######## block 1 ########
block_1/class_map.png
Scale bar: 20 µm.
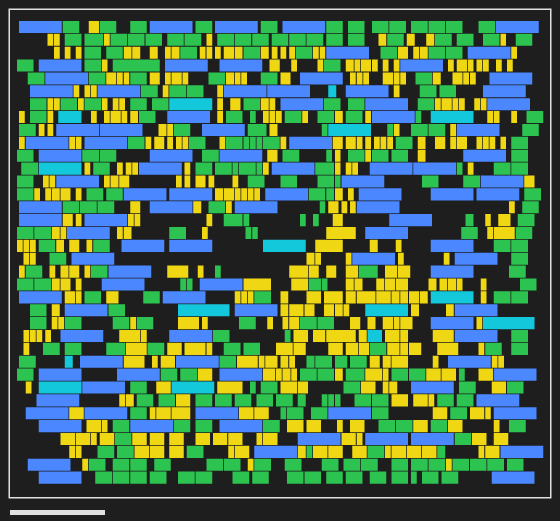
## config.mk

```make
export PLATFORM = sky130hd
export DESIGN_NAME = riscv_soft_alu_issue
export DESIGN_NICKNAME = d
export VERILOG_FILES = /design/src/rtl/riscv_soft_alu_issue_pkg.sv /design/src/rtl/riscv_soft_alu_issue_decode.sv /design/src/rtl/riscv_soft_alu_issue.sv
export SDC_FILE = /design/constraint.sdc
export NUM_CORES = 1
export LEC_CHECK = 0
export CORE_ASPECT_RATIO = 0.9
export CORE_UTILIZATION = 45
export CTS_CLUSTER_DIAMETER = 200
export CTS_CLUSTER_SIZE = 30
export DETAILED_ROUTE_END_ITERATION = 6
export GPL_TIMING_DRIVEN = 0
export PLACE_DENSITY = 0.85
export SLEW_MARGIN = 20
export SYNTH_ARGS = -nofsm -noshare
export SYNTH_HDL_FRONTEND = slang
export SYNTH_SLANG_ARGS = --single-unit
```

## constraint.sdc

```tcl
create_clock -name clk -period 3.1 [get_ports clk]
set_clock_uncertainty 0.2 [all_clocks]
set_input_delay 0.31 -clock clk [delete_from_list [all_inputs] [get_ports clk]]
set_output_delay 0.31 -clock clk [all_outputs]
set_load 0.01 [all_outputs]
```

## src/rtl/riscv_soft_alu_issue_pkg.sv

```systemverilog
// Shared constants for the RV32I decode-and-issue stage: ALU op codes, opcodes,
// funct fields and the issue payload struct.
package riscv_soft_alu_issue_pkg;

    localparam int unsigned XPR_LEN  = 32;
    localparam int unsigned ALU_OP_W = 4;

    localparam logic [ALU_OP_W-1:0] ALU_OP_ADD  = 4'd0;
    localparam logic [ALU_OP_W-1:0] ALU_OP_SLL  = 4'd1;
    localparam logic [ALU_OP_W-1:0] ALU_OP_XOR  = 4'd4;
    localparam logic [ALU_OP_W-1:0] ALU_OP_SRL  = 4'd5;
    localparam logic [ALU_OP_W-1:0] ALU_OP_OR   = 4'd6;
    localparam logic [ALU_OP_W-1:0] ALU_OP_AND  = 4'd7;
    localparam logic [ALU_OP_W-1:0] ALU_OP_SEQ  = 4'd8;
    localparam logic [ALU_OP_W-1:0] ALU_OP_SNE  = 4'd9;
    localparam logic [ALU_OP_W-1:0] ALU_OP_SUB  = 4'd10;
    localparam logic [ALU_OP_W-1:0] ALU_OP_SRA  = 4'd11;
    localparam logic [ALU_OP_W-1:0] ALU_OP_SLT  = 4'd12;
    localparam logic [ALU_OP_W-1:0] ALU_OP_SGE  = 4'd13;
    localparam logic [ALU_OP_W-1:0] ALU_OP_SLTU = 4'd14;
    localparam logic [ALU_OP_W-1:0] ALU_OP_SGEU = 4'd15;

    localparam logic [6:0] OPC_LOAD   = 7'b0000011;
    localparam logic [6:0] OPC_OP_IMM = 7'b0010011;
    localparam logic [6:0] OPC_AUIPC  = 7'b0010111;
    localparam logic [6:0] OPC_STORE  = 7'b0100011;
    localparam logic [6:0] OPC_OP     = 7'b0110011;
    localparam logic [6:0] OPC_LUI    = 7'b0110111;
    localparam logic [6:0] OPC_BRANCH = 7'b1100011;
    localparam logic [6:0] OPC_JALR   = 7'b1100111;
    localparam logic [6:0] OPC_JAL    = 7'b1101111;

    localparam logic [2:0] F3_ADD_SUB = 3'b000;
    localparam logic [2:0] F3_SLL     = 3'b001;
    localparam logic [2:0] F3_SLT     = 3'b010;
    localparam logic [2:0] F3_SLTU    = 3'b011;
    localparam logic [2:0] F3_XOR     = 3'b100;
    localparam logic [2:0] F3_SR      = 3'b101;
    localparam logic [2:0] F3_OR      = 3'b110;
    localparam logic [2:0] F3_AND     = 3'b111;

    localparam logic [2:0] F3_BEQ  = 3'b000;
    localparam logic [2:0] F3_BNE  = 3'b001;
    localparam logic [2:0] F3_BLT  = 3'b100;
    localparam logic [2:0] F3_BGE  = 3'b101;
    localparam logic [2:0] F3_BLTU = 3'b110;
    localparam logic [2:0] F3_BGEU = 3'b111;

    localparam logic [6:0] F7_BASE = 7'b0000000;
    localparam logic [6:0] F7_ALT  = 7'b0100000;

    typedef struct packed {
        logic [ALU_OP_W-1:0] op;
        logic [XPR_LEN-1:0]  operand_1;
        logic [XPR_LEN-1:0]  operand_2;
        logic                is_branch;
        logic                cmp_invert;
        logic                illegal;
        logic [XPR_LEN-1:0]  pc;
    } issue_t;

    // Register/immediate arithmetic map; alt selects SUB or SRA.
    function automatic logic [ALU_OP_W-1:0] arith_op(input logic [2:0] funct3, input logic alt);
        logic [ALU_OP_W-1:0] op;
        case (funct3)
            F3_ADD_SUB: op = alt ? ALU_OP_SUB : ALU_OP_ADD;
            F3_SLL:     op = ALU_OP_SLL;
            F3_SLT:     op = ALU_OP_SLT;
            F3_SLTU:    op = ALU_OP_SLTU;
            F3_XOR:     op = ALU_OP_XOR;
            F3_SR:      op = alt ? ALU_OP_SRA : ALU_OP_SRL;
            F3_OR:      op = ALU_OP_OR;
            default:    op = ALU_OP_AND;
        endcase
        return op;
    endfunction

endpackage

```

## src/rtl/riscv_soft_alu_issue_decode.sv

```systemverilog
// Combinational RV32I decode: instruction word, pc and register data to ALU op,
// operands and branch-compare flags.
module riscv_soft_alu_issue_decode
    import riscv_soft_alu_issue_pkg::*;
(
    input  logic [31:0]        i_inst,
    input  logic [XPR_LEN-1:0] i_pc,
    input  logic [XPR_LEN-1:0] i_rs1_data,
    input  logic [XPR_LEN-1:0] i_rs2_data,
    output issue_t             o_dec_c
);

    logic [6:0]         w_opcode;
    logic [2:0]         w_funct3;
    logic [6:0]         w_funct7;
    logic [XPR_LEN-1:0] w_imm_i;
    logic [XPR_LEN-1:0] w_imm_s;
    logic [XPR_LEN-1:0] w_imm_u;
    logic [XPR_LEN-1:0] w_shamt;
    logic               w_illegal;
    issue_t             w_dec;

    assign w_opcode = i_inst[6:0];
    assign w_funct3 = i_inst[14:12];
    assign w_funct7 = i_inst[31:25];
    assign w_imm_i  = {{(XPR_LEN-12){i_inst[31]}}, i_inst[31:20]};
    assign w_imm_s  = {{(XPR_LEN-12){i_inst[31]}}, i_inst[31:25], i_inst[11:7]};
    assign w_imm_u  = {i_inst[31:12], 12'b0};
    assign w_shamt  = XPR_LEN'(i_inst[24:20]);

    always_comb begin
        w_illegal = 1'b0;
        w_dec     = '0;
        w_dec.op  = ALU_OP_ADD;
        w_dec.pc  = i_pc;
        case (w_opcode)
            OPC_OP: begin
                w_illegal       = (w_funct7 != F7_BASE) && (w_funct7 != F7_ALT);
                w_dec.op        = arith_op(w_funct3, w_funct7[5]);
                w_dec.operand_1 = i_rs1_data;
                w_dec.operand_2 = i_rs2_data;
            end
            OPC_OP_IMM: begin
                w_illegal       = (w_funct3 == F3_SLL) && (w_funct7 != F7_BASE);
                w_dec.op        = arith_op(w_funct3, (w_funct3 == F3_SR) && w_funct7[5]);
                w_dec.operand_1 = i_rs1_data;
                w_dec.operand_2 = ((w_funct3 == F3_SLL) || (w_funct3 == F3_SR)) ? w_shamt : w_imm_i;
            end
            OPC_BRANCH: begin
                // GE forms reuse the LT compare and invert the result.
                w_dec.is_branch = 1'b1;
                w_dec.operand_1 = i_rs1_data;
                w_dec.operand_2 = i_rs2_data;
                case (w_funct3)
                    F3_BEQ:  w_dec.op = ALU_OP_SEQ;
                    F3_BNE:  w_dec.op = ALU_OP_SNE;
                    F3_BLT:  w_dec.op = ALU_OP_SLT;
                    F3_BGE: begin
                        w_dec.op         = ALU_OP_SLT;
                        w_dec.cmp_invert = 1'b1;
                    end
                    F3_BLTU: w_dec.op = ALU_OP_SLTU;
                    F3_BGEU: begin
                        w_dec.op         = ALU_OP_SLTU;
                        w_dec.cmp_invert = 1'b1;
                    end
                    default: w_illegal = 1'b1;
                endcase
            end
            OPC_LOAD: begin
                w_dec.operand_1 = i_rs1_data;
                w_dec.operand_2 = w_imm_i;
            end
            OPC_STORE: begin
                w_dec.operand_1 = i_rs1_data;
                w_dec.operand_2 = w_imm_s;
            end
            OPC_LUI: w_dec.operand_2 = w_imm_u;
            OPC_AUIPC: begin
                w_dec.operand_1 = i_pc;
                w_dec.operand_2 = w_imm_u;
            end
            OPC_JAL, OPC_JALR: begin
                w_dec.operand_1 = i_pc;
                w_dec.operand_2 = XPR_LEN'(4);
            end
            default: w_illegal = 1'b1;
        endcase

        o_dec_c = w_dec;
        if (w_illegal) begin
            o_dec_c         = '0;
            o_dec_c.op      = ALU_OP_ADD;
            o_dec_c.illegal = 1'b1;
            o_dec_c.pc      = i_pc;
        end
    end

endmodule

```

## src/rtl/riscv_soft_alu_issue.sv

```systemverilog
// Registered decode-and-issue stage with valid/ready on both sides.
// RISCV_SOFT_ALU_ISSUE_SKID_EN selects a 2-entry skid buffer with registered in_ready.
module riscv_soft_alu_issue
    import riscv_soft_alu_issue_pkg::*;
(
    input  logic                clk,
    input  logic                reset_n,
    input  logic                flush,
    input  logic                in_valid,
    output logic                in_ready,
    input  logic [31:0]         in_inst,
    input  logic [XPR_LEN-1:0]  in_pc,
    input  logic [XPR_LEN-1:0]  in_rs1_data,
    input  logic [XPR_LEN-1:0]  in_rs2_data,
    output logic                out_valid,
    input  logic                out_ready,
    output logic [ALU_OP_W-1:0] out_op,
    output logic [XPR_LEN-1:0]  out_operand_1,
    output logic [XPR_LEN-1:0]  out_operand_2,
    output logic                out_is_branch,
    output logic                out_cmp_invert,
    output logic                out_illegal,
    output logic [XPR_LEN-1:0]  out_pc
);

    issue_t w_dec;
    issue_t r_out;
    logic   r_out_valid;
    logic   w_accept;
    logic   w_out_fire;

    riscv_soft_alu_issue_decode u_decode (
        .i_inst     (in_inst),
        .i_pc       (in_pc),
        .i_rs1_data (in_rs1_data),
        .i_rs2_data (in_rs2_data),
        .o_dec_c    (w_dec)
    );

    assign w_out_fire = r_out_valid & out_ready;

`ifdef RISCV_SOFT_ALU_ISSUE_SKID_EN
    issue_t r_skid;
    logic   r_skid_valid;
    logic   r_in_ready;

    assign in_ready = r_in_ready;
    assign w_accept = in_valid & r_in_ready & ~flush;

    // Output register backed by one skid entry; in_ready drops once the skid fills.
    always_ff @(posedge clk or negedge reset_n) begin
        if (!reset_n) begin
            r_out        <= '0;
            r_out_valid  <= 1'b0;
            r_skid       <= '0;
            r_skid_valid <= 1'b0;
            r_in_ready   <= 1'b1;
        end else if (flush) begin
            r_out_valid  <= 1'b0;
            r_skid_valid <= 1'b0;
            r_in_ready   <= 1'b1;
        end else if (r_skid_valid) begin
            if (w_out_fire) begin
                r_out        <= r_skid;
                r_skid_valid <= 1'b0;
                r_in_ready   <= 1'b1;
            end
        end else if (!r_out_valid || w_out_fire) begin
            r_out_valid <= w_accept;
            if (w_accept) begin
                r_out <= w_dec;
            end
        end else if (w_accept) begin
            r_skid       <= w_dec;
            r_skid_valid <= 1'b1;
            r_in_ready   <= 1'b0;
        end
    end
`else
    assign in_ready = ~r_out_valid | out_ready;
    assign w_accept = in_valid & in_ready & ~flush;

    // Single output register; a new entry replaces a departing one with no bubble.
    always_ff @(posedge clk or negedge reset_n) begin
        if (!reset_n) begin
            r_out       <= '0;
            r_out_valid <= 1'b0;
        end else if (flush) begin
            r_out_valid <= 1'b0;
        end else if (in_ready) begin
            r_out_valid <= w_accept;
            if (w_accept) begin
                r_out <= w_dec;
            end
        end
    end
`endif

    assign out_valid      = r_out_valid;
    assign out_op         = r_out.op;
    assign out_operand_1  = r_out.operand_1;
    assign out_operand_2  = r_out.operand_2;
    assign out_is_branch  = r_out.is_branch;
    assign out_cmp_invert = r_out.cmp_invert;
    assign out_illegal    = r_out.illegal;
    assign out_pc         = r_out.pc;

    wire unused_fire = w_out_fire;

endmodule

```

==> changes_impl.md <==
## Implementation

- Status: finished, final reports clean
- Tool Warnings: 26
- Flip-flops: around 100
- Drt total wl: 17.76 mm
- Die Y: 102.9 µm
- Max transition margin: 0.5291
- Dpl cell area: between 7000 and 8000 µm²
- Comb area: about 2200 µm²
- Synth Register Bits: about 100
- Most common cell in the synthesized netlist: nand2_1
- Fin. Hold Viols: 0
- Synth Warn #: 0
- DP HPWL: 13.45 mm
- # nets final: about 940
- EDFF count, synth: 0
- WL met1: 7.030 mm
- Lkg Pwr: approximately 3.3 nW
- IO Count: 238
- Worst setup path class: in -> reg
- Clk power: ~1.2 mW
- Clock-cell share: 0.03980
- VDD IR max: roughly 540 µV
- Synth top area share: 0.5117
- Cell Area, Synth: roughly 5000 µm²
- Logic pwr share: 0.199
- Rows: 36
- Hold Path Depth: 3
- Number of port buffers: 235
- GR met2 Demand/Resource: 0.5077
- Tmin final: 2.597 ns
- Top non-seq family: simple AND/OR/NAND/NOR gates
- Asr flop ratio synth: 1.000
- Crit Path Max Fanout: 10
- Clkbuf count: 10
- Post-synth seq share: 0.5117
- Fillers: 801
- Reported sequential group power: 1.48 mW
- WHS: between 0.2 and 0.25 ns
- GRT Resource Usage Total: 0.3084
- Most numerous logic cell after layout: clkdlybuf4s50_1
- Simple-gate portion of the synthesized area: 0.2349
- Die ar.: 11,730 µm²
- Post-route ant nets: 0
- Largest class: non-clock buffers
- Unique cell types: ~47
- Hold buffer count at cts: 1
- Crit start category: input port
- CTS tree: yes
- Initial antenna violation count: 0
- Syn_nets: 689
- Max-cap violations: 0
- Setup bufs post-CTS: 0
- Met1 Usage GRT: 0.3794
- DRC Markers: 0
- Met3 usage: 0.08407
- Final setup vio count: 0
- Syn Inst Count: 556
## Picture notes: block_1/class_map.png
- remaining logic cells: yellow (cells 408)
- clock drivers and dummy loads: cyan (cells 15)
- sequential cells: blue (cells 104)
- remaining buffers and delay cells: green (cells 281)

## registers in the layout, indices dropped and copies added, names as in the netlist
signal / count
out_valid: 1
out_op: 4
out_pc: 32
out_is_branch: 1
out_operand_2: 32
out_operand_1: 32
out_illegal: 1
out_cmp_invert: 1
## critical path, cell delays in order
cell and delay [ns]:
clkdlybuf4s50_1 0.53, clkbuf_1 0.36, o21ai_1 0.31, a41o_1 0.36, clkbuf_1 0.25, a221oi_1 0.43
a21oi_2 0.06

######## block 2 ########
block_2/clock_wires.png
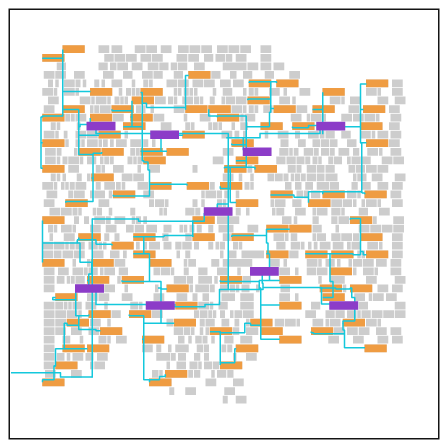
block_2/sizing.png
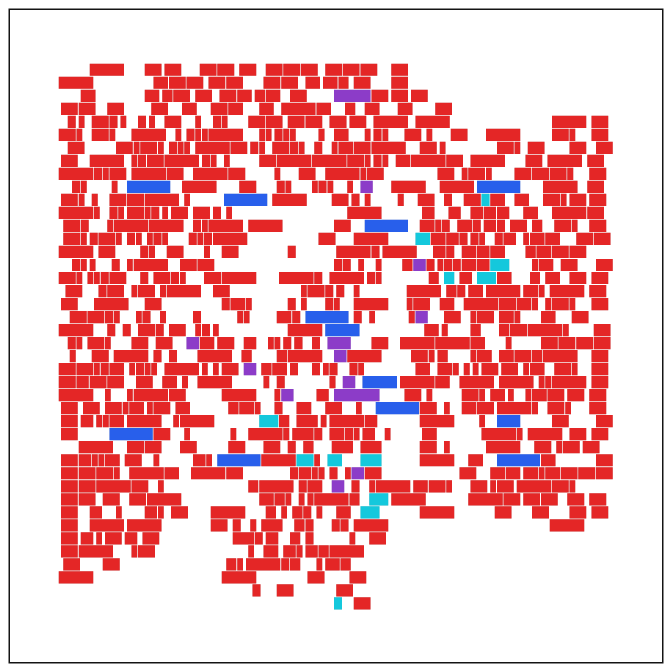
`config.mk`:
```
export PLATFORM = sky130hd
export DESIGN_NAME = mem_access_initiator_flat
export DESIGN_NICKNAME = d
export VERILOG_FILES = /design/src/rtl/mem_access_initiator_if.sv /design/src/rtl/mem_access_initiator.sv /design/src/flat_wrapper.sv
export SDC_FILE = /design/constraint.sdc
export NUM_CORES = 1
export LEC_CHECK = 0
export CORE_MARGIN = 10
export CORE_UTILIZATION = 39
export DETAILED_ROUTE_END_ITERATION = 10
export PLACE_DENSITY = 0.78
export SYNTH_ARGS = -nofsm -noshare
export SYNTH_HDL_FRONTEND = slang
export SYNTH_SLANG_ARGS = --single-unit
```
`constraint.sdc`:
```
create_clock -name clk -period 3.1 [get_ports clk]
set_input_delay 0.31 -clock clk [delete_from_list [all_inputs] [get_ports clk]]
set_output_delay 0.31 -clock clk [all_outputs]
set_load 0.005 [all_outputs]
```
`src/rtl/mem_access_initiator_if.sv`:
```
// Bus bundle between a memory access initiator and its environment
// (the requesting client on one side, the SRAM controller on the other).
//   req_*   : client request handshake and payload
//   resp_*  : one-cycle response back to the client
//   mem_*   : word-addressed strobe interface to the memory controller
// Modports:
//   master : the initiator block (drives req_ready, resp_*, mem strobes)
//   slave  : the environment (drives requests, acknowledges, read data)
`ifndef MEM_ADDR_BITS
`define MEM_ADDR_BITS 16
`endif

interface mem_access_initiator_if #(
    parameter int MEM_ADDR_BITS = `MEM_ADDR_BITS
);
    logic                       req_valid;
    logic                       req_ready;
    logic                       req_write;
    logic [MEM_ADDR_BITS+1:0]   req_addr;
    logic [1:0]                 req_size;
    logic                       req_unsigned;
    logic [31:0]                req_wdata;

    logic                       resp_valid;
    logic [31:0]                resp_rdata;
    logic                       resp_error;

    logic [MEM_ADDR_BITS-1:0]   mem_addr;
    logic                       mem_read_en;
    logic [3:0]                 mem_write_en;
    logic [31:0]                mem_write_data;
    logic [31:0]                mem_read_data;
    logic                       mem_read_ack;
    logic                       mem_write_ack;
    logic [MEM_ADDR_BITS-1:0]   mem_addr_ack;

    modport master (
        input  req_valid, req_write, req_addr, req_size, req_unsigned, req_wdata,
        output req_ready,
        output resp_valid, resp_rdata, resp_error,
        output mem_addr, mem_read_en, mem_write_en, mem_write_data,
        input  mem_read_data, mem_read_ack, mem_write_ack, mem_addr_ack
    );

    modport slave (
        output req_valid, req_write, req_addr, req_size, req_unsigned, req_wdata,
        input  req_ready,
        input  resp_valid, resp_rdata, resp_error,
        input  mem_addr, mem_read_en, mem_write_en, mem_write_data,
        output mem_read_data, mem_read_ack, mem_write_ack, mem_addr_ack
    );
endinterface

```
`src/rtl/mem_access_initiator.sv`:
```
// Single-outstanding load/store initiator for the on-chip SRAM controller.
// Takes one byte/halfword/word request, issues a one-cycle word strobe with
// byte enables and lane-replicated store data, waits (bounded) for the
// matching acknowledge, and returns extended load data plus an error flag
// (misalignment, read address-echo mismatch, acknowledge timeout).
// Ports:
//   clk        : single clock
//   sync_reset : synchronous active-high reset
//   bus        : mem_access_initiator_if.master (request, response, memory)
`ifndef MEM_ADDR_BITS
`define MEM_ADDR_BITS 16
`endif

module mem_access_initiator #(
    parameter int MEM_ADDR_BITS  = `MEM_ADDR_BITS,
    parameter int TIMEOUT_CYCLES = 15
) (
    input  logic                    clk,
    input  logic                    sync_reset,
    mem_access_initiator_if.master  bus
);

    typedef enum logic [1:0] {IDLE, ISSUE, WAIT, RESP} state_t;

    localparam logic [7:0] TIMEOUT_LIMIT = 8'(TIMEOUT_CYCLES);

    state_t      state;
    logic        write_q;
    logic [1:0]  size_q;
    logic        unsigned_q;
    logic [1:0]  lane_q;
    logic [7:0]  wait_cnt;
    logic        ack_hit;

    function automatic logic is_illegal(input logic [1:0] size, input logic [1:0] lane);
        case (size)
            2'd0:    is_illegal = 1'b0;
            2'd1:    is_illegal = lane[0];
            2'd2:    is_illegal = (lane != 2'd0);
            default: is_illegal = 1'b1;
        endcase
    endfunction

    function automatic logic [3:0] byte_enables(input logic [1:0] size, input logic [1:0] lane);
        case (size)
            2'd0:    byte_enables = 4'b0001 << lane;
            2'd1:    byte_enables = lane[1] ? 4'b1100 : 4'b0011;
            default: byte_enables = 4'b1111;
        endcase
    endfunction

    function automatic logic [31:0] replicate(input logic [1:0] size, input logic [31:0] wdata);
        case (size)
            2'd0:    replicate = {4{wdata[7:0]}};
            2'd1:    replicate = {2{wdata[15:0]}};
            default: replicate = wdata;
        endcase
    endfunction

    // Shift the addressed lane down to bit 0, then extend per size/signedness.
    function automatic logic [31:0] extract(input logic [31:0] rdata, input logic [1:0] size,
                                            input logic [1:0] lane, input logic uns);
        logic [31:0] shifted;
        case (size)
            2'd0: begin
                shifted = rdata >> {lane, 3'b000};
                extract = {{24{shifted[7] & ~uns}}, shifted[7:0]};
            end
            2'd1: begin
                shifted = rdata >> {lane[1], 4'b0000};
                extract = {{16{shifted[15] & ~uns}}, shifted[15:0]};
            end
            default: begin
                shifted = rdata;
                extract = rdata;
            end
        endcase
    endfunction

    assign bus.req_ready = (state == IDLE) & ~sync_reset;

    // Only the acknowledge of the issued kind completes a transaction.
    assign ack_hit = write_q ? bus.mem_write_ack : bus.mem_read_ack;

    always_ff @(posedge clk) begin
        if (sync_reset) begin
            state              <= IDLE;
            write_q            <= 1'b0;
            size_q             <= 2'd0;
            unsigned_q         <= 1'b0;
            lane_q             <= 2'd0;
            wait_cnt           <= 8'd0;
            bus.resp_valid     <= 1'b0;
            bus.resp_rdata     <= 32'd0;
            bus.resp_error     <= 1'b0;
            bus.mem_addr       <= '0;
            bus.mem_read_en    <= 1'b0;
            bus.mem_write_en   <= 4'b0000;
            bus.mem_write_data <= 32'd0;
        end else begin
            case (state)
                IDLE: begin
                    if (bus.req_valid) begin
                        write_q    <= bus.req_write;
                        size_q     <= bus.req_size;
                        unsigned_q <= bus.req_unsigned;
                        lane_q     <= bus.req_addr[1:0];
                        if (is_illegal(bus.req_size, bus.req_addr[1:0])) begin
                            bus.resp_valid <= 1'b1;
                            bus.resp_error <= 1'b1;
                            bus.resp_rdata <= 32'd0;
                            state          <= RESP;
                        end else begin
                            bus.mem_addr       <= bus.req_addr[MEM_ADDR_BITS+1:2];
                            bus.mem_write_data <= replicate(bus.req_size, bus.req_wdata);
                            if (bus.req_write)
                                bus.mem_write_en <= byte_enables(bus.req_size, bus.req_addr[1:0]);
                            else
                                bus.mem_read_en <= 1'b1;
                            state <= ISSUE;
                        end
                    end
                end

                ISSUE: begin
                    bus.mem_read_en  <= 1'b0;
                    bus.mem_write_en <= 4'b0000;
                    wait_cnt         <= 8'd0;
                    state            <= WAIT;
                end

                // An acknowledge in the cycle the counter would hit the limit wins.
                WAIT: begin
                    if (ack_hit) begin
                        bus.resp_valid <= 1'b1;
                        state          <= RESP;
                        if (write_q) begin
                            bus.resp_error <= 1'b0;
                            bus.resp_rdata <= 32'd0;
                        end else if (bus.mem_addr_ack != bus.mem_addr) begin
                            bus.resp_error <= 1'b1;
                            bus.resp_rdata <= 32'd0;
                        end else begin
                            bus.resp_error <= 1'b0;
                            bus.resp_rdata <= extract(bus.mem_read_data, size_q, lane_q, unsigned_q);
                        end
                    end else if (wait_cnt + 8'd1 == TIMEOUT_LIMIT) begin
                        bus.resp_valid <= 1'b1;
                        bus.resp_error <= 1'b1;
                        bus.resp_rdata <= 32'd0;
                        state          <= RESP;
                    end else begin
                        wait_cnt <= wait_cnt + 8'd1;
                    end
                end

                RESP: begin
                    bus.resp_valid <= 1'b0;
                    state          <= IDLE;
                end

                default: state <= IDLE;
            endcase
        end
    end

endmodule

```
`src/flat_wrapper.sv`:
```
// flat-port wrapper written by rule: the top's interface ports become plain ports
module mem_access_initiator_flat 
#(
    parameter int MEM_ADDR_BITS  = `MEM_ADDR_BITS,
    parameter int TIMEOUT_CYCLES = 15
)
  (clk, sync_reset, bus_req_valid, bus_req_write, bus_req_addr, bus_req_size, bus_req_unsigned, bus_req_wdata, bus_req_ready, bus_resp_valid, bus_resp_rdata, bus_resp_error, bus_mem_addr, bus_mem_read_en, bus_mem_write_en, bus_mem_write_data, bus_mem_read_data, bus_mem_read_ack, bus_mem_write_ack, bus_mem_addr_ack);
  mem_access_initiator_if #(.MEM_ADDR_BITS(MEM_ADDR_BITS)) bus_i ();
  input  logic clk;
  input  logic sync_reset;
  input wire logic [$bits(bus_i.req_valid)-1:0] bus_req_valid;
  input wire logic [$bits(bus_i.req_write)-1:0] bus_req_write;
  input wire logic [$bits(bus_i.req_addr)-1:0] bus_req_addr;
  input wire logic [$bits(bus_i.req_size)-1:0] bus_req_size;
  input wire logic [$bits(bus_i.req_unsigned)-1:0] bus_req_unsigned;
  input wire logic [$bits(bus_i.req_wdata)-1:0] bus_req_wdata;
  output wire logic [$bits(bus_i.req_ready)-1:0] bus_req_ready;
  output wire logic [$bits(bus_i.resp_valid)-1:0] bus_resp_valid;
  output wire logic [$bits(bus_i.resp_rdata)-1:0] bus_resp_rdata;
  output wire logic [$bits(bus_i.resp_error)-1:0] bus_resp_error;
  output wire logic [$bits(bus_i.mem_addr)-1:0] bus_mem_addr;
  output wire logic [$bits(bus_i.mem_read_en)-1:0] bus_mem_read_en;
  output wire logic [$bits(bus_i.mem_write_en)-1:0] bus_mem_write_en;
  output wire logic [$bits(bus_i.mem_write_data)-1:0] bus_mem_write_data;
  input wire logic [$bits(bus_i.mem_read_data)-1:0] bus_mem_read_data;
  input wire logic [$bits(bus_i.mem_read_ack)-1:0] bus_mem_read_ack;
  input wire logic [$bits(bus_i.mem_write_ack)-1:0] bus_mem_write_ack;
  input wire logic [$bits(bus_i.mem_addr_ack)-1:0] bus_mem_addr_ack;
  assign bus_i.req_valid = bus_req_valid;
  assign bus_i.req_write = bus_req_write;
  assign bus_i.req_addr = bus_req_addr;
  assign bus_i.req_size = bus_req_size;
  assign bus_i.req_unsigned = bus_req_unsigned;
  assign bus_i.req_wdata = bus_req_wdata;
  assign bus_req_ready = bus_i.req_ready;
  assign bus_resp_valid = bus_i.resp_valid;
  assign bus_resp_rdata = bus_i.resp_rdata;
  assign bus_resp_error = bus_i.resp_error;
  assign bus_mem_addr = bus_i.mem_addr;
  assign bus_mem_read_en = bus_i.mem_read_en;
  assign bus_mem_write_en = bus_i.mem_write_en;
  assign bus_mem_write_data = bus_i.mem_write_data;
  assign bus_i.mem_read_data = bus_mem_read_data;
  assign bus_i.mem_read_ack = bus_mem_read_ack;
  assign bus_i.mem_write_ack = bus_mem_write_ack;
  assign bus_i.mem_addr_ack = bus_mem_addr_ack;
  mem_access_initiator #(.MEM_ADDR_BITS(MEM_ADDR_BITS), .TIMEOUT_CYCLES(TIMEOUT_CYCLES)) u_core (.clk(clk), .sync_reset(sync_reset), .bus(bus_i));
endmodule
```
==> changes_impl.md <==
## Implementation

- CP endpoint: u_core.bus.resp_rdata[17]
- Hold_sp: sync_reset
- Simple-gate portion of the synthesized area: 0.1781
- Hold Path Depth: 2
- Diode count: 0
- Critical path's slowest cell: o21ai_1
- Via Count: ~5,400
- Rows: approximately 42
- Post-route ant nets: 0
- Crit Path Max Fanout: 16
- WHS: 0.3700 ns
- Max-cap violations: 0
- RSZ-0062 raised after global routing: false
- Status: finished, final reports clean
- VDD IR max: 408.9 µV
- Pwr dens: 555.7 nW/µm²
- H-tree levels: 3
- Top non-seq family: AND-OR/OR-AND gates
- Num CTS Buffers: 9
- Design Area, Final: 7582 µm²
- GR met2 Demand/Resource: 0.2989
- Final worst slack: 0.5704 ns
- Vias in the first global route: 5,296
- R2R setup slack: about 0.57 ns
- Most instantiated logic cells after routing: clkdlybuf4s50_1, nand2_1, dfxtp_1
- Area leader, netlist: dfxtp_1
- Pre-CTS WS: 0.5913 ns
- Number of port buffers: 194
- Maximum clock insertion buffer count: 2
- Tool Warnings: 30
- Worst Skew: around 0.0044 ns
- Final setup vio count: 0
- Fin util: 0.5726
- Placer's final routability congestion estimate: slightly above 0.9
- Syn_nets: about 760
- Total power: 4.214 mW
- Post-synth seq share: 0.3913
- MUX area fraction: 0.1016
- WL per Instance: 18.94 µm
Notes on block_2/clock_wires.png above:
- clock-net drivers: purple (count 9)
- flip-flops: orange (count 103)
- clock wires: cyan (length 1,340 µm)
- routed clock nets: 10

Notes on block_2/sizing.png above:
- x6 and larger: blue (cells 12)
- x3 and x4: purple (cells 13)
- x1 and smaller: red (cells 774)
- x2: cyan (cells 12)

power by group through the flow:
stage          sequential (mW)  combinational (mW)  clock (mW)
2_1_floorplan             1.56                1.03           0
3_3_place_gp              1.58                1.60           0
3_5_place_dp              1.58                1.60           0
4_1_cts                   1.55                1.61        1.07
5_1_grt                   1.57                1.75        1.12
6_report                  1.55                1.62        1.04
cell type report:
class / count / area [µm²]
flip-flops and latches: 103 / 2062
clock inverters: 1 / 5.005
fillers: 1219 / 5660
multi-input cells: 469 / 2922
clock buffers: 14 / 254.0
repair buffers: 206 / 2052
well taps: 176 / 220.2
inverters: 18 / 67.56

######## block 3 ########
===== src/rtl/simon_pkg.sv =====
// Shared types and default timing constants for the Simon colour-sequence game.
// Imported by the sequencer, its storage sub-module and the bus interface.
package simon_pkg;

    typedef enum logic [1:0] {
        RED    = 2'd0,
        GREEN  = 2'd1,
        BLUE   = 2'd2,
        YELLOW = 2'd3
    } color_t;

    typedef enum logic [2:0] {
        SEQ_IDLE     = 3'd0,
        SEQ_APPEND   = 3'd1,
        SEQ_SHOW_ON  = 3'd2,
        SEQ_SHOW_GAP = 3'd3,
        SEQ_WAIT_IN  = 3'd4,
        SEQ_WIN      = 3'd5,
        SEQ_LOSE     = 3'd6
    } seq_state_t;

    localparam int unsigned DEF_MAX_LEN     = 32;
    localparam int unsigned DEF_SHOW_CYCLES = 4;
    localparam int unsigned DEF_GAP_CYCLES  = 2;

    function automatic int unsigned max_u(input int unsigned a, input int unsigned b);
        return (a > b) ? a : b;
    endfunction

    // Only the two low LFSR bits pick a colour; the upper bits are deliberately discarded.
    function automatic color_t lfsr_color(input logic [4:0] lfsr);
        return color_t'(lfsr[1:0]);
    endfunction

endpackage


===== src/rtl/simon_if.sv =====
// Bus between the Simon sequencer and the LFSR / display / button front-end.
// master = front-end side, slave = sequencer side.
interface simon_if #(
    parameter int unsigned MAX_LEN = simon_pkg::DEF_MAX_LEN
);
    localparam int unsigned LEN_W = $clog2(MAX_LEN) + 1;

    logic [4:0]       lfsr_data;
    logic             start;
    logic             btn_valid;
    logic [1:0]       btn_color;
    logic             show_valid;
    logic [1:0]       show_color;
    logic             await_input;
    logic [LEN_W-1:0] round_len;
    logic             win;
    logic             lose;

    modport master (
        output lfsr_data, start, btn_valid, btn_color,
        input  show_valid, show_color, await_input, round_len, win, lose
    );

    modport slave (
        input  lfsr_data, start, btn_valid, btn_color,
        output show_valid, show_color, await_input, round_len, win, lose
    );

endinterface


===== src/rtl/simon_seq_mem.sv =====
// Colour sequence storage: DEPTH x 2-bit register array, one synchronous write
// port and one asynchronous read port. Contents are not reset.
module simon_seq_mem
    import simon_pkg::*;
#(
    parameter int unsigned DEPTH = DEF_MAX_LEN,
    parameter int unsigned AW    = $clog2(DEPTH)
) (
    input  logic          clk,
    input  logic          we,
    input  logic [AW-1:0] waddr,
    input  color_t        wdata,
    input  logic [AW-1:0] raddr,
    output color_t        rdata
);

    color_t mem_q [DEPTH];

    always_ff @(posedge clk) begin
        if (we) begin
            mem_q[waddr] <= wdata;
        end
    end

    assign rdata = mem_q[raddr];

endmodule


===== src/rtl/simon_sequencer.sv =====
// Simon sequencer: grows a random colour sequence each round, plays it out,
// then checks player presses against it and reports win / lose.
module simon_sequencer
    import simon_pkg::*;
#(
    parameter int unsigned MAX_LEN     = DEF_MAX_LEN,
    parameter int unsigned SHOW_CYCLES = DEF_SHOW_CYCLES,
    parameter int unsigned GAP_CYCLES  = DEF_GAP_CYCLES
) (
    input logic    clk,
    input logic    rst,
    simon_if.slave bus
);

    localparam int unsigned AW = $clog2(MAX_LEN);
    localparam int unsigned LW = $clog2(MAX_LEN) + 1;
    localparam int unsigned TW = $clog2(max_u(SHOW_CYCLES, GAP_CYCLES)) + 1;

    localparam logic [TW-1:0] SHOW_LAST = TW'(SHOW_CYCLES - 1);
    localparam logic [TW-1:0] GAP_LAST  = TW'(GAP_CYCLES - 1);
    localparam logic [LW-1:0] LEN_MAX   = LW'(MAX_LEN);

    seq_state_t    state_q, state_d;
    logic [LW-1:0] len_q,   len_d;
    logic [AW-1:0] idx_q,   idx_d;
    logic [TW-1:0] timer_q, timer_d;

    logic   mem_we;
    color_t mem_rdata;
    logic   idx_is_last;

    simon_seq_mem #(
        .DEPTH (MAX_LEN),
        .AW    (AW)
    ) u_mem (
        .clk   (clk),
        .we    (mem_we),
        .waddr (len_q[AW-1:0]),
        .wdata (lfsr_color(bus.lfsr_data)),
        .raddr (idx_q),
        .rdata (mem_rdata)
    );

    assign idx_is_last = ({1'b0, idx_q} == (len_q - LW'(1)));

    always_ff @(posedge clk) begin
        if (rst) begin
            state_q <= SEQ_IDLE;
            len_q   <= '0;
            idx_q   <= '0;
            timer_q <= '0;
        end else begin
            state_q <= state_d;
            len_q   <= len_d;
            idx_q   <= idx_d;
            timer_q <= timer_d;
        end
    end

    always_comb begin
        state_d = state_q;
        len_d   = len_q;
        idx_d   = idx_q;
        timer_d = timer_q;
        mem_we  = 1'b0;

        unique case (state_q)
            SEQ_IDLE, SEQ_WIN, SEQ_LOSE: begin
                if (bus.start) begin
                    len_d   = '0;
                    state_d = SEQ_APPEND;
                end
            end

            SEQ_APPEND: begin
                mem_we  = 1'b1;
                len_d   = len_q + LW'(1);
                idx_d   = '0;
                timer_d = '0;
                state_d = SEQ_SHOW_ON;
            end

            SEQ_SHOW_ON: begin
                if (timer_q == SHOW_LAST) begin
                    timer_d = '0;
                    state_d = SEQ_SHOW_GAP;
                end else begin
                    timer_d = timer_q + TW'(1);
                end
            end

            SEQ_SHOW_GAP: begin
                if (timer_q == GAP_LAST) begin
                    timer_d = '0;
                    if (idx_is_last) begin
                        idx_d   = '0;
                        state_d = SEQ_WAIT_IN;
                    end else begin
                        idx_d   = idx_q + AW'(1);
                        state_d = SEQ_SHOW_ON;
                    end
                end else begin
                    timer_d = timer_q + TW'(1);
                end
            end

            // A full-length correct sequence wins; APPEND is only reached below MAX_LEN, so len never wraps.
            SEQ_WAIT_IN: begin
                if (bus.btn_valid) begin
                    if (bus.btn_color != mem_rdata) begin
                        state_d = SEQ_LOSE;
                    end else if (!idx_is_last) begin
                        idx_d = idx_q + AW'(1);
                    end else if (len_q == LEN_MAX) begin
                        state_d = SEQ_WIN;
                    end else begin
                        state_d = SEQ_APPEND;
                    end
                end
            end

            default: begin
                state_d = SEQ_IDLE;
            end
        endcase
    end

    always_comb begin
        bus.show_valid  = (state_q == SEQ_SHOW_ON);
        bus.show_color  = (state_q == SEQ_SHOW_ON) ? mem_rdata : 2'd0;
        bus.await_input = (state_q == SEQ_WAIT_IN);
        bus.round_len   = len_q;
        bus.win         = (state_q == SEQ_WIN);
        bus.lose        = (state_q == SEQ_LOSE);
    end

endmodule


===== src/flat_wrapper.sv =====
// flat-port wrapper written by rule: the top's interface ports become plain ports
module simon_sequencer_flat import simon_pkg::*;
#(
    parameter int unsigned MAX_LEN     = DEF_MAX_LEN,
    parameter int unsigned SHOW_CYCLES = DEF_SHOW_CYCLES,
    parameter int unsigned GAP_CYCLES  = DEF_GAP_CYCLES
)
  (clk, rst, bus_lfsr_data, bus_start, bus_btn_valid, bus_btn_color, bus_show_valid, bus_show_color, bus_await_input, bus_round_len, bus_win, bus_lose);
  simon_if #(.MAX_LEN(MAX_LEN)) bus_i ();
  input logic clk;
  input logic rst;
  input wire logic [$bits(bus_i.lfsr_data)-1:0] bus_lfsr_data;
  input wire logic [$bits(bus_i.start)-1:0] bus_start;
  input wire logic [$bits(bus_i.btn_valid)-1:0] bus_btn_valid;
  input wire logic [$bits(bus_i.btn_color)-1:0] bus_btn_color;
  output wire logic [$bits(bus_i.show_valid)-1:0] bus_show_valid;
  output wire logic [$bits(bus_i.show_color)-1:0] bus_show_color;
  output wire logic [$bits(bus_i.await_input)-1:0] bus_await_input;
  output wire logic [$bits(bus_i.round_len)-1:0] bus_round_len;
  output wire logic [$bits(bus_i.win)-1:0] bus_win;
  output wire logic [$bits(bus_i.lose)-1:0] bus_lose;
  assign bus_i.lfsr_data = bus_lfsr_data;
  assign bus_i.start = bus_start;
  assign bus_i.btn_valid = bus_btn_valid;
  assign bus_i.btn_color = bus_btn_color;
  assign bus_show_valid = bus_i.show_valid;
  assign bus_show_color = bus_i.show_color;
  assign bus_await_input = bus_i.await_input;
  assign bus_round_len = bus_i.round_len;
  assign bus_win = bus_i.win;
  assign bus_lose = bus_i.lose;
  simon_sequencer #(.MAX_LEN(MAX_LEN), .SHOW_CYCLES(SHOW_CYCLES), .GAP_CYCLES(GAP_CYCLES)) u_core (.clk(clk), .rst(rst), .bus(bus_i));
endmodule

===== config.mk =====
export PLATFORM = sky130hd
export DESIGN_NAME = simon_sequencer_flat
export DESIGN_NICKNAME = d
export VERILOG_FILES = /design/src/rtl/simon_pkg.sv /design/src/rtl/simon_if.sv /design/src/rtl/simon_seq_mem.sv /design/src/rtl/simon_sequencer.sv /design/src/flat_wrapper.sv
export SDC_FILE = /design/constraint.sdc
export NUM_CORES = 1
export LEC_CHECK = 0
export CAP_MARGIN = 0
export CORE_MARGIN = 2
export CORE_UTILIZATION = 60
export DETAILED_ROUTE_END_ITERATION = 10
export MAX_ROUTING_LAYER = met4
export PLACE_DENSITY = 0.8
export SETUP_SLACK_MARGIN = 0.05
export SLEW_MARGIN = 20
export SYNTH_ARGS = -nofsm -noshare
export SYNTH_HDL_FRONTEND = slang
export SYNTH_SLANG_ARGS = --single-unit

===== constraint.sdc =====
create_clock -name clk -period 4.3 [get_ports clk]
set_clock_uncertainty 0.15 [all_clocks]
set_input_delay 0.645 -clock clk [delete_from_list [all_inputs] [get_ports clk]]
set_output_delay 0.645 -clock clk [all_outputs]
set_load 0.02 [all_outputs]

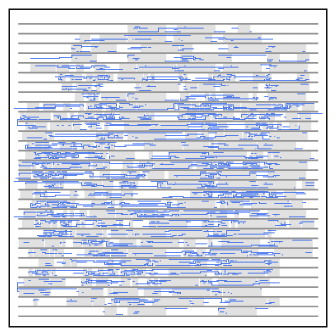
block_3/m1.png
Supply wires on this layer in gray. Cells faint in the background.
- wire length on this layer: 3,560 µm
- main direction: horizontal
- longest straight run: 33.6 µm
- share of all routed wire: 43%

==> changes_impl.md <==
## Implementation

- RSZ-0062 raised after global routing: false
- Post-CTS sizing: 0
- Largest net degree at the start of global routing: 33
- N_taps: 96
- MUX area fraction: 0.07998
- DP HPWL: 5.613 mm
- Status: finished, final reports clean
- Crit Path Max Fanout: 20
- Top non-seq family: simple AND/OR/NAND/NOR gates
- H-tree levels: 3
- Die ar.: between 7000 and 8000 µm²
- Synth top cells by count: edfxtp_1, nor2_1, mux2i_1
- Post-synth seq share: 0.5551
- Die Y: approximately 88 µm
- Share of cells above drive strength 1: 0.06599
- Pre-CTS WS: 1.121 ns
- VDD IR max: between 200 and 300 µV
- FMAX: 281.1 MHz
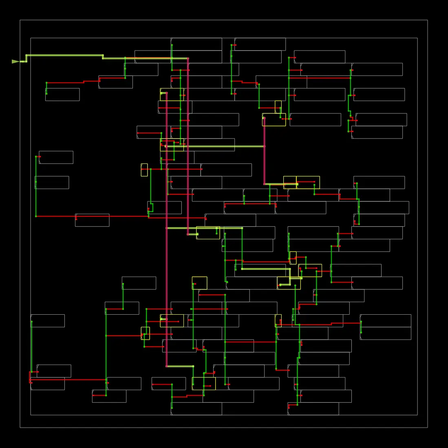
block_3/clock_nets.png
clkbuf count: 12
Num CTS Buffers: 9
Latency at later pin: 0.35 ns
flip-flops: 86
Clk power: 478 µW

## state kept, by name, indices dropped and copies added, names as in the netlist, named ones only
register and flops:
u_core.idx_q 5, u_core.timer_q 3, u_core.bus.round_len 6, u_core.u_mem.mem_q 64, u_core.state_q 3
## critical path: stages, from the launching register on
cell and delay (ns):
dfxtp_2 0.64, buf_12 0.24, mux2i_1 0.09, a22oi_1 0.14, nand2_1 0.08, o31ai_1 0.40
nor2_1 0.09, nor2_1 0.10, clkdlybuf4s50_1 0.61

######## block 4 ########
block_4/sizing.png
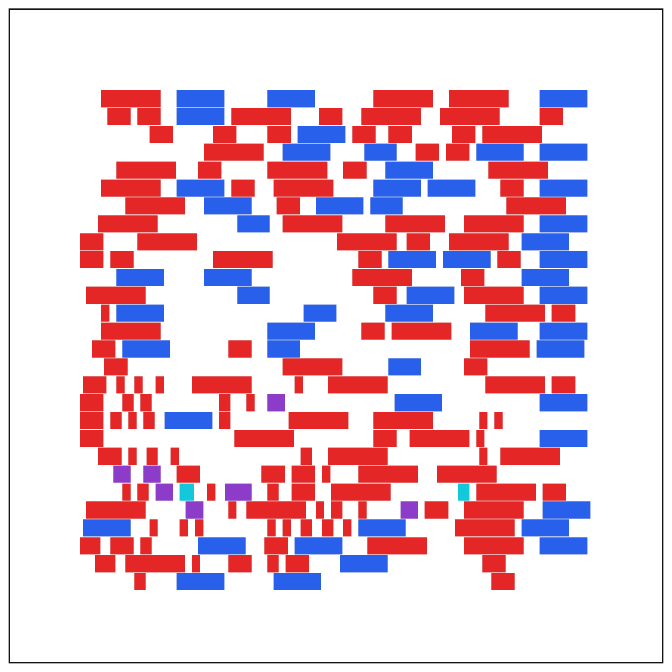
block_4/clock_nets.png
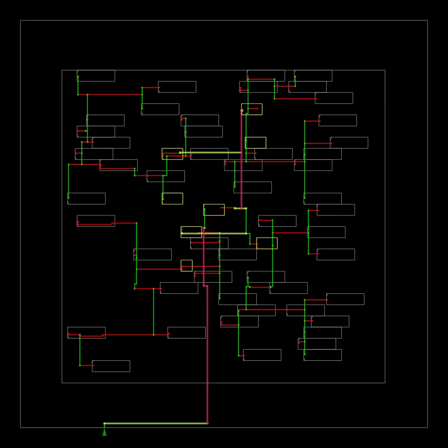
==> config.mk <==
export PLATFORM = sky130hd
export DESIGN_NAME = bm_rd_arb
export DESIGN_NICKNAME = d
export VERILOG_FILES = /design/src/rtl/bm_pkg.sv /design/src/rtl/bm_tag_pipe.sv /design/src/rtl/bm_rd_arb.sv
export SDC_FILE = /design/constraint.sdc
export NUM_CORES = 1
export LEC_CHECK = 0
export ABC_AREA = 1
export ABC_CLOCK_PERIOD_IN_PS = 1700
export CAP_MARGIN = 10
export CELL_PAD_IN_SITES_DETAIL_PLACEMENT = 1
export CELL_PAD_IN_SITES_GLOBAL_PLACEMENT = 1
export CORE_MARGIN = 10
export CORE_UTILIZATION = 24
export CTS_BUF_LIST = sky130_fd_sc_hd__clkbuf_8
export DETAILED_ROUTE_END_ITERATION = 10
export PLACE_DENSITY_LB_ADDON = 0.1
export SETUP_SLACK_MARGIN = 0.15
export SLEW_MARGIN = 10
export SYNTH_ARGS = -nofsm -noshare
export SYNTH_HDL_FRONTEND = slang
export SYNTH_HIERARCHICAL = 1
export SYNTH_SLANG_ARGS = --single-unit
==> constraint.sdc <==
create_clock -name clk -period 1.7 [get_ports clk]
set_clock_uncertainty 0.2 [all_clocks]
set_input_delay 0.255 -clock clk [delete_from_list [all_inputs] [get_ports clk]]
set_output_delay 0.255 -clock clk [all_outputs]
set_load 0.1 [all_outputs]
==> src/rtl/bm_pkg.sv <==
// bm_pkg: constants and helpers shared by the bias-memory read path.
//   BM_DEPTH / BM_DATA_WIDTH / BM_NUM_PIPE : BM geometry and read pipeline depth
//   ARB_FIXED / ARB_RR                     : arbitration mode selectors
//   client_id_w()                          : client-id width, never below 1 bit
package bm_pkg;

  localparam int BM_DEPTH      = 256;
  localparam int BM_DATA_WIDTH = 32;
  localparam int BM_NUM_PIPE   = 2;

  localparam int ARB_FIXED = 0;
  localparam int ARB_RR    = 1;

  // $clog2(1) is 0, which would give a zero-width id for a single client.
  function automatic int client_id_w(input int n_client);
    return (n_client <= 1) ? 1 : $clog2(n_client);
  endfunction

endpackage

==> src/rtl/bm_tag_pipe.sv <==
// bm_tag_pipe: DEPTH-stage shift register carrying {valid, client id} alongside
// the BM read pipeline so each returning word can be routed to its requester.
//   clk, rstn        : clock, asynchronous active-low clear (drops all tags)
//   in_vld, in_id    : tag loaded at the issue stage
//   out_vld, out_id  : tag at the tail, aligned with mem_dout
module bm_tag_pipe
  import bm_pkg::*;
#(
  parameter int DEPTH = 4,
  parameter int ID_W  = 1
) (
  input  logic            clk,
  input  logic            rstn,
  input  logic            in_vld,
  input  logic [ID_W-1:0] in_id,
  output logic            out_vld,
  output logic [ID_W-1:0] out_id
);

  logic [DEPTH-1:0]           vld_reg;
  logic [DEPTH-1:0][ID_W-1:0] id_reg;

  // DEPTH is MEM_LAT+1 with MEM_LAT >= 1, so there are always >= 2 stages.
  always_ff @(posedge clk or negedge rstn) begin
    if (!rstn) begin
      vld_reg <= '0;
      id_reg  <= '0;
    end else begin
      vld_reg <= {vld_reg[DEPTH-2:0], in_vld};
      id_reg  <= {id_reg[DEPTH-2:0], in_id};
    end
  end

  assign out_vld = vld_reg[DEPTH-1];
  assign out_id  = id_reg[DEPTH-1];

endmodule

==> src/rtl/bm_rd_arb.sv <==
// bm_rd_arb: N-client read arbiter and return demultiplexer for the bias memory.
//   clk, rstn              : clock, asynchronous active-low reset
//   rd_en[N]               : per-client request, held until granted
//   rd_addr[N*ADDR_W]      : packed per-client addresses (client i at i*ADDR_W)
//   rd_rdy[N]              : one-hot combinational grant
//   dout, dout_vld[N]      : registered return data and one-hot owner
//   mem_rd_en, mem_rd_addr : registered BM read port
//   mem_dout               : BM read data, valid MEM_LAT cycles after mem_rd_en
// Grant at cycle t -> issue at t+1 -> dout/dout_vld at t+MEM_LAT+2.
module bm_rd_arb
  import bm_pkg::*;
#(
  parameter int N_CLIENT = 2,
  parameter int ADDR_W   = $clog2(BM_DEPTH),
  parameter int DATA_W   = BM_DATA_WIDTH,
  parameter int MEM_LAT  = BM_NUM_PIPE + 1,
  parameter int ARB_MODE = ARB_FIXED
) (
  input  logic                       clk,
  input  logic                       rstn,
  input  logic [N_CLIENT-1:0]        rd_en,
  input  logic [N_CLIENT*ADDR_W-1:0] rd_addr,
  output logic [N_CLIENT-1:0]        rd_rdy,
  output logic [DATA_W-1:0]          dout,
  output logic [N_CLIENT-1:0]        dout_vld,
  output logic                       mem_rd_en,
  output logic [ADDR_W-1:0]          mem_rd_addr,
  input  logic [DATA_W-1:0]          mem_dout
);

  localparam int ID_W = client_id_w(N_CLIENT);

  logic [ID_W-1:0]     ptr_reg;
  logic [ID_W-1:0]     ptr_next;
  logic [ID_W-1:0]     arb_start;
  logic                grant_vld;
  logic [ID_W-1:0]     grant_id;
  logic [ADDR_W-1:0]   grant_addr;
  int                  arb_dist;
  int                  arb_best;
  logic                tail_vld;
  logic [ID_W-1:0]     tail_id;
  logic [N_CLIENT-1:0] dout_vld_next;

  // Fixed priority is round-robin with the search origin pinned to client 0.
  assign arb_start = (ARB_MODE == ARB_RR) ? ptr_reg : '0;

  // Winner = requesting client with the smallest rotated distance from the
  // search origin. Only one winner, so the grant is one-hot by construction.
  always_comb begin
    grant_vld  = 1'b0;
    grant_id   = '0;
    grant_addr = '0;
    arb_best   = N_CLIENT;
    arb_dist   = 0;
    for (int i = 0; i < N_CLIENT; i++) begin
      arb_dist = i - int'(arb_start);
      if (arb_dist < 0) arb_dist = arb_dist + N_CLIENT;
      if (rd_en[i] && (arb_dist < arb_best)) begin
        arb_best   = arb_dist;
        grant_vld  = 1'b1;
        grant_id   = ID_W'(i);
        grant_addr = rd_addr[i*ADDR_W +: ADDR_W];
      end
    end
  end

  // Pointer moves just past the winner; idle cycles leave it alone.
  always_comb begin
    ptr_next = ptr_reg;
    if ((ARB_MODE == ARB_RR) && grant_vld) begin
      ptr_next = (int'(grant_id) == N_CLIENT - 1) ? '0 : grant_id + ID_W'(1);
    end
  end

  // rd_rdy is forced low during reset so no client believes it transferred.
  genvar gi;
  generate
    for (gi = 0; gi < N_CLIENT; gi++) begin : g_client
      assign rd_rdy[gi]        = rstn && grant_vld && (grant_id == ID_W'(gi));
      assign dout_vld_next[gi] = tail_vld && (tail_id == ID_W'(gi));
    end
  endgenerate

  // Issue stage. The address only updates on a grant so the BM address bus
  // stays quiet while idle.
  always_ff @(posedge clk or negedge rstn) begin
    if (!rstn) begin
      ptr_reg     <= '0;
      mem_rd_en   <= 1'b0;
      mem_rd_addr <= '0;
    end else begin
      ptr_reg   <= ptr_next;
      mem_rd_en <= grant_vld;
      if (grant_vld) mem_rd_addr <= grant_addr;
    end
  end

  // Tag loaded on the same edge as mem_rd_en; MEM_LAT+1 stages lines the tail
  // up with the cycle mem_dout holds the matching word.
  bm_tag_pipe #(
    .DEPTH (MEM_LAT + 1),
    .ID_W  (ID_W)
  ) u_tag_pipe (
    .clk     (clk),
    .rstn    (rstn),
    .in_vld  (grant_vld),
    .in_id   (grant_id),
    .out_vld (tail_vld),
    .out_id  (tail_id)
  );

  // Return stage: data register is free-running, only the valids are qualified.
  always_ff @(posedge clk or negedge rstn) begin
    if (!rstn) begin
      dout     <= '0;
      dout_vld <= '0;
    end else begin
      dout     <= mem_dout;
      dout_vld <= dout_vld_next;
    end
  end

endmodule

==> changes_impl.md <==
## Implementation

- Worst Tran Pin Value: 0.5866 ns
- CP arrival: 0.99 ns
- Sw power: slightly above 1 mW
- Met1 Usage GRT: 0.1101
- Pre-CTS WS: -0.02126 ns
- Most common cell in the synthesized netlist: dfrtp_1
- Combinational share of cell area: 0.05997
- Crit path launch: rd_en[0]
- Comb area: 188.9 µm²
- Status: finished, final reports clean
- WL per Instance: 17.98 µm
- Most numerous logic cell after layout: dfrtp_1
- Synth top area share: 0.8486
- Synth Area in XOR/XNOR: 0
- # clock sinks: 51
- Compound Share, Synth: 0
- WL met1: 1.845 mm
## Picture notes: block_4/sizing.png
- x1 and smaller: red (cells 145)
- x6 and larger: blue (cells 53)
- x3 and x4: purple (cells 7)
- x2: cyan (cells 2)

## Picture notes: block_4/clock_nets.png
clkbuf count: 7
Clk power: 759 µW

power groups by stage:
stage / clock (mW) / sequential (mW) / combinational [mW]
final: 0.759 / 1.34 / 0.957
after global routing: 0.840 / 1.35 / 0.988
after CTS: 0.792 / 1.34 / 0.970
after detailed placement: 0 / 1.37 / 0.965
after global placement: 0 / 1.36 / 0.954
after floorplan: 0 / 1.78 / 0.0611
timing repair:
action | CTS | global route
gates resized | 3 | 0
hold endpoints to repair | 4 | 0
setup endpoints to repair | 2 | 0
hold buffers | 2 | 0

######## block 5 ########
block_5/sizing.png
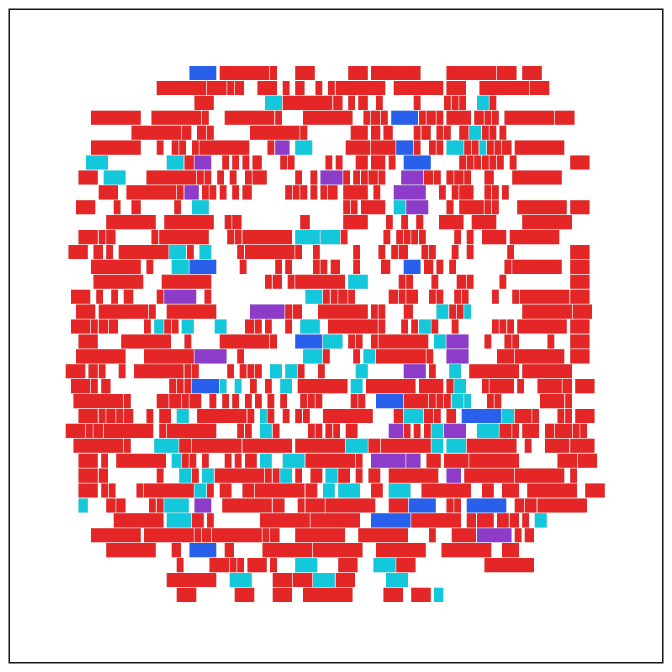
block_5/class_map.png
Scale bar: 20 µm.
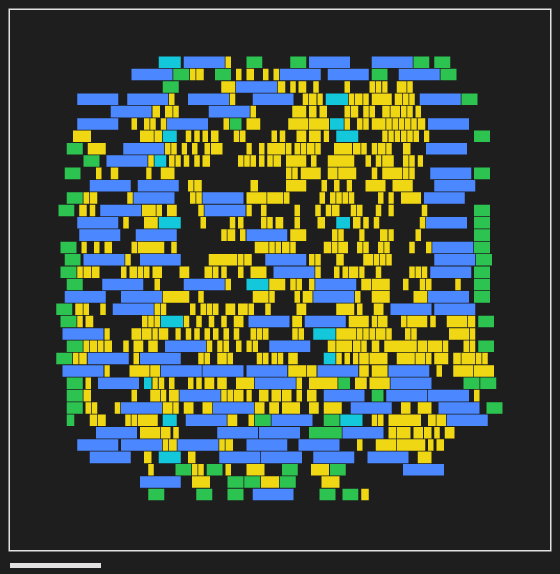
block_5/clock_nets.png
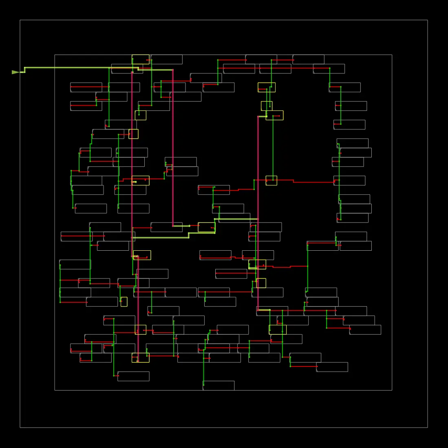
==> src/rtl/display_scan.sv <==
// Multiplexed 7-segment scanner with per-digit PWM dimming, leading-zero blanking and double-buffered capture.
// Optional blinking is enabled by defining DISPLAY_SCAN_BLINK_EN (adds i_blink and parameter BLINK_FRAMES).
module display_scan #(
`ifdef DISPLAY_SCAN_BLINK_EN
    parameter int BLINK_FRAMES = 64,
`endif
    parameter int DIGIT_NUM    = 8,
    parameter int CLK_DIV      = 1024
) (
    input  logic                   i_clock,
    input  logic                   i_reset,
    input  logic [DIGIT_NUM*4-1:0] i_digits,
    input  logic                   i_sign,
    input  logic [3:0]             i_brightness,
    input  logic                   i_update,
`ifdef DISPLAY_SCAN_BLINK_EN
    input  logic                   i_blink,
`endif
    output logic [6:0]             o_seg,
    output logic                   o_dp,
    output logic [DIGIT_NUM-1:0]   o_dig_sel,
    output logic                   o_frame_done
);

    localparam int PH_LEN = CLK_DIV / 16;
    localparam int SUB_W  = (PH_LEN > 1) ? $clog2(PH_LEN) : 1;
    localparam int SLOT_W = (DIGIT_NUM > 1) ? $clog2(DIGIT_NUM) : 1;

    // Cycle-in-slot is kept as {phase, sub} so the PWM phase needs no divider.
    logic [SUB_W-1:0]       r_sub;
    logic [3:0]             r_phase;
    logic [SLOT_W-1:0]      r_slot;
    logic [DIGIT_NUM*4-1:0] r_shadow_dig;
    logic                   r_shadow_sign;
    logic [DIGIT_NUM*4-1:0] r_active_dig;
    logic                   r_active_sign;

    logic [SUB_W-1:0]       w_sub_nxt;
    logic [3:0]             w_phase_nxt;
    logic [SLOT_W-1:0]      w_slot_nxt;
    logic                   w_sub_wrap;
    logic                   w_slot_wrap;
    logic                   w_frame_start;
    logic                   w_frame_done_nxt;
    logic                   w_lit;
    logic                   w_vis;
    logic [DIGIT_NUM-1:0]   w_sel_nxt;
    logic [DIGIT_NUM*4-1:0] w_src_dig;
    logic                   w_src_sign;
    logic [SLOT_W-1:0]      w_msd;
    logic                   w_nonzero;
    logic [3:0]             w_nib;
    logic [6:0]             w_seg_nxt;
    logic                   w_dp_nxt;

    function automatic logic [6:0] f_glyph(input logic [3:0] nib);
        case (nib)
            4'h0:    f_glyph = 7'h3F;
            4'h1:    f_glyph = 7'h06;
            4'h2:    f_glyph = 7'h5B;
            4'h3:    f_glyph = 7'h4F;
            4'h4:    f_glyph = 7'h66;
            4'h5:    f_glyph = 7'h6D;
            4'h6:    f_glyph = 7'h7D;
            4'h7:    f_glyph = 7'h07;
            4'h8:    f_glyph = 7'h7F;
            4'h9:    f_glyph = 7'h6F;
            4'hA:    f_glyph = 7'h77;
            4'hB:    f_glyph = 7'h7C;
            4'hC:    f_glyph = 7'h39;
            4'hD:    f_glyph = 7'h5E;
            4'hE:    f_glyph = 7'h79;
            default: f_glyph = 7'h71;
        endcase
    endfunction

    assign w_sub_wrap    = (r_sub == SUB_W'(PH_LEN - 1));
    assign w_sub_nxt     = w_sub_wrap ? '0 : r_sub + 1'b1;
    assign w_phase_nxt   = w_sub_wrap ? r_phase + 4'd1 : r_phase;
    assign w_slot_wrap   = w_sub_wrap && (r_phase == 4'd15);
    assign w_frame_start = w_slot_wrap && (r_slot == SLOT_W'(DIGIT_NUM - 1));
    assign w_slot_nxt    = w_frame_start ? '0 :
                           (w_slot_wrap ? r_slot + 1'b1 : r_slot);

    assign w_frame_done_nxt = (w_phase_nxt == 4'd15) && (w_sub_nxt == SUB_W'(PH_LEN - 1)) &&
                              (w_slot_nxt == SLOT_W'(DIGIT_NUM - 1));

    // The first cycle of each slot is always dark to avoid ghosting between digits.
    assign w_lit     = !w_slot_wrap && (w_phase_nxt <= i_brightness) && w_vis;
    assign w_sel_nxt = w_lit ? (DIGIT_NUM'(1) << w_slot_nxt) : '0;

    // At the frame-start edge the glyph must come from the value being promoted.
    assign w_src_dig  = w_frame_start ? r_shadow_dig  : r_active_dig;
    assign w_src_sign = w_frame_start ? r_shadow_sign : r_active_sign;

    always_comb begin
        w_msd     = '0;
        w_nonzero = 1'b0;
        for (int i = 0; i < DIGIT_NUM; i++) begin
            if (w_src_dig[4*i +: 4] != 4'h0) begin
                w_msd     = SLOT_W'(i);
                w_nonzero = 1'b1;
            end
        end
    end

    assign w_nib = w_src_dig[{w_slot_nxt, 2'b00} +: 4];

    always_comb begin
        w_seg_nxt = 7'h00;
        if (w_slot_nxt <= w_msd) begin
            w_seg_nxt = f_glyph(w_nib);
        end else if (w_src_sign && w_nonzero &&
                     ({1'b0, w_slot_nxt} == ({1'b0, w_msd} + 1'b1))) begin
            w_seg_nxt = 7'h40;
        end
    end

    assign w_dp_nxt = w_src_sign && w_nonzero &&
                      (w_msd == SLOT_W'(DIGIT_NUM - 1)) &&
                      (w_slot_nxt == SLOT_W'(DIGIT_NUM - 1));

`ifdef DISPLAY_SCAN_BLINK_EN
    localparam int BC_W = (BLINK_FRAMES > 1) ? $clog2(BLINK_FRAMES) : 1;

    logic [BC_W-1:0] r_blink_cnt;
    logic            r_hidden;

    always_ff @(posedge i_clock or posedge i_reset) begin
        if (i_reset) begin
            r_blink_cnt <= '0;
            r_hidden    <= 1'b0;
        end else if (w_frame_start) begin
            if (r_blink_cnt == BC_W'(BLINK_FRAMES - 1)) begin
                r_blink_cnt <= '0;
                r_hidden    <= !r_hidden;
            end else begin
                r_blink_cnt <= r_blink_cnt + 1'b1;
            end
        end
    end

    assign w_vis = !(i_blink && r_hidden);
`else
    assign w_vis = 1'b1;
`endif

    always_ff @(posedge i_clock or posedge i_reset) begin
        if (i_reset) begin
            r_sub         <= '0;
            r_phase       <= 4'd0;
            r_slot        <= '0;
            r_shadow_dig  <= '0;
            r_shadow_sign <= 1'b0;
            r_active_dig  <= '0;
            r_active_sign <= 1'b0;
            o_seg         <= 7'h00;
            o_dp          <= 1'b0;
            o_dig_sel     <= '0;
            o_frame_done  <= 1'b0;
        end else begin
            r_sub   <= w_sub_nxt;
            r_phase <= w_phase_nxt;
            r_slot  <= w_slot_nxt;
            if (i_update) begin
                r_shadow_dig  <= i_digits;
                r_shadow_sign <= i_sign;
            end
            if (w_frame_start) begin
                r_active_dig  <= r_shadow_dig;
                r_active_sign <= r_shadow_sign;
            end
            o_seg        <= w_seg_nxt;
            o_dp         <= w_dp_nxt;
            o_dig_sel    <= w_sel_nxt;
            o_frame_done <= w_frame_done_nxt;
        end
    end

endmodule

==> config.mk <==
export PLATFORM = sky130hd
export DESIGN_NAME = display_scan
export DESIGN_NICKNAME = d
export VERILOG_FILES = /design/src/rtl/display_scan.sv
export SDC_FILE = /design/constraint.sdc
export NUM_CORES = 1
export LEC_CHECK = 0
export ABC_AREA = 1
export CAP_MARGIN = 20
export CORE_MARGIN = 10
export CORE_UTILIZATION = 53
export CTS_BUF_LIST = sky130_fd_sc_hd__clkbuf_8
export CTS_CLUSTER_SIZE = 14
export DETAILED_ROUTE_END_ITERATION = 10
export PLACE_DENSITY = 0.8
export SLEW_MARGIN = 20
export SYNTH_ARGS = -nofsm -noshare
export SYNTH_HDL_FRONTEND = slang
export SYNTH_SLANG_ARGS = --single-unit
==> constraint.sdc <==
create_clock -name i_clock -period 4.1 [get_ports i_clock]
set_input_delay 0.82 -clock i_clock [delete_from_list [all_inputs] [get_ports i_clock]]
set_output_delay 0.82 -clock i_clock [all_outputs]
set_load 0.05 [all_outputs]
==> changes_impl.md <==
## Implementation

- Number of signal-net buffers in the layout: ~60
- Most instantiated logic cells after routing: nand2_1, dfrtp_1, inv_1
- Adders+Majority by Area: 0.04582
- Synth top area share: 0.4630
- Sequential cell area share: 0.4010
- Total power: 1.674 mW
- Drt total wl: between 10 and 15 mm
- DRC Markers: 0
- Root Driver: clkbuf_8
- Fin crit share: 0.8856
- First-pass DRT Iterations: 4
- Placed insts: 777
- WL met1: about 5.2 mm
- Post-synth seq share: 0.4630
- GRT Resource Usage Total: 0.1691
- Tool Warnings: 31
- Critical path's slowest cell: dfrtp_1
- Pre-CTS WS: between 0.2 and 0.25 ns
- VDD IR max: 160.0 µV
- FF+latch area: 2402 µm²
- P&R area growth vs syn: 15.46%
- Max-cap violations: 0
- WHS: around 0.5 ns
- Synth Warn #: 0
- # clock sinks: 96
- WL per Instance: 14.62 µm
- Syn Inst Count: 604
- Simple-gate portion of the synthesized area: 0.2932
- CP peak stage delay: about 0.40 ns
- Synth top area cells: dfrtp_1, nand2_1, inv_1, ha_1, nor2_1
- Sw power: about 420 µW
- Core Util at FP: 0.5383
- Final worst slack: 0.4692 ns
- Max transition margin: 0.4203
- Fin util: 0.6215
- Avg Inst Size Synth: 8.591 µm²
- Post-CTS sizing: 0
- EDFF count, synth: 0
- Largest net degree at the start of global routing: around 56
- Clk power: 576 µW
- Ys cells: 604
- Met2 routed WL: 5.532 mm
- FMAX: 275.4 MHz
- First-pass GRT wire length: 19.62 mm
- Status: finished, final reports clean
- Logic pwr share: 0.065
- Tmin final: between 3 and 4 ns
- Reported sequential group power: 988 µW
- Synth top cells by count: nand2_1, dfrtp_1, inv_1
- Asr flop ratio synth: 1.000
- CP bufs+invs: 2
- Unique cell types: 43
- Yosys stat chip area: around 5200 µm²
- Die width: 118.9 µm
- Top non-seq family: simple AND/OR/NAND/NOR gates
- Core Area: 9639 µm²
- Setup bufs post-CTS: 0
Notes on block_5/sizing.png above:
- x3 and x4: purple (cells 20)
- x1 and smaller: red (cells 555)
- x6 and larger: blue (cells 14)
- x2: cyan (cells 72)

Notes on block_5/class_map.png above:
- remaining logic cells: yellow (cells 489)
- sequential cells: blue (cells 96)
- clock drivers and dummy loads: cyan (cells 16)
- remaining buffers and delay cells: green (cells 60)

Notes on block_5/clock_nets.png above:
flip-flops: 96
Num CTS Buffers: 9
Worst Skew: 0.01010 ns

## final timing paths
kind | start | end | slack [ns] | cells past startpoint
min reg2reg | r_sub[0] | r_sub[0] | 0.49 | 1
min | r_sub[0] | r_sub[0] | 0.49 | 1
min in group asynchronous | i_reset | r_shadow_dig[28] | 0.91 | 2
max in group asynchronous | i_reset | r_shadow_dig[1] | 2.47 | 3
max reg2reg | r_phase[0] | o_seg[6] | 0.47 | 19
max | r_phase[0] | o_seg[6] | 0.47 | 19
## layer usage
metal	GRT usage	vias to the layer above
met3	0.03354	28
li1	-	2009
met1	0.2008	1841
met4	0.09695	0
met2	0.2809	103
met5	0	-

######## block 6 ########
$ cat src/rtl/lmsm_sequencer_if.sv
// LM/SM sequencer port bundle: the instruction-issue side (in_*) and the
// load/store-unit side (ls_*).
//
// Handshake rule, both sides: a transfer happens on a rising clock edge where
// valid && ready are both 1. The producer must not withdraw or change a
// payload while valid=1 and ready=0; ready may depend on valid.
//
// Modport master: the sequencer's view (it masters the LSU micro-op port and
// answers the issue slot). Modport slave: the surrounding pipeline's view.
interface lmsm_sequencer_if;
  logic        in_valid;
  logic        in_ready;
  logic        in_is_store;
  logic [7:0]  in_mask;
  logic [15:0] in_base;
  logic [55:0] in_dest_tags;
  logic [4:0]  in_sb_index;
  logic [6:0]  in_rob_index;

  logic        ls_valid;
  logic        ls_ready;
  logic        ls_load_store;
  logic [15:0] ls_base;
  logic [15:0] ls_offset;
  logic [6:0]  ls_dest;
  logic [2:0]  ls_arch_dest;
  logic [4:0]  ls_sb_index;
  logic [6:0]  ls_rob_index;
  logic        ls_is_lmsm;
  logic [15:0] ls_source_data;

  modport master (
    input  in_valid, in_is_store, in_mask, in_base, in_dest_tags,
           in_sb_index, in_rob_index, ls_ready,
    output in_ready, ls_valid, ls_load_store, ls_base, ls_offset, ls_dest,
           ls_arch_dest, ls_sb_index, ls_rob_index, ls_is_lmsm, ls_source_data
  );

  modport slave (
    output in_valid, in_is_store, in_mask, in_base, in_dest_tags,
           in_sb_index, in_rob_index, ls_ready,
    input  in_ready, ls_valid, ls_load_store, ls_base, ls_offset, ls_dest,
           ls_arch_dest, ls_sb_index, ls_rob_index, ls_is_lmsm, ls_source_data
  );
endinterface

$ cat src/rtl/lmsm_sequencer.sv
// lmsm_sequencer: expands one LM/SM instruction into single-register micro-ops
// for the load/store unit, lowest set mask bit first, one per accepted
// handshake. Zero-mask instructions complete immediately via empty_done.
//
// Optional feature: define LMSM_BACKTOBACK_EN to let a new instruction be
// accepted in the same cycle the final micro-op transfers (zero bubble).
module lmsm_sequencer #(
  parameter int OFFSET_STEP = 1
) (
  input  logic             clk,
  input  logic             rst_n,
  input  logic             flush,
  lmsm_sequencer_if.master bus,
  output logic [2:0]       rf_rd_addr,
  input  logic [15:0]      rf_rd_data,
  output logic             empty_done,
  output logic [6:0]       empty_rob_index,
  output logic             busy,
  output logic             dbg_state_o
);

  typedef enum logic {ST_IDLE = 1'b0, ST_ISSUE = 1'b1} state_e;

  localparam logic [15:0] STEP = 16'(OFFSET_STEP);

  state_e      state_q, state_d;
  logic [7:0]  rem_mask_q, rem_mask_d;
  logic [3:0]  k_q, k_d;
  logic        is_store_q, is_store_d;
  logic [15:0] base_q, base_d;
  logic [55:0] tags_q, tags_d;
  logic [4:0]  sb_q, sb_d;
  logic [6:0]  rob_q, rob_d;
  logic        empty_q, empty_d;
  logic [6:0]  empty_rob_q, empty_rob_d;

  logic [2:0]  cur_idx;
  logic [6:0]  cur_tag;
  logic [7:0]  mask_clr;
  logic        ls_valid_w;
  logic        fire;
  logic        last_xfer;
  logic        in_ready_w;
  logic        accept;

  // Priority-encode the lowest set bit of the remaining mask.
  always_comb begin
    cur_idx = 3'd0;
    for (int i = 7; i >= 0; i--) begin
      if (rem_mask_q[i]) cur_idx = 3'(i);
    end
  end

  // Select the captured physical tag for the current register.
  always_comb begin
    cur_tag = 7'd0;
    for (int i = 0; i < 8; i++) begin
      if (cur_idx == 3'(i)) cur_tag = tags_q[7*i +: 7];
    end
  end

  // Handshake qualifiers; flush squashes both sides combinationally.
  always_comb begin
    mask_clr   = rem_mask_q & ~(8'b1 << cur_idx);
    ls_valid_w = (state_q == ST_ISSUE) && !flush;
    fire       = ls_valid_w && bus.ls_ready;
    last_xfer  = fire && (mask_clr == 8'd0);
`ifdef LMSM_BACKTOBACK_EN
    in_ready_w = !flush && ((state_q == ST_IDLE) || last_xfer);
`else
    in_ready_w = !flush && (state_q == ST_IDLE);
`endif
    accept     = bus.in_valid && in_ready_w;
  end

  // Next-state logic: flush wins, then transfer bookkeeping, then capture.
  always_comb begin
    state_d     = state_q;
    rem_mask_d  = rem_mask_q;
    k_d         = k_q;
    is_store_d  = is_store_q;
    base_d      = base_q;
    tags_d      = tags_q;
    sb_d        = sb_q;
    rob_d       = rob_q;
    empty_d     = 1'b0;
    empty_rob_d = empty_rob_q;
    if (flush) begin
      state_d    = ST_IDLE;
      rem_mask_d = 8'd0;
      k_d        = 4'd0;
    end else begin
      if (fire) begin
        rem_mask_d = mask_clr;
        k_d        = k_q + 4'd1;
        if (mask_clr == 8'd0) state_d = ST_IDLE;
      end
      // A capture in the final-transfer cycle overrides the bookkeeping above.
      if (accept) begin
        is_store_d = bus.in_is_store;
        base_d     = bus.in_base;
        tags_d     = bus.in_dest_tags;
        sb_d       = bus.in_sb_index;
        rob_d      = bus.in_rob_index;
        rem_mask_d = bus.in_mask;
        k_d        = 4'd0;
        if (bus.in_mask != 8'd0) begin
          state_d = ST_ISSUE;
        end else begin
          state_d     = ST_IDLE;
          empty_d     = 1'b1;
          empty_rob_d = bus.in_rob_index;
        end
      end
    end
  end

  // State and capture registers.
  always_ff @(posedge clk or negedge rst_n) begin
    if (!rst_n) begin
      state_q     <= ST_IDLE;
      rem_mask_q  <= 8'd0;
      k_q         <= 4'd0;
      is_store_q  <= 1'b0;
      base_q      <= 16'd0;
      tags_q      <= 56'd0;
      sb_q        <= 5'd0;
      rob_q       <= 7'd0;
      empty_q     <= 1'b0;
      empty_rob_q <= 7'd0;
    end else begin
      state_q     <= state_d;
      rem_mask_q  <= rem_mask_d;
      k_q         <= k_d;
      is_store_q  <= is_store_d;
      base_q      <= base_d;
      tags_q      <= tags_d;
      sb_q        <= sb_d;
      rob_q       <= rob_d;
      empty_q     <= empty_d;
      empty_rob_q <= empty_rob_d;
    end
  end

  // Micro-op outputs: driven from registered state, forced to 0 when idle.
  always_comb begin
    bus.in_ready       = in_ready_w;
    bus.ls_valid       = ls_valid_w;
    bus.ls_load_store  = 1'b0;
    bus.ls_base        = 16'd0;
    bus.ls_offset      = 16'd0;
    bus.ls_dest        = 7'd0;
    bus.ls_arch_dest   = 3'd0;
    bus.ls_sb_index    = 5'd0;
    bus.ls_rob_index   = 7'd0;
    bus.ls_is_lmsm     = 1'b0;
    bus.ls_source_data = 16'd0;
    rf_rd_addr         = 3'd0;
    if (ls_valid_w) begin
      bus.ls_load_store  = is_store_q;
      bus.ls_base        = base_q;
      bus.ls_offset      = {12'd0, k_q} * STEP;
      bus.ls_dest        = cur_tag;
      bus.ls_arch_dest   = cur_idx;
      bus.ls_sb_index    = sb_q + {1'b0, k_q};
      bus.ls_rob_index   = rob_q + {3'd0, k_q};
      bus.ls_is_lmsm     = 1'b1;
      bus.ls_source_data = rf_rd_data;
      rf_rd_addr         = cur_idx;
    end
  end

  // Status outputs; a flush in the pulse cycle cancels the empty completion.
  always_comb begin
    empty_done      = empty_q && !flush;
    empty_rob_index = empty_done ? empty_rob_q : 7'd0;
    busy            = (state_q == ST_ISSUE);
    dbg_state_o     = (state_q == ST_ISSUE);
  end

endmodule

$ cat src/flat_wrapper.sv
// flat-port wrapper written by rule: the top's interface ports become plain ports
module lmsm_sequencer_flat 
#(
  parameter int OFFSET_STEP = 1
)
  (clk, rst_n, flush, rf_rd_addr, rf_rd_data, empty_done, empty_rob_index, busy, dbg_state_o, bus_in_valid, bus_in_is_store, bus_in_mask, bus_in_base, bus_in_dest_tags, bus_in_sb_index, bus_in_rob_index, bus_ls_ready, bus_in_ready, bus_ls_valid, bus_ls_load_store, bus_ls_base, bus_ls_offset, bus_ls_dest, bus_ls_arch_dest, bus_ls_sb_index, bus_ls_rob_index, bus_ls_is_lmsm, bus_ls_source_data);
  lmsm_sequencer_if bus_i ();
  input  logic clk;
  input  logic rst_n;
  input  logic flush;
  output logic [2:0] rf_rd_addr;
  input  logic [15:0] rf_rd_data;
  output logic empty_done;
  output logic [6:0] empty_rob_index;
  output logic busy;
  output logic dbg_state_o;
  input wire logic [$bits(bus_i.in_valid)-1:0] bus_in_valid;
  input wire logic [$bits(bus_i.in_is_store)-1:0] bus_in_is_store;
  input wire logic [$bits(bus_i.in_mask)-1:0] bus_in_mask;
  input wire logic [$bits(bus_i.in_base)-1:0] bus_in_base;
  input wire logic [$bits(bus_i.in_dest_tags)-1:0] bus_in_dest_tags;
  input wire logic [$bits(bus_i.in_sb_index)-1:0] bus_in_sb_index;
  input wire logic [$bits(bus_i.in_rob_index)-1:0] bus_in_rob_index;
  input wire logic [$bits(bus_i.ls_ready)-1:0] bus_ls_ready;
  output wire logic [$bits(bus_i.in_ready)-1:0] bus_in_ready;
  output wire logic [$bits(bus_i.ls_valid)-1:0] bus_ls_valid;
  output wire logic [$bits(bus_i.ls_load_store)-1:0] bus_ls_load_store;
  output wire logic [$bits(bus_i.ls_base)-1:0] bus_ls_base;
  output wire logic [$bits(bus_i.ls_offset)-1:0] bus_ls_offset;
  output wire logic [$bits(bus_i.ls_dest)-1:0] bus_ls_dest;
  output wire logic [$bits(bus_i.ls_arch_dest)-1:0] bus_ls_arch_dest;
  output wire logic [$bits(bus_i.ls_sb_index)-1:0] bus_ls_sb_index;
  output wire logic [$bits(bus_i.ls_rob_index)-1:0] bus_ls_rob_index;
  output wire logic [$bits(bus_i.ls_is_lmsm)-1:0] bus_ls_is_lmsm;
  output wire logic [$bits(bus_i.ls_source_data)-1:0] bus_ls_source_data;
  assign bus_i.in_valid = bus_in_valid;
  assign bus_i.in_is_store = bus_in_is_store;
  assign bus_i.in_mask = bus_in_mask;
  assign bus_i.in_base = bus_in_base;
  assign bus_i.in_dest_tags = bus_in_dest_tags;
  assign bus_i.in_sb_index = bus_in_sb_index;
  assign bus_i.in_rob_index = bus_in_rob_index;
  assign bus_i.ls_ready = bus_ls_ready;
  assign bus_in_ready = bus_i.in_ready;
  assign bus_ls_valid = bus_i.ls_valid;
  assign bus_ls_load_store = bus_i.ls_load_store;
  assign bus_ls_base = bus_i.ls_base;
  assign bus_ls_offset = bus_i.ls_offset;
  assign bus_ls_dest = bus_i.ls_dest;
  assign bus_ls_arch_dest = bus_i.ls_arch_dest;
  assign bus_ls_sb_index = bus_i.ls_sb_index;
  assign bus_ls_rob_index = bus_i.ls_rob_index;
  assign bus_ls_is_lmsm = bus_i.ls_is_lmsm;
  assign bus_ls_source_data = bus_i.ls_source_data;
  lmsm_sequencer #(.OFFSET_STEP(OFFSET_STEP)) u_core (.clk(clk), .rst_n(rst_n), .flush(flush), .bus(bus_i), .rf_rd_addr(rf_rd_addr), .rf_rd_data(rf_rd_data), .empty_done(empty_done), .empty_rob_index(empty_rob_index), .busy(busy), .dbg_state_o(dbg_state_o));
endmodule
$ cat config.mk
export PLATFORM = sky130hd
export DESIGN_NAME = lmsm_sequencer_flat
export DESIGN_NICKNAME = d
export VERILOG_FILES = /design/src/rtl/lmsm_sequencer_if.sv /design/src/rtl/lmsm_sequencer.sv /design/src/flat_wrapper.sv
export SDC_FILE = /design/constraint.sdc
export NUM_CORES = 1
export LEC_CHECK = 0
export CAP_MARGIN = 10
export CORE_MARGIN = 3
export CORE_UTILIZATION = 49
export CTS_CLUSTER_SIZE = 30
export DETAILED_ROUTE_END_ITERATION = 10
export PLACE_DENSITY_LB_ADDON = 0.2
export SLEW_MARGIN = 20
export SYNTH_ARGS = -nofsm -noshare
export SYNTH_HDL_FRONTEND = slang
export SYNTH_SLANG_ARGS = --single-unit
$ cat constraint.sdc
create_clock -name clk -period 4.29 [get_ports clk]
set_input_delay 0.6435 -clock clk [delete_from_list [all_inputs] [get_ports clk]]
set_output_delay 0.6435 -clock clk [all_outputs]
set_load 0.01 [all_outputs]
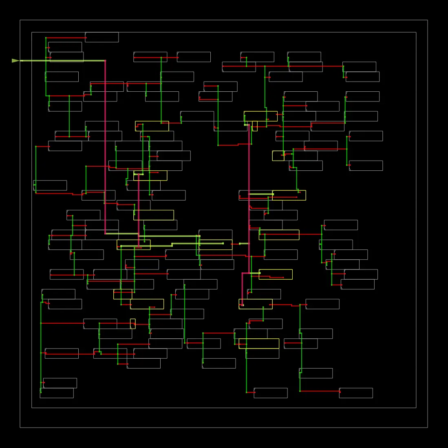
block_6/clock_nets.png
Latency at later pin: 0.34 ns
clkbuf count: 12

==> changes_impl.md <==
## Implementation

- Crit path depth: 6
- Post-synth seq share: 0.4802
- Met1 Usage GRT: 0.3140
- Largest class: flip-flops and latches
- H-tree levels: 3
- Worst setup path class: reg -> out
- Sequential cell area share: 0.3410
- IO Count: about 200
- Crit Path Max Fanout: 15
- CP endpoint kind: output pin
- N_taps: 140
- Status: finished, final reports clean
- Placer's final routability congestion estimate: ~0.85
- Tmin final: 3.794 ns
- Via/cell ratio: roughly 5.5
- Most common cell in the synthesized netlist: dfrtp_1
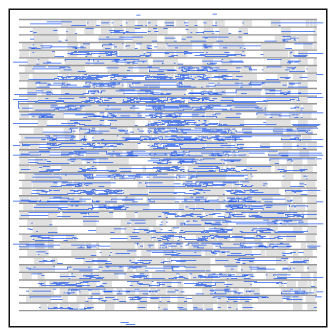
block_6/m1.png
Supply wires on this layer in gray. Cells faint in the background.
- longest straight run: 33.1 µm
- wire length on this layer: 6,060 µm
- nets with wire on the layer: 678
- share of all routed wire: 42%

## per-layer routing
layer,routed length (µm),up-vias
li1,-,2065
met1,6059,2190
met2,7382,167
met3,832,9
met4,118,0
met5,0,-
## sequential cells by signal, summed over array words and instances, names as in the netlist, 4 cells and up
name / cells
u_core.rob_q: 7
u_core.rem_mask_q: 8
u_core.empty_rob_q: 7
u_core.k_q: 4
u_core.base_q: 16
u_core.tags_q: 56
u_core.sb_q: 5
## power breakdown
group | internal, mW | switching [mW] | total (mW)
logic | 0.508 | 0.367 | 0.875
clock network | 0.588 | 0.353 | 0.942
registers | 1.24 | 0.157 | 1.40

######## block 7 ########
block_7/sizing.png
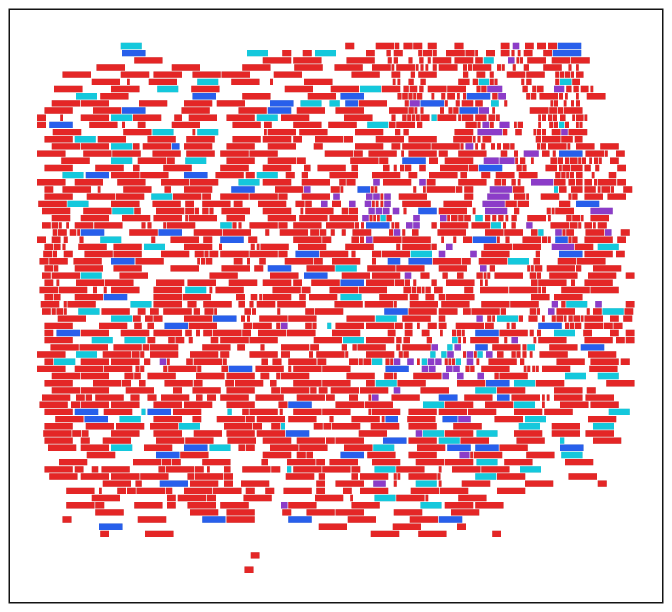
File: src/rtl/tx_msg_seq_if.sv
// Host-side signal bundle for the 1553 transmit message sequencer.
interface tx_msg_seq_if;
  logic        st;
  logic [15:0] cw;
  logic [4:0]  dw_num;
  logic [15:0] dw_in;
  logic        dw_wr;
  logic        txen;
  logic [15:0] DAT;
  logic        word_strb;
  logic        is_cw;
  logic        busy;
  logic        done;
  logic        err;
  logic        ovf;
  logic [5:0]  fill;

  modport master (
    output st, cw, dw_num, dw_in, dw_wr,
    input  txen, DAT, word_strb, is_cw, busy, done, err, ovf, fill
  );

  modport slave (
    input  st, cw, dw_num, dw_in, dw_wr,
    output txen, DAT, word_strb, is_cw, busy, done, err, ovf, fill
  );
endinterface

File: src/rtl/tx_msg_seq.sv
// 1553 transmit message sequencer: one command word slot followed by
// dw_num data word slots fed from a circular data-word FIFO.
module tx_msg_seq #(
  parameter int unsigned CLK_PER_WORD = 1000,
  parameter int unsigned MAX_DW       = 32
) (
  input  logic        clk,
  input  logic        rst,
  tx_msg_seq_if.slave bus
);

  localparam int unsigned CNT_W     = (CLK_PER_WORD > 1) ? $clog2(CLK_PER_WORD) : 1;
  localparam int unsigned PTR_W     = $clog2(MAX_DW);
  localparam logic [CNT_W-1:0] CNT_LAST = CNT_W'(CLK_PER_WORD - 1);
  localparam logic [5:0]  FILL_FULL = 6'(MAX_DW);

  typedef enum logic [1:0] {S_IDLE, S_CW, S_DW} state_t;

  state_t            r_state;
  logic [CNT_W-1:0]  r_cnt;
  logic [5:0]        r_rem;
  logic [4:0]        r_dwn;
  logic [15:0]       r_dat;
  logic              r_strb;
  logic              r_is_cw;
  logic              r_txen;
  logic              r_done;
  logic              r_err;
  logic              r_ovf;
  logic [5:0]        r_fill;
  logic [PTR_W-1:0]  r_rd;
  logic [PTR_W-1:0]  r_wr;
  logic [15:0]       r_mem [MAX_DW];

  state_t            w_state_nxt;
  logic [CNT_W-1:0]  w_cnt_nxt;
  logic [5:0]        w_rem_nxt;
  logic              w_slot_end;
  logic              w_dw_slot;
  logic              w_start;
  logic              w_pop;
  logic              w_flush;
  logic              w_strb_nxt;
  logic              w_is_cw_nxt;
  logic              w_txen_nxt;
  logic              w_done_nxt;
  logic              w_err_nxt;
  logic              w_full;
  logic              w_wr_ok;
  logic              w_wr_drop;

  assign w_slot_end = (r_cnt == CNT_LAST);
  assign w_full     = (r_fill == FILL_FULL);

  // A pop frees a slot in the same cycle, so a write to a full buffer is
  // accepted when it coincides with a pop; a flush discards the write.
  assign w_wr_ok    = bus.dw_wr && !w_flush && (!w_full || w_pop);
  assign w_wr_drop  = bus.dw_wr && !w_flush && w_full && !w_pop;

  // Next-state, slot timing and next output values.
  always_comb begin
    w_state_nxt = r_state;
    w_cnt_nxt   = r_cnt;
    w_rem_nxt   = r_rem;
    w_dw_slot   = 1'b0;
    w_start     = 1'b0;
    w_pop       = 1'b0;
    w_flush     = 1'b0;
    w_strb_nxt  = 1'b0;
    w_is_cw_nxt = r_is_cw;
    w_txen_nxt  = r_txen;
    w_done_nxt  = 1'b0;
    w_err_nxt   = 1'b0;

    unique case (r_state)
      S_IDLE: begin
        w_is_cw_nxt = 1'b0;
        w_txen_nxt  = 1'b0;
        if (bus.st) begin
          w_start     = 1'b1;
          w_state_nxt = S_CW;
          w_cnt_nxt   = '0;
          w_txen_nxt  = 1'b1;
          w_strb_nxt  = 1'b1;
          w_is_cw_nxt = 1'b1;
        end
      end
      S_CW: begin
        if (w_slot_end) begin
          w_cnt_nxt = '0;
          w_rem_nxt = (r_dwn == 5'd0) ? 6'd32 : {1'b0, r_dwn};
          w_dw_slot = 1'b1;
        end else begin
          w_cnt_nxt = r_cnt + CNT_W'(1);
        end
      end
      S_DW: begin
        if (w_slot_end) begin
          w_cnt_nxt = '0;
          if (r_rem == 6'd1) begin
            w_state_nxt = S_IDLE;
            w_txen_nxt  = 1'b0;
            w_is_cw_nxt = 1'b0;
            w_done_nxt  = 1'b1;
          end else begin
            w_rem_nxt = r_rem - 6'd1;
            w_dw_slot = 1'b1;
          end
        end else begin
          w_cnt_nxt = r_cnt + CNT_W'(1);
        end
      end
      default: w_state_nxt = S_IDLE;
    endcase

    // Every data slot starts here: pop a word, or abort on an empty buffer.
    if (w_dw_slot) begin
      w_is_cw_nxt = 1'b0;
      if (r_fill == 6'd0) begin
        w_state_nxt = S_IDLE;
        w_txen_nxt  = 1'b0;
        w_err_nxt   = 1'b1;
        w_flush     = 1'b1;
      end else begin
        w_state_nxt = S_DW;
        w_pop       = 1'b1;
        w_strb_nxt  = 1'b1;
      end
    end
  end

  // FSM state, slot counter and remaining-word counter.
  always_ff @(posedge clk) begin
    if (rst) begin
      r_state <= S_IDLE;
      r_cnt   <= '0;
      r_rem   <= '0;
    end else begin
      r_state <= w_state_nxt;
      r_cnt   <= w_cnt_nxt;
      r_rem   <= w_rem_nxt;
    end
  end

  // Registered outputs and the latched word count.
  always_ff @(posedge clk) begin
    if (rst) begin
      r_dwn   <= '0;
      r_dat   <= '0;
      r_strb  <= 1'b0;
      r_is_cw <= 1'b0;
      r_txen  <= 1'b0;
      r_done  <= 1'b0;
      r_err   <= 1'b0;
    end else begin
      r_strb  <= w_strb_nxt;
      r_is_cw <= w_is_cw_nxt;
      r_txen  <= w_txen_nxt;
      r_done  <= w_done_nxt;
      r_err   <= w_err_nxt;
      if (w_start) begin
        r_dwn <= bus.dw_num;
        r_dat <= bus.cw;
      end else if (w_pop) begin
        r_dat <= r_mem[r_rd];
      end
    end
  end

  // FIFO pointers, occupancy and sticky overflow.
  always_ff @(posedge clk) begin
    if (rst) begin
      r_rd   <= '0;
      r_wr   <= '0;
      r_fill <= '0;
      r_ovf  <= 1'b0;
    end else begin
      if (w_wr_ok) r_wr <= r_wr + PTR_W'(1);
      if (w_pop)   r_rd <= r_rd + PTR_W'(1);
      if (w_wr_ok && !w_pop)      r_fill <= r_fill + 6'd1;
      else if (w_pop && !w_wr_ok) r_fill <= r_fill - 6'd1;
      if (w_wr_drop) r_ovf <= 1'b1;
    end
  end

  // FIFO storage; contents need no reset since the pointers gate them.
  always_ff @(posedge clk) begin
    if (!rst && w_wr_ok) r_mem[r_wr] <= bus.dw_in;
  end

  assign bus.txen      = r_txen;
  assign bus.DAT       = r_dat;
  assign bus.word_strb = r_strb;
  assign bus.is_cw     = r_is_cw;
  assign bus.busy      = (r_state != S_IDLE);
  assign bus.done      = r_done;
  assign bus.err       = r_err;
  assign bus.ovf       = r_ovf;
  assign bus.fill      = r_fill;

endmodule
File: src/flat_wrapper.sv
// flat-port wrapper written by rule: the top's interface ports become plain ports
module tx_msg_seq_flat 
#(
  parameter int unsigned CLK_PER_WORD = 1000,
  parameter int unsigned MAX_DW       = 32
)
  (clk, rst, bus_st, bus_cw, bus_dw_num, bus_dw_in, bus_dw_wr, bus_txen, bus_DAT, bus_word_strb, bus_is_cw, bus_busy, bus_done, bus_err, bus_ovf, bus_fill);
  tx_msg_seq_if bus_i ();
  input  logic clk;
  input  logic rst;
  input wire logic [$bits(bus_i.st)-1:0] bus_st;
  input wire logic [$bits(bus_i.cw)-1:0] bus_cw;
  input wire logic [$bits(bus_i.dw_num)-1:0] bus_dw_num;
  input wire logic [$bits(bus_i.dw_in)-1:0] bus_dw_in;
  input wire logic [$bits(bus_i.dw_wr)-1:0] bus_dw_wr;
  output wire logic [$bits(bus_i.txen)-1:0] bus_txen;
  output wire logic [$bits(bus_i.DAT)-1:0] bus_DAT;
  output wire logic [$bits(bus_i.word_strb)-1:0] bus_word_strb;
  output wire logic [$bits(bus_i.is_cw)-1:0] bus_is_cw;
  output wire logic [$bits(bus_i.busy)-1:0] bus_busy;
  output wire logic [$bits(bus_i.done)-1:0] bus_done;
  output wire logic [$bits(bus_i.err)-1:0] bus_err;
  output wire logic [$bits(bus_i.ovf)-1:0] bus_ovf;
  output wire logic [$bits(bus_i.fill)-1:0] bus_fill;
  assign bus_i.st = bus_st;
  assign bus_i.cw = bus_cw;
  assign bus_i.dw_num = bus_dw_num;
  assign bus_i.dw_in = bus_dw_in;
  assign bus_i.dw_wr = bus_dw_wr;
  assign bus_txen = bus_i.txen;
  assign bus_DAT = bus_i.DAT;
  assign bus_word_strb = bus_i.word_strb;
  assign bus_is_cw = bus_i.is_cw;
  assign bus_busy = bus_i.busy;
  assign bus_done = bus_i.done;
  assign bus_err = bus_i.err;
  assign bus_ovf = bus_i.ovf;
  assign bus_fill = bus_i.fill;
  tx_msg_seq #(.CLK_PER_WORD(CLK_PER_WORD), .MAX_DW(MAX_DW)) u_core (.clk(clk), .rst(rst), .bus(bus_i));
endmodule
File: config.mk
export PLATFORM = sky130hd
export DESIGN_NAME = tx_msg_seq_flat
export DESIGN_NICKNAME = d
export VERILOG_FILES = /design/src/rtl/tx_msg_seq_if.sv /design/src/rtl/tx_msg_seq.sv /design/src/flat_wrapper.sv
export SDC_FILE = /design/constraint.sdc
export NUM_CORES = 1
export LEC_CHECK = 0
export CORE_ASPECT_RATIO = 0.9
export CORE_MARGIN = 10
export CORE_UTILIZATION = 50
export DETAILED_ROUTE_END_ITERATION = 10
export PLACE_DENSITY = 0.67
export SETUP_SLACK_MARGIN = 0.5
export SKIP_LAST_GASP = 1
export SYNTH_ARGS = -nofsm -noshare
export SYNTH_HDL_FRONTEND = slang
export SYNTH_SLANG_ARGS = --single-unit
File: constraint.sdc
create_clock -name clk -period 4.7 [get_ports clk]
set_clock_uncertainty 0.05 [all_clocks]
set_input_delay 0.705 -clock clk [delete_from_list [all_inputs] [get_ports clk]]
set_output_delay 0.705 -clock clk [all_outputs]
set_load 0.1 [all_outputs]
==> changes_impl.md <==
## Implementation

- Status: finished, final reports clean
- GRT Resource Usage Total: 0.2065
- Clk power: 4.32 mW
- Reg2reg path depth: 15
- Crit start category: flop
- Number of signal-net buffers in the layout: 132
- Flip-flops: 578
- Adders+Majority by Area: 0.009484
- Via/cell ratio: 6.019
- Avg Inst Size Synth: 16.72 µm²
- FF-to-FF Start: u_core.r_cnt[1]
- Max-cap violations: 0
- WL per Instance: 26.49 µm
- Die Y: 224.4 µm
- Syn_nets: 1,447
- CTS tree: yes
- First-pass GRT wire length: around 85 mm
- CP peak stage delay: 0.45 ns
- Comb area: 6140 µm²
- Largest class: flip-flops and latches
- Number of port buffers: just under 70
- Tool Warnings: 32
- Post-synth seq share: 0.7191
- CP endpoint kind: flop
- Synth Flop Type: edfxtp_1
- Diode count: 1
- Top power group: registers
- Logic pwr share: 0.092
- Worst Tran Pin Value: around 1.4 ns
- FMAX: 254.9 MHz
- Design Area, Final: 26,600 µm²
- Drt total wl: between 50 and 60 mm
- # nets final: about 1,600
- Maximum clock insertion buffer count: 3
- Synth top area cells: edfxtp_1, mux4_2, dfxtp_1, mux2i_1, nor2_1
- Min-Delay Endpoint: u_core.r_rem[1]
- Crit path depth: 15
- DRC Markers: 0
- Flop pwr share: 0.518
- Root Driver: clkbuf_16
- N_taps: 608
- Die ar.: 55,470 µm²
- Synth top area share: 0.6622
- CP arrival: 4.36 ns
- Hold_sp: u_core.r_rem[1]
About block_7/sizing.png:
- x1 and smaller: red (cells 1,293)
- x6 and larger: blue (cells 70)
- x3 and x4: purple (cells 83)
- x2: cyan (cells 100)

[through the flow]
step | util | hold slack, ns
after floorplan | - | 0.3863
after global placement | 0.5442 | 0.4030
after detailed placement | 0.5442 | 0.4201
after CTS | 0.5826 | 0.4297
after global routing | 0.5826 | 0.4579
final | 0.5827 | 0.4249
[routing by layer]
layer | track usage | up-vias | part of all wire
met5 | 0 | - | 0
met4 | 0.05656 | 0 | 0.025
met3 | 0.04858 | 84 | 0.089
met2 | 0.3227 | 560 | 0.46
met1 | 0.2863 | 6612 | 0.42
li1 | - | 5716 | -

######## block 8 ########
<file path="src/rtl/gift_dispatcher.sv">
// Dispatches queued brick-destroyed spawn positions to free gift slots, round-robin,
// holding the granted slot's load-enable for a bounded window until it goes active.
module gift_dispatcher #(
   parameter int NSLOT  = 4,
   parameter int SBIT   = 2,
   parameter int DEPTH  = 4,
   parameter int DBIT   = 2,
   parameter int WINDOW = 16
) (
   input  logic             clock,
   input  logic             reset,
   input  logic             req_valid,
   input  logic [9:0]       req_x,
   input  logic [9:0]       req_y,
   output logic             req_ready,
   input  logic             freeze,
   input  logic [NSLOT-1:0] slot_active,
   output logic [NSLOT-1:0] slot_enable,
   output logic [9:0]       slot_x,
   output logic [9:0]       slot_y,
   output logic [SBIT-1:0]  grant_idx,
   output logic             spawn_pulse,
   output logic             miss_pulse,
   output logic [7:0]       drop_count,
   output logic             overflow,
   output logic             state_dbg
);

   localparam int CBIT = DBIT + 1;
   localparam int TBIT = $clog2(WINDOW + 1);

   typedef enum logic {S_IDLE, S_WAIT} state_t;

   state_t           state_q, state_d;
   logic [DBIT-1:0]  wr_ptr_q, wr_ptr_d, rd_ptr_q, rd_ptr_d;
   logic [CBIT-1:0]  count_q, count_d;
   logic [19:0]      fifo_q [DEPTH];
   logic [TBIT-1:0]  timer_q, timer_d;
   logic [SBIT-1:0]  grant_q, grant_d, ptr_q, ptr_d;
   logic [9:0]       x_q, x_d, y_q, y_d;
   logic             spawn_q, spawn_d, miss_q, miss_d, overflow_q, overflow_d;
   logic [7:0]       drops_q, drops_d;
   logic             push, pop, free_found;
   logic [SBIT-1:0]  free_idx, cand;
   logic [19:0]      head;

   // Ready is derived from the registered count only, so a full FIFO rejects
   // a push even in a cycle that also pops.
   assign req_ready = (count_q != CBIT'(DEPTH));
   assign push      = req_valid && req_ready;
   assign head      = fifo_q[rd_ptr_q];

   always_comb begin
      free_found = 1'b0;
      free_idx   = ptr_q;
      cand       = '0;
      for (int i = 1; i <= NSLOT; i++) begin
         cand = ptr_q + SBIT'(i);
         if (!free_found && !slot_active[cand]) begin
            free_found = 1'b1;
            free_idx   = cand;
         end
      end
   end

   always_comb begin
      state_d     = state_q;
      timer_d     = timer_q;
      grant_d     = grant_q;
      ptr_d       = ptr_q;
      x_d         = x_q;
      y_d         = y_q;
      drops_d     = drops_q;
      spawn_d     = 1'b0;
      miss_d      = 1'b0;
      pop         = 1'b0;
      slot_enable = '0;
      case (state_q)
         S_IDLE: begin
            if ((count_q != '0) && !freeze && free_found) begin
               grant_d = free_idx;
               ptr_d   = free_idx;
               x_d     = head[19:10];
               y_d     = head[9:0];
               timer_d = '0;
               state_d = S_WAIT;
            end
         end
         S_WAIT: begin
            if (!freeze) slot_enable = NSLOT'(1) << grant_q;
            // A spawn takes priority over window expiry on the same edge.
            if (slot_active[grant_q]) begin
               pop     = 1'b1;
               spawn_d = 1'b1;
               if (drops_q != 8'hFF) drops_d = drops_q + 8'd1;
               state_d = S_IDLE;
            end else if (!freeze) begin
               if (timer_q == TBIT'(WINDOW - 1)) begin
                  pop     = 1'b1;
                  miss_d  = 1'b1;
                  state_d = S_IDLE;
               end else begin
                  timer_d = timer_q + 1'b1;
               end
            end
         end
         default: state_d = S_IDLE;
      endcase
   end

   always_comb begin
      wr_ptr_d   = push ? wr_ptr_q + 1'b1 : wr_ptr_q;
      rd_ptr_d   = pop  ? rd_ptr_q + 1'b1 : rd_ptr_q;
      overflow_d = overflow_q | (req_valid & ~req_ready);
      count_d    = count_q;
      case ({push, pop})
         2'b10:   count_d = count_q + 1'b1;
         2'b01:   count_d = count_q - 1'b1;
         default: count_d = count_q;
      endcase
   end

   always_ff @(posedge clock or negedge reset) begin
      if (!reset) begin
         state_q    <= S_IDLE;
         wr_ptr_q   <= '0;
         rd_ptr_q   <= '0;
         count_q    <= '0;
         timer_q    <= '0;
         grant_q    <= '0;
         ptr_q      <= SBIT'(NSLOT - 1);
         x_q        <= '0;
         y_q        <= '0;
         spawn_q    <= 1'b0;
         miss_q     <= 1'b0;
         drops_q    <= '0;
         overflow_q <= 1'b0;
      end else begin
         state_q    <= state_d;
         wr_ptr_q   <= wr_ptr_d;
         rd_ptr_q   <= rd_ptr_d;
         count_q    <= count_d;
         timer_q    <= timer_d;
         grant_q    <= grant_d;
         ptr_q      <= ptr_d;
         x_q        <= x_d;
         y_q        <= y_d;
         spawn_q    <= spawn_d;
         miss_q     <= miss_d;
         drops_q    <= drops_d;
         overflow_q <= overflow_d;
      end
   end

   always_ff @(posedge clock) begin
      if (push) fifo_q[wr_ptr_q] <= {req_x, req_y};
   end

   assign slot_x      = x_q;
   assign slot_y      = y_q;
   assign grant_idx   = grant_q;
   assign spawn_pulse = spawn_q;
   assign miss_pulse  = miss_q;
   assign drop_count  = drops_q;
   assign overflow    = overflow_q;
   assign state_dbg   = (state_q == S_WAIT);

endmodule

</file>
<file path="config.mk">
export PLATFORM = sky130hd
export DESIGN_NAME = gift_dispatcher
export DESIGN_NICKNAME = d
export VERILOG_FILES = /design/src/rtl/gift_dispatcher.sv
export SDC_FILE = /design/constraint.sdc
export NUM_CORES = 1
export LEC_CHECK = 0
export ABC_CLOCK_PERIOD_IN_PS = 2700
export CAP_MARGIN = 20
export CORE_ASPECT_RATIO = 1.4
export CORE_UTILIZATION = 55
export DETAILED_ROUTE_END_ITERATION = 8
export PLACE_DENSITY_LB_ADDON = 0.1
export SKIP_CTS_REPAIR_TIMING = 1
export SYNTH_ARGS = -nofsm -noshare
export SYNTH_HDL_FRONTEND = slang
export SYNTH_SLANG_ARGS = --single-unit
</file>
<file path="constraint.sdc">
create_clock -name clock -period 2.7 [get_ports clock]
set_clock_uncertainty 0.05 [all_clocks]
set_input_delay 0.54 -clock clock [delete_from_list [all_inputs] [get_ports clock]]
set_output_delay 0.54 -clock clock [all_outputs]
set_load 0.02 [all_outputs]
</file>
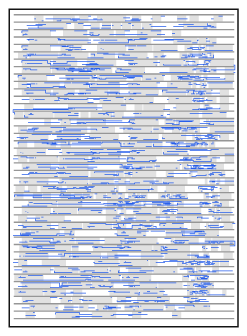
block_8/m1.png
Supply wires on this layer in gray. Cells faint in the background.
- main direction: horizontal
- longest straight run: 34.5 µm
- wire length on this layer: 3,660 µm
- share of all routed wire: 41%

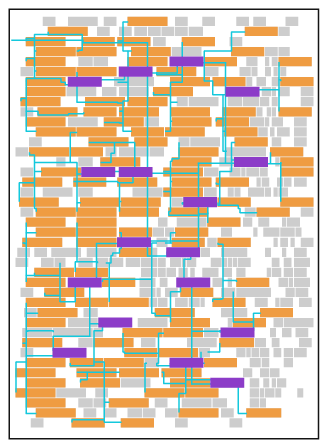
block_8/clock_wires.png
- clock-net drivers: purple (count 17)
- clock wires: cyan (length 1,390 µm)
- flip-flops: orange (count 128)
- flops lie: widely spread

==> changes_impl.md <==
## Implementation

- CP arrival: 2.01 ns
- EDFF count, synth: 80
- IO Count: around 67
- Status: finished, final reports clean
- Num CTS Buffers: 17
- Rows: ~41
- Core Area: 9029 µm²
- Sequential cell area share: 0.5411
- WHS: about 0.19 ns
- Total power: 7.926 mW
- Max layer used: met4
- Syn Inst Count: 291
- Top delay family on crit path: buffers and inverters
- Most numerous logic cell after layout: edfxtp_1
- Final cell count without fillers: 507
- Worst min-delay path class: in -> async
- First-pass GRT wire length: 14.37 mm
- Flip-flops: 128
- First-pass DRT Iterations: 4
- Worst setup path class: in -> out
- Unique cell types: 40
- Design Area, Final: approximately 6700 µm²
- Synth Flop Type: edfxtp_1
- R2R setup slack: roughly 0.3 ns
- Setup TNS: 0 ns
- Largest class: flip-flops and latches
- Avg Inst Size Synth: approximately 18 µm²
- Worst-path clk slew: 0.06 ns
- Number of signal-net buffers in the layout: 85
- Tmin final: 2.598 ns
- Met1 Usage GRT: 0.2341
- Buffering overhead: 0.1224
- CTS tree: yes
- P&R area growth vs syn: 30.57%
- Core Util at FP: 0.5653
- Inverters: 8
- Pwr dens: 1189 nW/µm²
- Iter 0 DRT Violations: roughly 120
- CP bufs+invs: 2
- Most instantiated logic cells after routing: edfxtp_1, clkdlybuf4s50_1, dfrtp_1
- Die Y: approximately 120 µm
- Cell Area, Synth: 5104 µm²
- Syn_nets: 328
- Drt total wl: 8.940 mm
- Max reg flops: approximately 80
- Crit path top cell by count: clkdlybuf4s50_1
- Post-synth seq share: 0.7065
- FF-to-FF Start: timer_q[1]
- Synth top area share: 0.4707
- Fin crit share: 0.9621
- WL per Instance: 17.63 µm
- DP HPWL: 5.545 mm
- CP endpoint: slot_enable[0]
==> cell usage after synthesis, types with 6 or more instances <==
library cell,instances
ha_1,8
dfrtp_1,46
nand2_1,13
clkbuf_1,6
edfxtp_1,80
nor2_1,11
xor2_1,8
mux4_2,21
mux2_2,23
nand3_1,7
inv_1,8
==> report_power, final <==
part | internal (mW) | switching (mW) | total [mW]
Sequential | 2.69 | 0.341 | 3.03
Combinational | 1.32 | 1.20 | 2.52
Clock | 1.49 | 0.889 | 2.37
Total | 5.49 | 2.43 | 7.93

######## block 9 ########
$ cat config.mk
export PLATFORM = sky130hd
export DESIGN_NAME = prescaled_updown_counter
export DESIGN_NICKNAME = d
export VERILOG_FILES = /design/src/rtl/counter_pkg.sv /design/src/rtl/tick_prescaler.sv /design/src/rtl/prescaled_updown_counter.sv
export SDC_FILE = /design/constraint.sdc
export NUM_CORES = 1
export LEC_CHECK = 0
export ABC_AREA = 1
export CAP_MARGIN = 25
export CORE_MARGIN = 3
export CORE_UTILIZATION = 34
export CTS_CLUSTER_SIZE = 10
export DETAILED_ROUTE_END_ITERATION = 16
export GPL_ROUTABILITY_DRIVEN = 0
export RECOVER_POWER = 100
export SLEW_MARGIN = 10
export SYNTH_ARGS = -nofsm -noshare
export SYNTH_HDL_FRONTEND = slang
export SYNTH_SLANG_ARGS = --single-unit
$ cat constraint.sdc
create_clock -name CLOCK -period 2.5 [get_ports CLOCK]
set_input_delay 0.5 -clock CLOCK [delete_from_list [all_inputs] [get_ports CLOCK]]
set_output_delay 0.5 -clock CLOCK [all_outputs]
set_load 0.02 [all_outputs]
$ cat src/rtl/counter_pkg.sv
// Shared definitions for the prescaled up/down counter family.
package counter_pkg;

    // Bound behaviour selected by the SATURATE input
    localparam logic MODE_WRAP = 1'b0;
    localparam logic MODE_SAT  = 1'b1;

    // CLOCK cycles per count step for a roughly 2 Hz step at 27 MHz
    localparam int DEFAULT_PRESCALE = 13500000;

    // Bits needed to hold the values 0..value-1 (at least 1)
    function automatic int clog2(input int value);
        int bits;
        bits = 0;
        for (int i = 0; i < 31; i++) begin
            if ((1 << i) < value) begin
                bits = i + 1;
            end
        end
        return (bits < 1) ? 1 : bits;
    endfunction

endpackage

$ cat src/rtl/tick_prescaler.sv
// Divides CLOCK down to a one-cycle tick every PRESCALE enabled cycles.
module tick_prescaler
    import counter_pkg::*;
#(
    parameter int PRESCALE = DEFAULT_PRESCALE,
    parameter int PS_WIDTH = clog2(PRESCALE)
) (
    input  logic CLOCK,
    input  logic RESET,
    input  logic ENABLE,
    input  logic CLEAR,
    output logic TICK
);

    localparam logic [PS_WIDTH-1:0] PS_LAST = PS_WIDTH'(PRESCALE - 1);
    localparam logic [PS_WIDTH-1:0] PS_ONE  = PS_WIDTH'(1);

    logic [PS_WIDTH-1:0] ps;

    // Tick fires on the last enabled cycle of each prescale period
    assign TICK = ENABLE && (ps == PS_LAST);

    // Prescale counter: restarts on reset/clear, holds while disabled
    always_ff @(posedge CLOCK) begin
        if (RESET || CLEAR) begin
            ps <= '0;
        end else if (ENABLE) begin
            ps <= TICK ? '0 : ps + PS_ONE;
        end
    end

endmodule

$ cat src/rtl/prescaled_updown_counter.sv
// Prescaled up/down counter with wrap/saturate bounds, load and cascade outputs.
module prescaled_updown_counter
    import counter_pkg::*;
#(
    parameter int WIDTH     = 4,
    parameter int MAX_VALUE = 2**WIDTH - 1,
    parameter int PRESCALE  = DEFAULT_PRESCALE,
    parameter int PS_WIDTH  = 24
) (
    input  logic             CLOCK,
    input  logic             RESET,
    input  logic             ENABLE,
    input  logic             DIRECTION,
    input  logic             SATURATE,
    input  logic             LOAD,
    input  logic [WIDTH-1:0] LOAD_VALUE,
    output logic [WIDTH-1:0] COUNT_OUT,
    output logic             TICK_OUT,
    output logic             TC_OUT,
    output logic             AT_MAX,
    output logic             AT_ZERO
);

    localparam logic [WIDTH-1:0] MAX_VAL = WIDTH'(MAX_VALUE);
    localparam logic [WIDTH-1:0] ONE     = WIDTH'(1);

    // Loaded values above the modulus are clamped to the top count
    function automatic logic [WIDTH-1:0] clamp_load(input logic [WIDTH-1:0] value);
        return (value > MAX_VAL) ? MAX_VAL : value;
    endfunction

    // One count step; returns {terminal_count, next_count}
    function automatic logic [WIDTH:0] step_count(
        input logic [WIDTH-1:0] cur,
        input logic             dir_up,
        input logic             sat_mode
    );
        logic             tc;
        logic [WIDTH-1:0] nxt;
        tc  = 1'b0;
        nxt = cur;
        if (dir_up) begin
            if (cur >= MAX_VAL) begin
                tc  = 1'b1;
                nxt = (sat_mode == MODE_SAT) ? MAX_VAL : '0;
            end else begin
                nxt = cur + ONE;
            end
        end else begin
            if (cur == '0) begin
                tc  = 1'b1;
                nxt = (sat_mode == MODE_SAT) ? '0 : MAX_VAL;
            end else begin
                nxt = cur - ONE;
            end
        end
        return {tc, nxt};
    endfunction

    logic             ps_tick_p0;
    logic [WIDTH-1:0] count_p1;
    logic             tick_p1;
    logic             tc_p1;

    // Stage p0: prescaler produces the step strobe; LOAD restarts the period
    tick_prescaler #(
        .PRESCALE (PRESCALE),
        .PS_WIDTH (PS_WIDTH)
    ) u_prescaler (
        .CLOCK  (CLOCK),
        .RESET  (RESET),
        .ENABLE (ENABLE),
        .CLEAR  (LOAD),
        .TICK   (ps_tick_p0)
    );

    // Stage p1: count register and step pulses, priority reset > load > tick
    always_ff @(posedge CLOCK) begin
        if (RESET) begin
            count_p1 <= '0;
            tick_p1  <= 1'b0;
            tc_p1    <= 1'b0;
        end else if (LOAD) begin
            count_p1 <= clamp_load(LOAD_VALUE);
            tick_p1  <= 1'b0;
            tc_p1    <= 1'b0;
        end else if (ps_tick_p0) begin
            {tc_p1, count_p1} <= step_count(count_p1, DIRECTION, SATURATE);
            tick_p1           <= 1'b1;
        end else begin
            tick_p1 <= 1'b0;
            tc_p1   <= 1'b0;
        end
    end

    assign COUNT_OUT = count_p1;
    assign TICK_OUT  = tick_p1;
    assign TC_OUT    = tc_p1;
    assign AT_MAX    = (count_p1 == MAX_VAL);
    assign AT_ZERO   = (count_p1 == '0);

endmodule

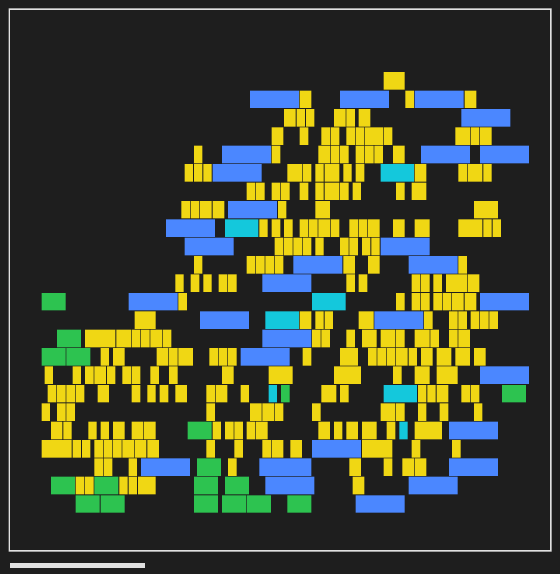
block_9/class_map.png
Scale bar: 20 µm.
- sequential cells: blue (cells 30)
- remaining logic cells: yellow (cells 255)
- clock drivers and dummy loads: cyan (cells 7)
- remaining buffers and delay cells: green (cells 18)

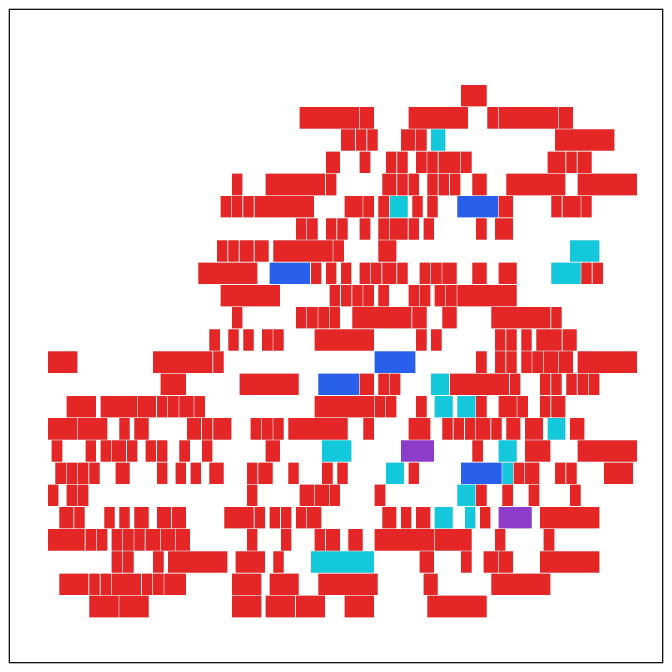
block_9/sizing.png
- x6 and larger: blue (cells 5)
- x2: cyan (cells 16)
- x1 and smaller: red (cells 287)
- x3 and x4: purple (cells 2)

==> changes_impl.md <==
## Implementation

- Status: finished, final reports clean
- Combinational share of cell area: 0.4902
- P_int: slightly above 700 µW
- Hold Path Depth: 2
- Cell Area, Synth: 1854 µm²
- Post-route ant nets: 0
- Sequential cell area share: 0.2861
- Placed insts: 373
- Buffering overhead: 0.08269
- Synth top area share: 0.3239
- Via/cell ratio: 4.571
- Tool Warnings: 27
- Comb area: about 1000 µm²
- RSZ-0062 raised after global routing: false
- First-pass GRT wire length: roughly 7.1 mm
- Drt total wl: 4.111 mm
- Clk pwr share: 0.372
- Clkbuf count: 7
- IO Count: 18
- Hold buffer count at cts: 0
- Via Count: 1,737
- Hold_sp: u_prescaler.ps[1]
- CP endpoint: AT_MAX
- Reg2reg path depth: 10
- MUX area fraction: 0
- FMAX: about 420 MHz
- CP endpoint kind: output pin
- Synth Register Bits: 30
- Busiest grt layer: met2
- Maximum clock insertion buffer count: 2
- Die Y: around 80 µm
[logic make-up (layout without fill, tap and decap cells)]
| kind of cell | Yosys count | after routing |
|---|---|---|
| simple gates | 193 | 193 |
| fa+ha+maj | 3 | 3 |
| compound gates | 20 | 20 |
| buf+inv | 38 | 60 |
| xor+xnor | 4 | 4 |
| flops | 30 | 30 |
[critical path, delay by kind of cell (launching register included)]
| family | cells | cell delay (ns) |
|---|---|---|
| adder cells (fa/ha/maj) | 1 | 0.27 |
| buffers and inverters | 2 | 0.69 |
| flip-flops | 1 | 0.45 |
| AND/OR/NAND/NOR | 1 | 0.19 |

######## block 10 ########
block_10/m1.png
Supply wires on this layer in gray. Cells faint in the background.
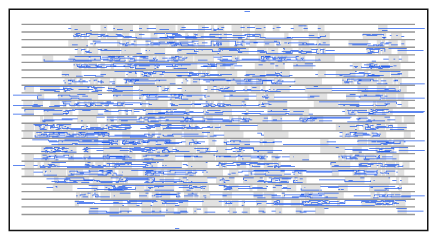
block_10/sizing.png
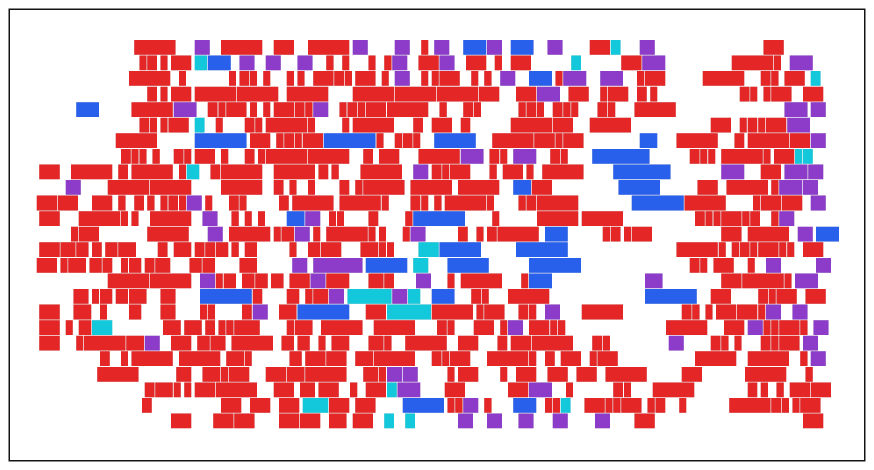
`config.mk`:
```
export PLATFORM = sky130hd
export DESIGN_NAME = stg0ia_flat
export DESIGN_NICKNAME = d
export VERILOG_FILES = /design/src/rtl/stg0ia_pkg.sv /design/src/rtl/stg0ia_if.sv /design/src/rtl/stg0ia_skid.sv /design/src/rtl/stg0ia.sv /design/src/flat_wrapper.sv
export SDC_FILE = /design/constraint.sdc
export NUM_CORES = 1
export LEC_CHECK = 0
export CORE_ASPECT_RATIO = 0.5
export CORE_MARGIN = 4
export CORE_UTILIZATION = 40
export DETAILED_ROUTE_END_ITERATION = 10
export GPL_TIMING_DRIVEN = 1
export PLACE_DENSITY = 0.72
export SETUP_SLACK_MARGIN = 0.05
export SLEW_MARGIN = 20
export SYNTH_ARGS = -nofsm -noshare
export SYNTH_HDL_FRONTEND = slang
export SYNTH_SLANG_ARGS = --single-unit
export TNS_END_PERCENT = 20
```
`constraint.sdc`:
```
create_clock -name iw_clk -period 2.3 [get_ports iw_clk]
set_input_delay 0.575 -clock iw_clk [delete_from_list [all_inputs] [get_ports iw_clk]]
set_output_delay 0.575 -clock iw_clk [all_outputs]
set_load 0.02 [all_outputs]
```
`src/rtl/stg0ia_pkg.sv`:
```
// Shared widths, FSM encodings and the fetched-word record for the
// instruction-address stage.
package stg0ia_pkg;
  localparam int SIZE_ADDR = 16;
  localparam int SIZE_DATA = 32;

  // Reusable by hazard/debug logic that needs to observe the fetch FSM.
  typedef enum logic [1:0] {
    S_RESET = 2'd0,
    S_FETCH = 2'd1,
    S_STALL = 2'd2
  } ia_state_e;

  typedef struct packed {
    logic [SIZE_ADDR-1:0] pc;
    logic [SIZE_DATA-1:0] data;
  } ia_word_t;
endpackage

```
`src/rtl/stg0ia_if.sv`:
```
// Fetch-side bundle: control from downstream, the instruction-memory
// handshake and the word delivered to stg1if.
interface stg0ia_if;
  import stg0ia_pkg::*;

  logic                 iw_stall;
  logic                 iw_redirect;
  logic [SIZE_ADDR-1:0] iw_redirect_pc;
  logic                 iw_mem_gnt;
  logic [SIZE_DATA-1:0] iw_mem_data;
  logic                 ow_mem_req;
  logic [SIZE_ADDR-1:0] ow_mem_addr;
  logic                 ow_ia_valid;
  logic [SIZE_ADDR-1:0] ow_pc;
  logic [SIZE_DATA-1:0] ow_mem_data;

  modport master (
    input  iw_stall, iw_redirect, iw_redirect_pc, iw_mem_gnt, iw_mem_data,
    output ow_mem_req, ow_mem_addr, ow_ia_valid, ow_pc, ow_mem_data
  );

  modport slave (
    output iw_stall, iw_redirect, iw_redirect_pc, iw_mem_gnt, iw_mem_data,
    input  ow_mem_req, ow_mem_addr, ow_ia_valid, ow_pc, ow_mem_data
  );
endinterface

```
`src/rtl/stg0ia_skid.sv`:
```
// One-entry {pc,data} holding register for a word that returns from memory
// while the downstream stage is stalled.
module ia_skid
  import stg0ia_pkg::*;
(
  input  logic     i_clk,
  input  logic     i_rst,
  input  logic     i_load,
  input  logic     i_clear,
  input  ia_word_t i_d,
  output logic     o_valid,
  output ia_word_t o_q
);
  logic     r_valid;
  ia_word_t r_q;

  // Clear wins: a redirect landing with a returning word must drop it.
  always_ff @(posedge i_clk) begin
    if (i_rst) begin
      r_valid <= 1'b0;
      r_q     <= '0;
    end else if (i_clear) begin
      r_valid <= 1'b0;
    end else if (i_load) begin
      r_valid <= 1'b1;
      r_q     <= i_d;
    end
  end

  assign o_valid = r_valid;
  assign o_q     = r_q;
endmodule

```
`src/rtl/stg0ia.sv`:
```
// Instruction-address stage: owns the fetch PC, issues pipelined reads to
// instruction memory and hands each returned word with its PC to stg1if.
module stg0ia
  import stg0ia_pkg::*;
#(
  parameter logic [SIZE_ADDR-1:0] RESET_PC  = '0,
  parameter int unsigned          ADDR_STEP = 1
) (
  input  logic iw_clk,
  input  logic iw_rst,
  stg0ia_if.master bus
);
  localparam logic [SIZE_ADDR-1:0] LP_STEP = SIZE_ADDR'(ADDR_STEP);

  ia_state_e            r_state;
  logic [SIZE_ADDR-1:0] r_pc;
  logic                 r_inflight;
  logic [SIZE_ADDR-1:0] r_inflight_pc;

  logic     w_req;
  logic     w_accept;
  logic     w_deliver;
  logic     w_skid_load;
  logic     w_skid_clear;
  logic     w_skid_valid;
  ia_word_t w_skid_d;
  ia_word_t w_skid_q;

  assign w_req    = (r_state == S_FETCH) & ~bus.iw_stall & ~bus.iw_redirect;
  assign w_accept = w_req & bus.iw_mem_gnt;

  assign w_deliver = ~bus.iw_stall & ~bus.iw_redirect & (w_skid_valid | r_inflight);

  // No grant can occur during a stall, so the skid never needs a second entry.
  assign w_skid_load  = r_inflight & bus.iw_stall & ~bus.iw_redirect;
  assign w_skid_clear = bus.iw_redirect | (w_deliver & w_skid_valid);
  assign w_skid_d     = '{pc: r_inflight_pc, data: bus.iw_mem_data};

  ia_skid u_skid (
    .i_clk   (iw_clk),
    .i_rst   (iw_rst),
    .i_load  (w_skid_load),
    .i_clear (w_skid_clear),
    .i_d     (w_skid_d),
    .o_valid (w_skid_valid),
    .o_q     (w_skid_q)
  );

  always_ff @(posedge iw_clk) begin
    if (iw_rst) begin
      r_state       <= S_RESET;
      r_pc          <= RESET_PC;
      r_inflight    <= 1'b0;
      r_inflight_pc <= '0;
    end else begin
      case (r_state)
        S_RESET: r_state <= S_FETCH;
        S_FETCH: if (bus.iw_stall)  r_state <= S_STALL;
        S_STALL: if (!bus.iw_stall) r_state <= S_FETCH;
        default: r_state <= S_RESET;
      endcase

      if (bus.iw_redirect) begin
        r_pc       <= bus.iw_redirect_pc;
        r_inflight <= 1'b0;
      end else if (w_accept) begin
        r_pc          <= r_pc + LP_STEP;
        r_inflight    <= 1'b1;
        r_inflight_pc <= r_pc;
      end else begin
        r_inflight <= 1'b0;
      end
    end
  end

  assign bus.ow_mem_req  = w_req;
  assign bus.ow_mem_addr = r_pc;
  assign bus.ow_ia_valid = w_deliver;

  // A held word is always older than anything in flight, so it goes first.
  always_comb begin
    bus.ow_pc       = '0;
    bus.ow_mem_data = '0;
    if (w_deliver) begin
      if (w_skid_valid) begin
        bus.ow_pc       = w_skid_q.pc;
        bus.ow_mem_data = w_skid_q.data;
      end else begin
        bus.ow_pc       = r_inflight_pc;
        bus.ow_mem_data = bus.iw_mem_data;
      end
    end
  end
endmodule

```
`src/flat_wrapper.sv`:
```
// flat-port wrapper written by rule: the top's interface ports become plain ports
module stg0ia_flat import stg0ia_pkg::*;
#(
  parameter logic [SIZE_ADDR-1:0] RESET_PC  = '0,
  parameter int unsigned          ADDR_STEP = 1
)
  (iw_clk, iw_rst, bus_iw_stall, bus_iw_redirect, bus_iw_redirect_pc, bus_iw_mem_gnt, bus_iw_mem_data, bus_ow_mem_req, bus_ow_mem_addr, bus_ow_ia_valid, bus_ow_pc, bus_ow_mem_data);
  stg0ia_if bus_i ();
  input  logic iw_clk;
  input  logic iw_rst;
  input wire logic [$bits(bus_i.iw_stall)-1:0] bus_iw_stall;
  input wire logic [$bits(bus_i.iw_redirect)-1:0] bus_iw_redirect;
  input wire logic [$bits(bus_i.iw_redirect_pc)-1:0] bus_iw_redirect_pc;
  input wire logic [$bits(bus_i.iw_mem_gnt)-1:0] bus_iw_mem_gnt;
  input wire logic [$bits(bus_i.iw_mem_data)-1:0] bus_iw_mem_data;
  output wire logic [$bits(bus_i.ow_mem_req)-1:0] bus_ow_mem_req;
  output wire logic [$bits(bus_i.ow_mem_addr)-1:0] bus_ow_mem_addr;
  output wire logic [$bits(bus_i.ow_ia_valid)-1:0] bus_ow_ia_valid;
  output wire logic [$bits(bus_i.ow_pc)-1:0] bus_ow_pc;
  output wire logic [$bits(bus_i.ow_mem_data)-1:0] bus_ow_mem_data;
  assign bus_i.iw_stall = bus_iw_stall;
  assign bus_i.iw_redirect = bus_iw_redirect;
  assign bus_i.iw_redirect_pc = bus_iw_redirect_pc;
  assign bus_i.iw_mem_gnt = bus_iw_mem_gnt;
  assign bus_i.iw_mem_data = bus_iw_mem_data;
  assign bus_ow_mem_req = bus_i.ow_mem_req;
  assign bus_ow_mem_addr = bus_i.ow_mem_addr;
  assign bus_ow_ia_valid = bus_i.ow_ia_valid;
  assign bus_ow_pc = bus_i.ow_pc;
  assign bus_ow_mem_data = bus_i.ow_mem_data;
  stg0ia #(.RESET_PC(RESET_PC), .ADDR_STEP(ADDR_STEP)) u_core (.iw_clk(iw_clk), .iw_rst(iw_rst), .bus(bus_i));
endmodule
```
==> changes_impl.md <==
## Implementation

- Number of signal-net buffers in the layout: ~150
- Busiest grt layer: met2
- R2R setup slack: 0.44 ns
- Rows: 25
- Final cell count without fillers: 774
- Fin. Hold Viols: 0
- Synth Warn #: 0
- Lkg Pwr: 2.001 nW
- Largest net degree at the start of global routing: approximately 50
- Met1 Usage GRT: 0.2621
- WL per Instance: 14.62 µm
- H-tree levels: 3
- Worst-path clk slew: 0.06 ns
- CTS tree: yes
- Min-Delay Endpoint: u_core.u_skid.o_q[12]
- Status: finished, final reports clean
- VDD IR max: roughly 390 µV
- Logic pwr share: 0.100
- Syn_nets: 568
- # clock sinks: 84
- Synth Flop Type: dfxtp_1
- Avg Inst Size Synth: 7.758 µm²
- Latency at later pin: 0.34 ns
- Unique cell types: 43
- Final worst slack: 0.07822 ns
- Inverters: 6
- Fillers: 900
- Comb group: between 300 and 400 µW
- Net Sw Frac: 0.2531
## Picture notes: block_10/m1.png
- main direction: horizontal
- wire length on this layer: 5,140 µm
- nets with wire on the layer: 623
- longest straight run: 35.0 µm

## Picture notes: block_10/sizing.png
- x6 and larger: blue (cells 30)
- x2: cyan (cells 19)
- x1 and smaller: red (cells 515)
- x3 and x4: purple (cells 75)

[critical path: stages]
cell	delay, ns
clkbuf_2	0.09
or3_4	0.47
buf_16	0.20
nor2_1	0.14
buf_4	0.16
[stage by stage]
stage	instance area (µm²)	TNS, ns
5_1_grt	5789	0
6_report	5789	0
2_1_floorplan	4059	0
3_3_place_gp	5498	-37.16
4_1_cts	5816	-0.1921
3_5_place_dp	5498	-38.49
[flip-flops by register name, summed over array words and instances, names as in the netlist]
signal,flops
u_core.r_inflight,1
u_core.r_state,2
u_core.u_skid.o_q,48
u_core.bus.ow_mem_addr,16
u_core.u_skid.o_valid,1
u_core.r_inflight_pc,16


==> notes/layouts.md <==
Pictures saved along the way, in no particular order.

The metal 1 layer.
Supply wires on this layer in gray. Cells faint in the background.
image #1
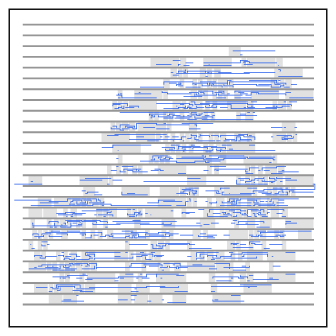
image #2
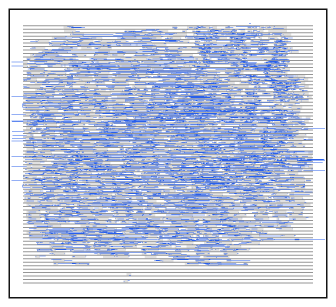
image #3
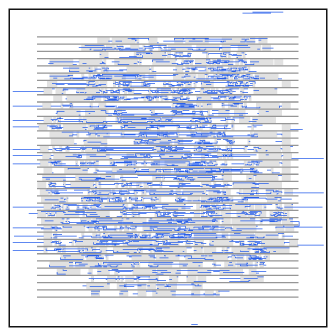
image #4
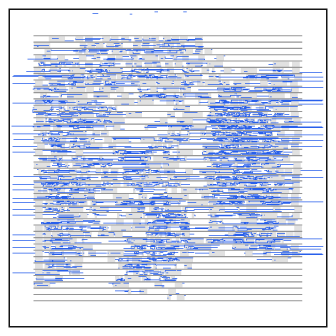
image #5
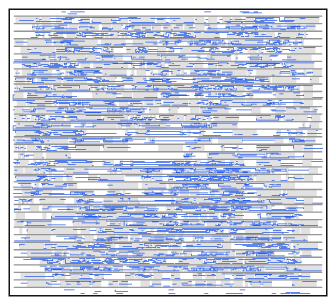
image #6
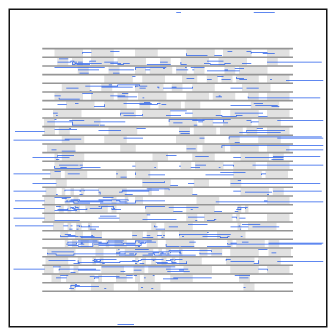
block 9 -> image #1
block 2 -> image #4
block 1 -> image #5
block 7 -> image #2
block 4 -> image #6
block 5 -> image #3


==> layout pictures side by side <==
Clock distribution.
panel A
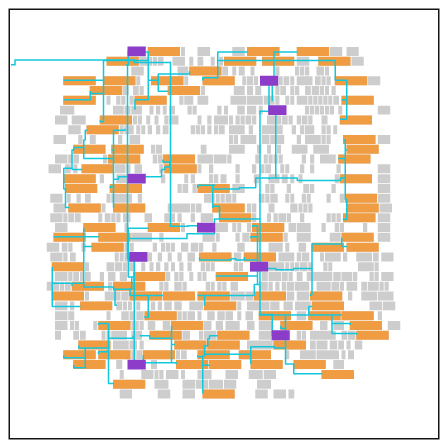
panel B
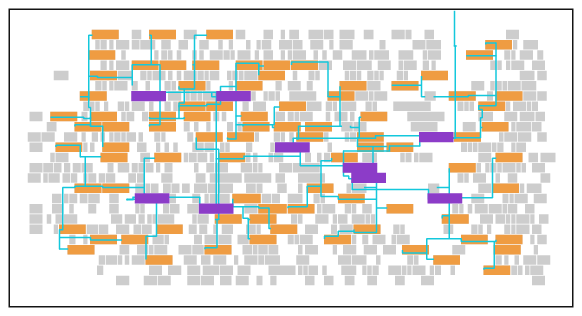
panel C
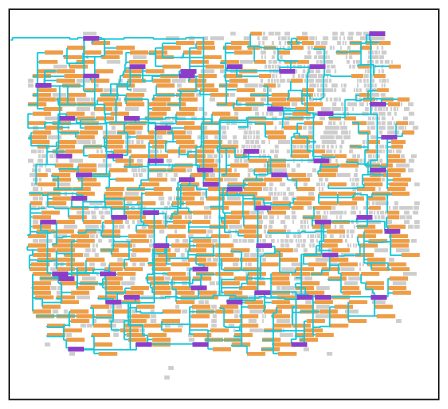
panel D
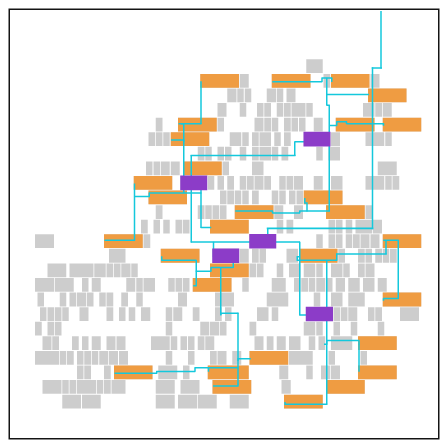
panel E
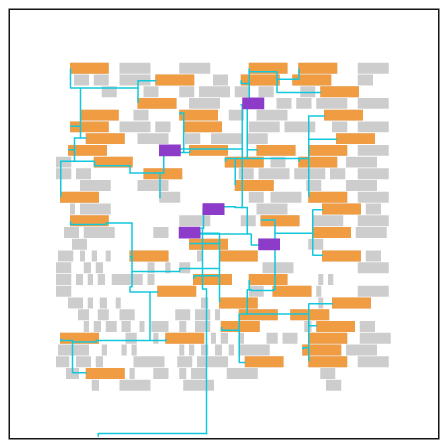
panel F
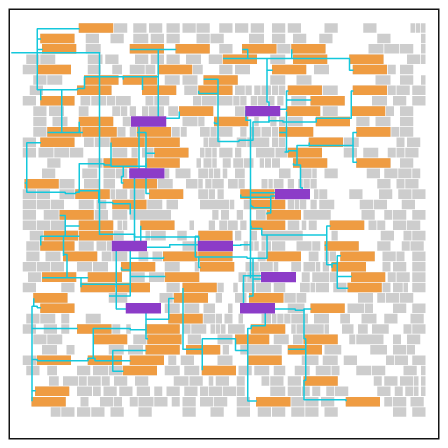
The one with the most sequential cells is panel C.
block 9: panel D
block 6: panel F
block 5: panel A
block 4: panel E
block 7: panel C
block 10: panel B

No activity file was given, so power comes from the tool's default toggle rates.
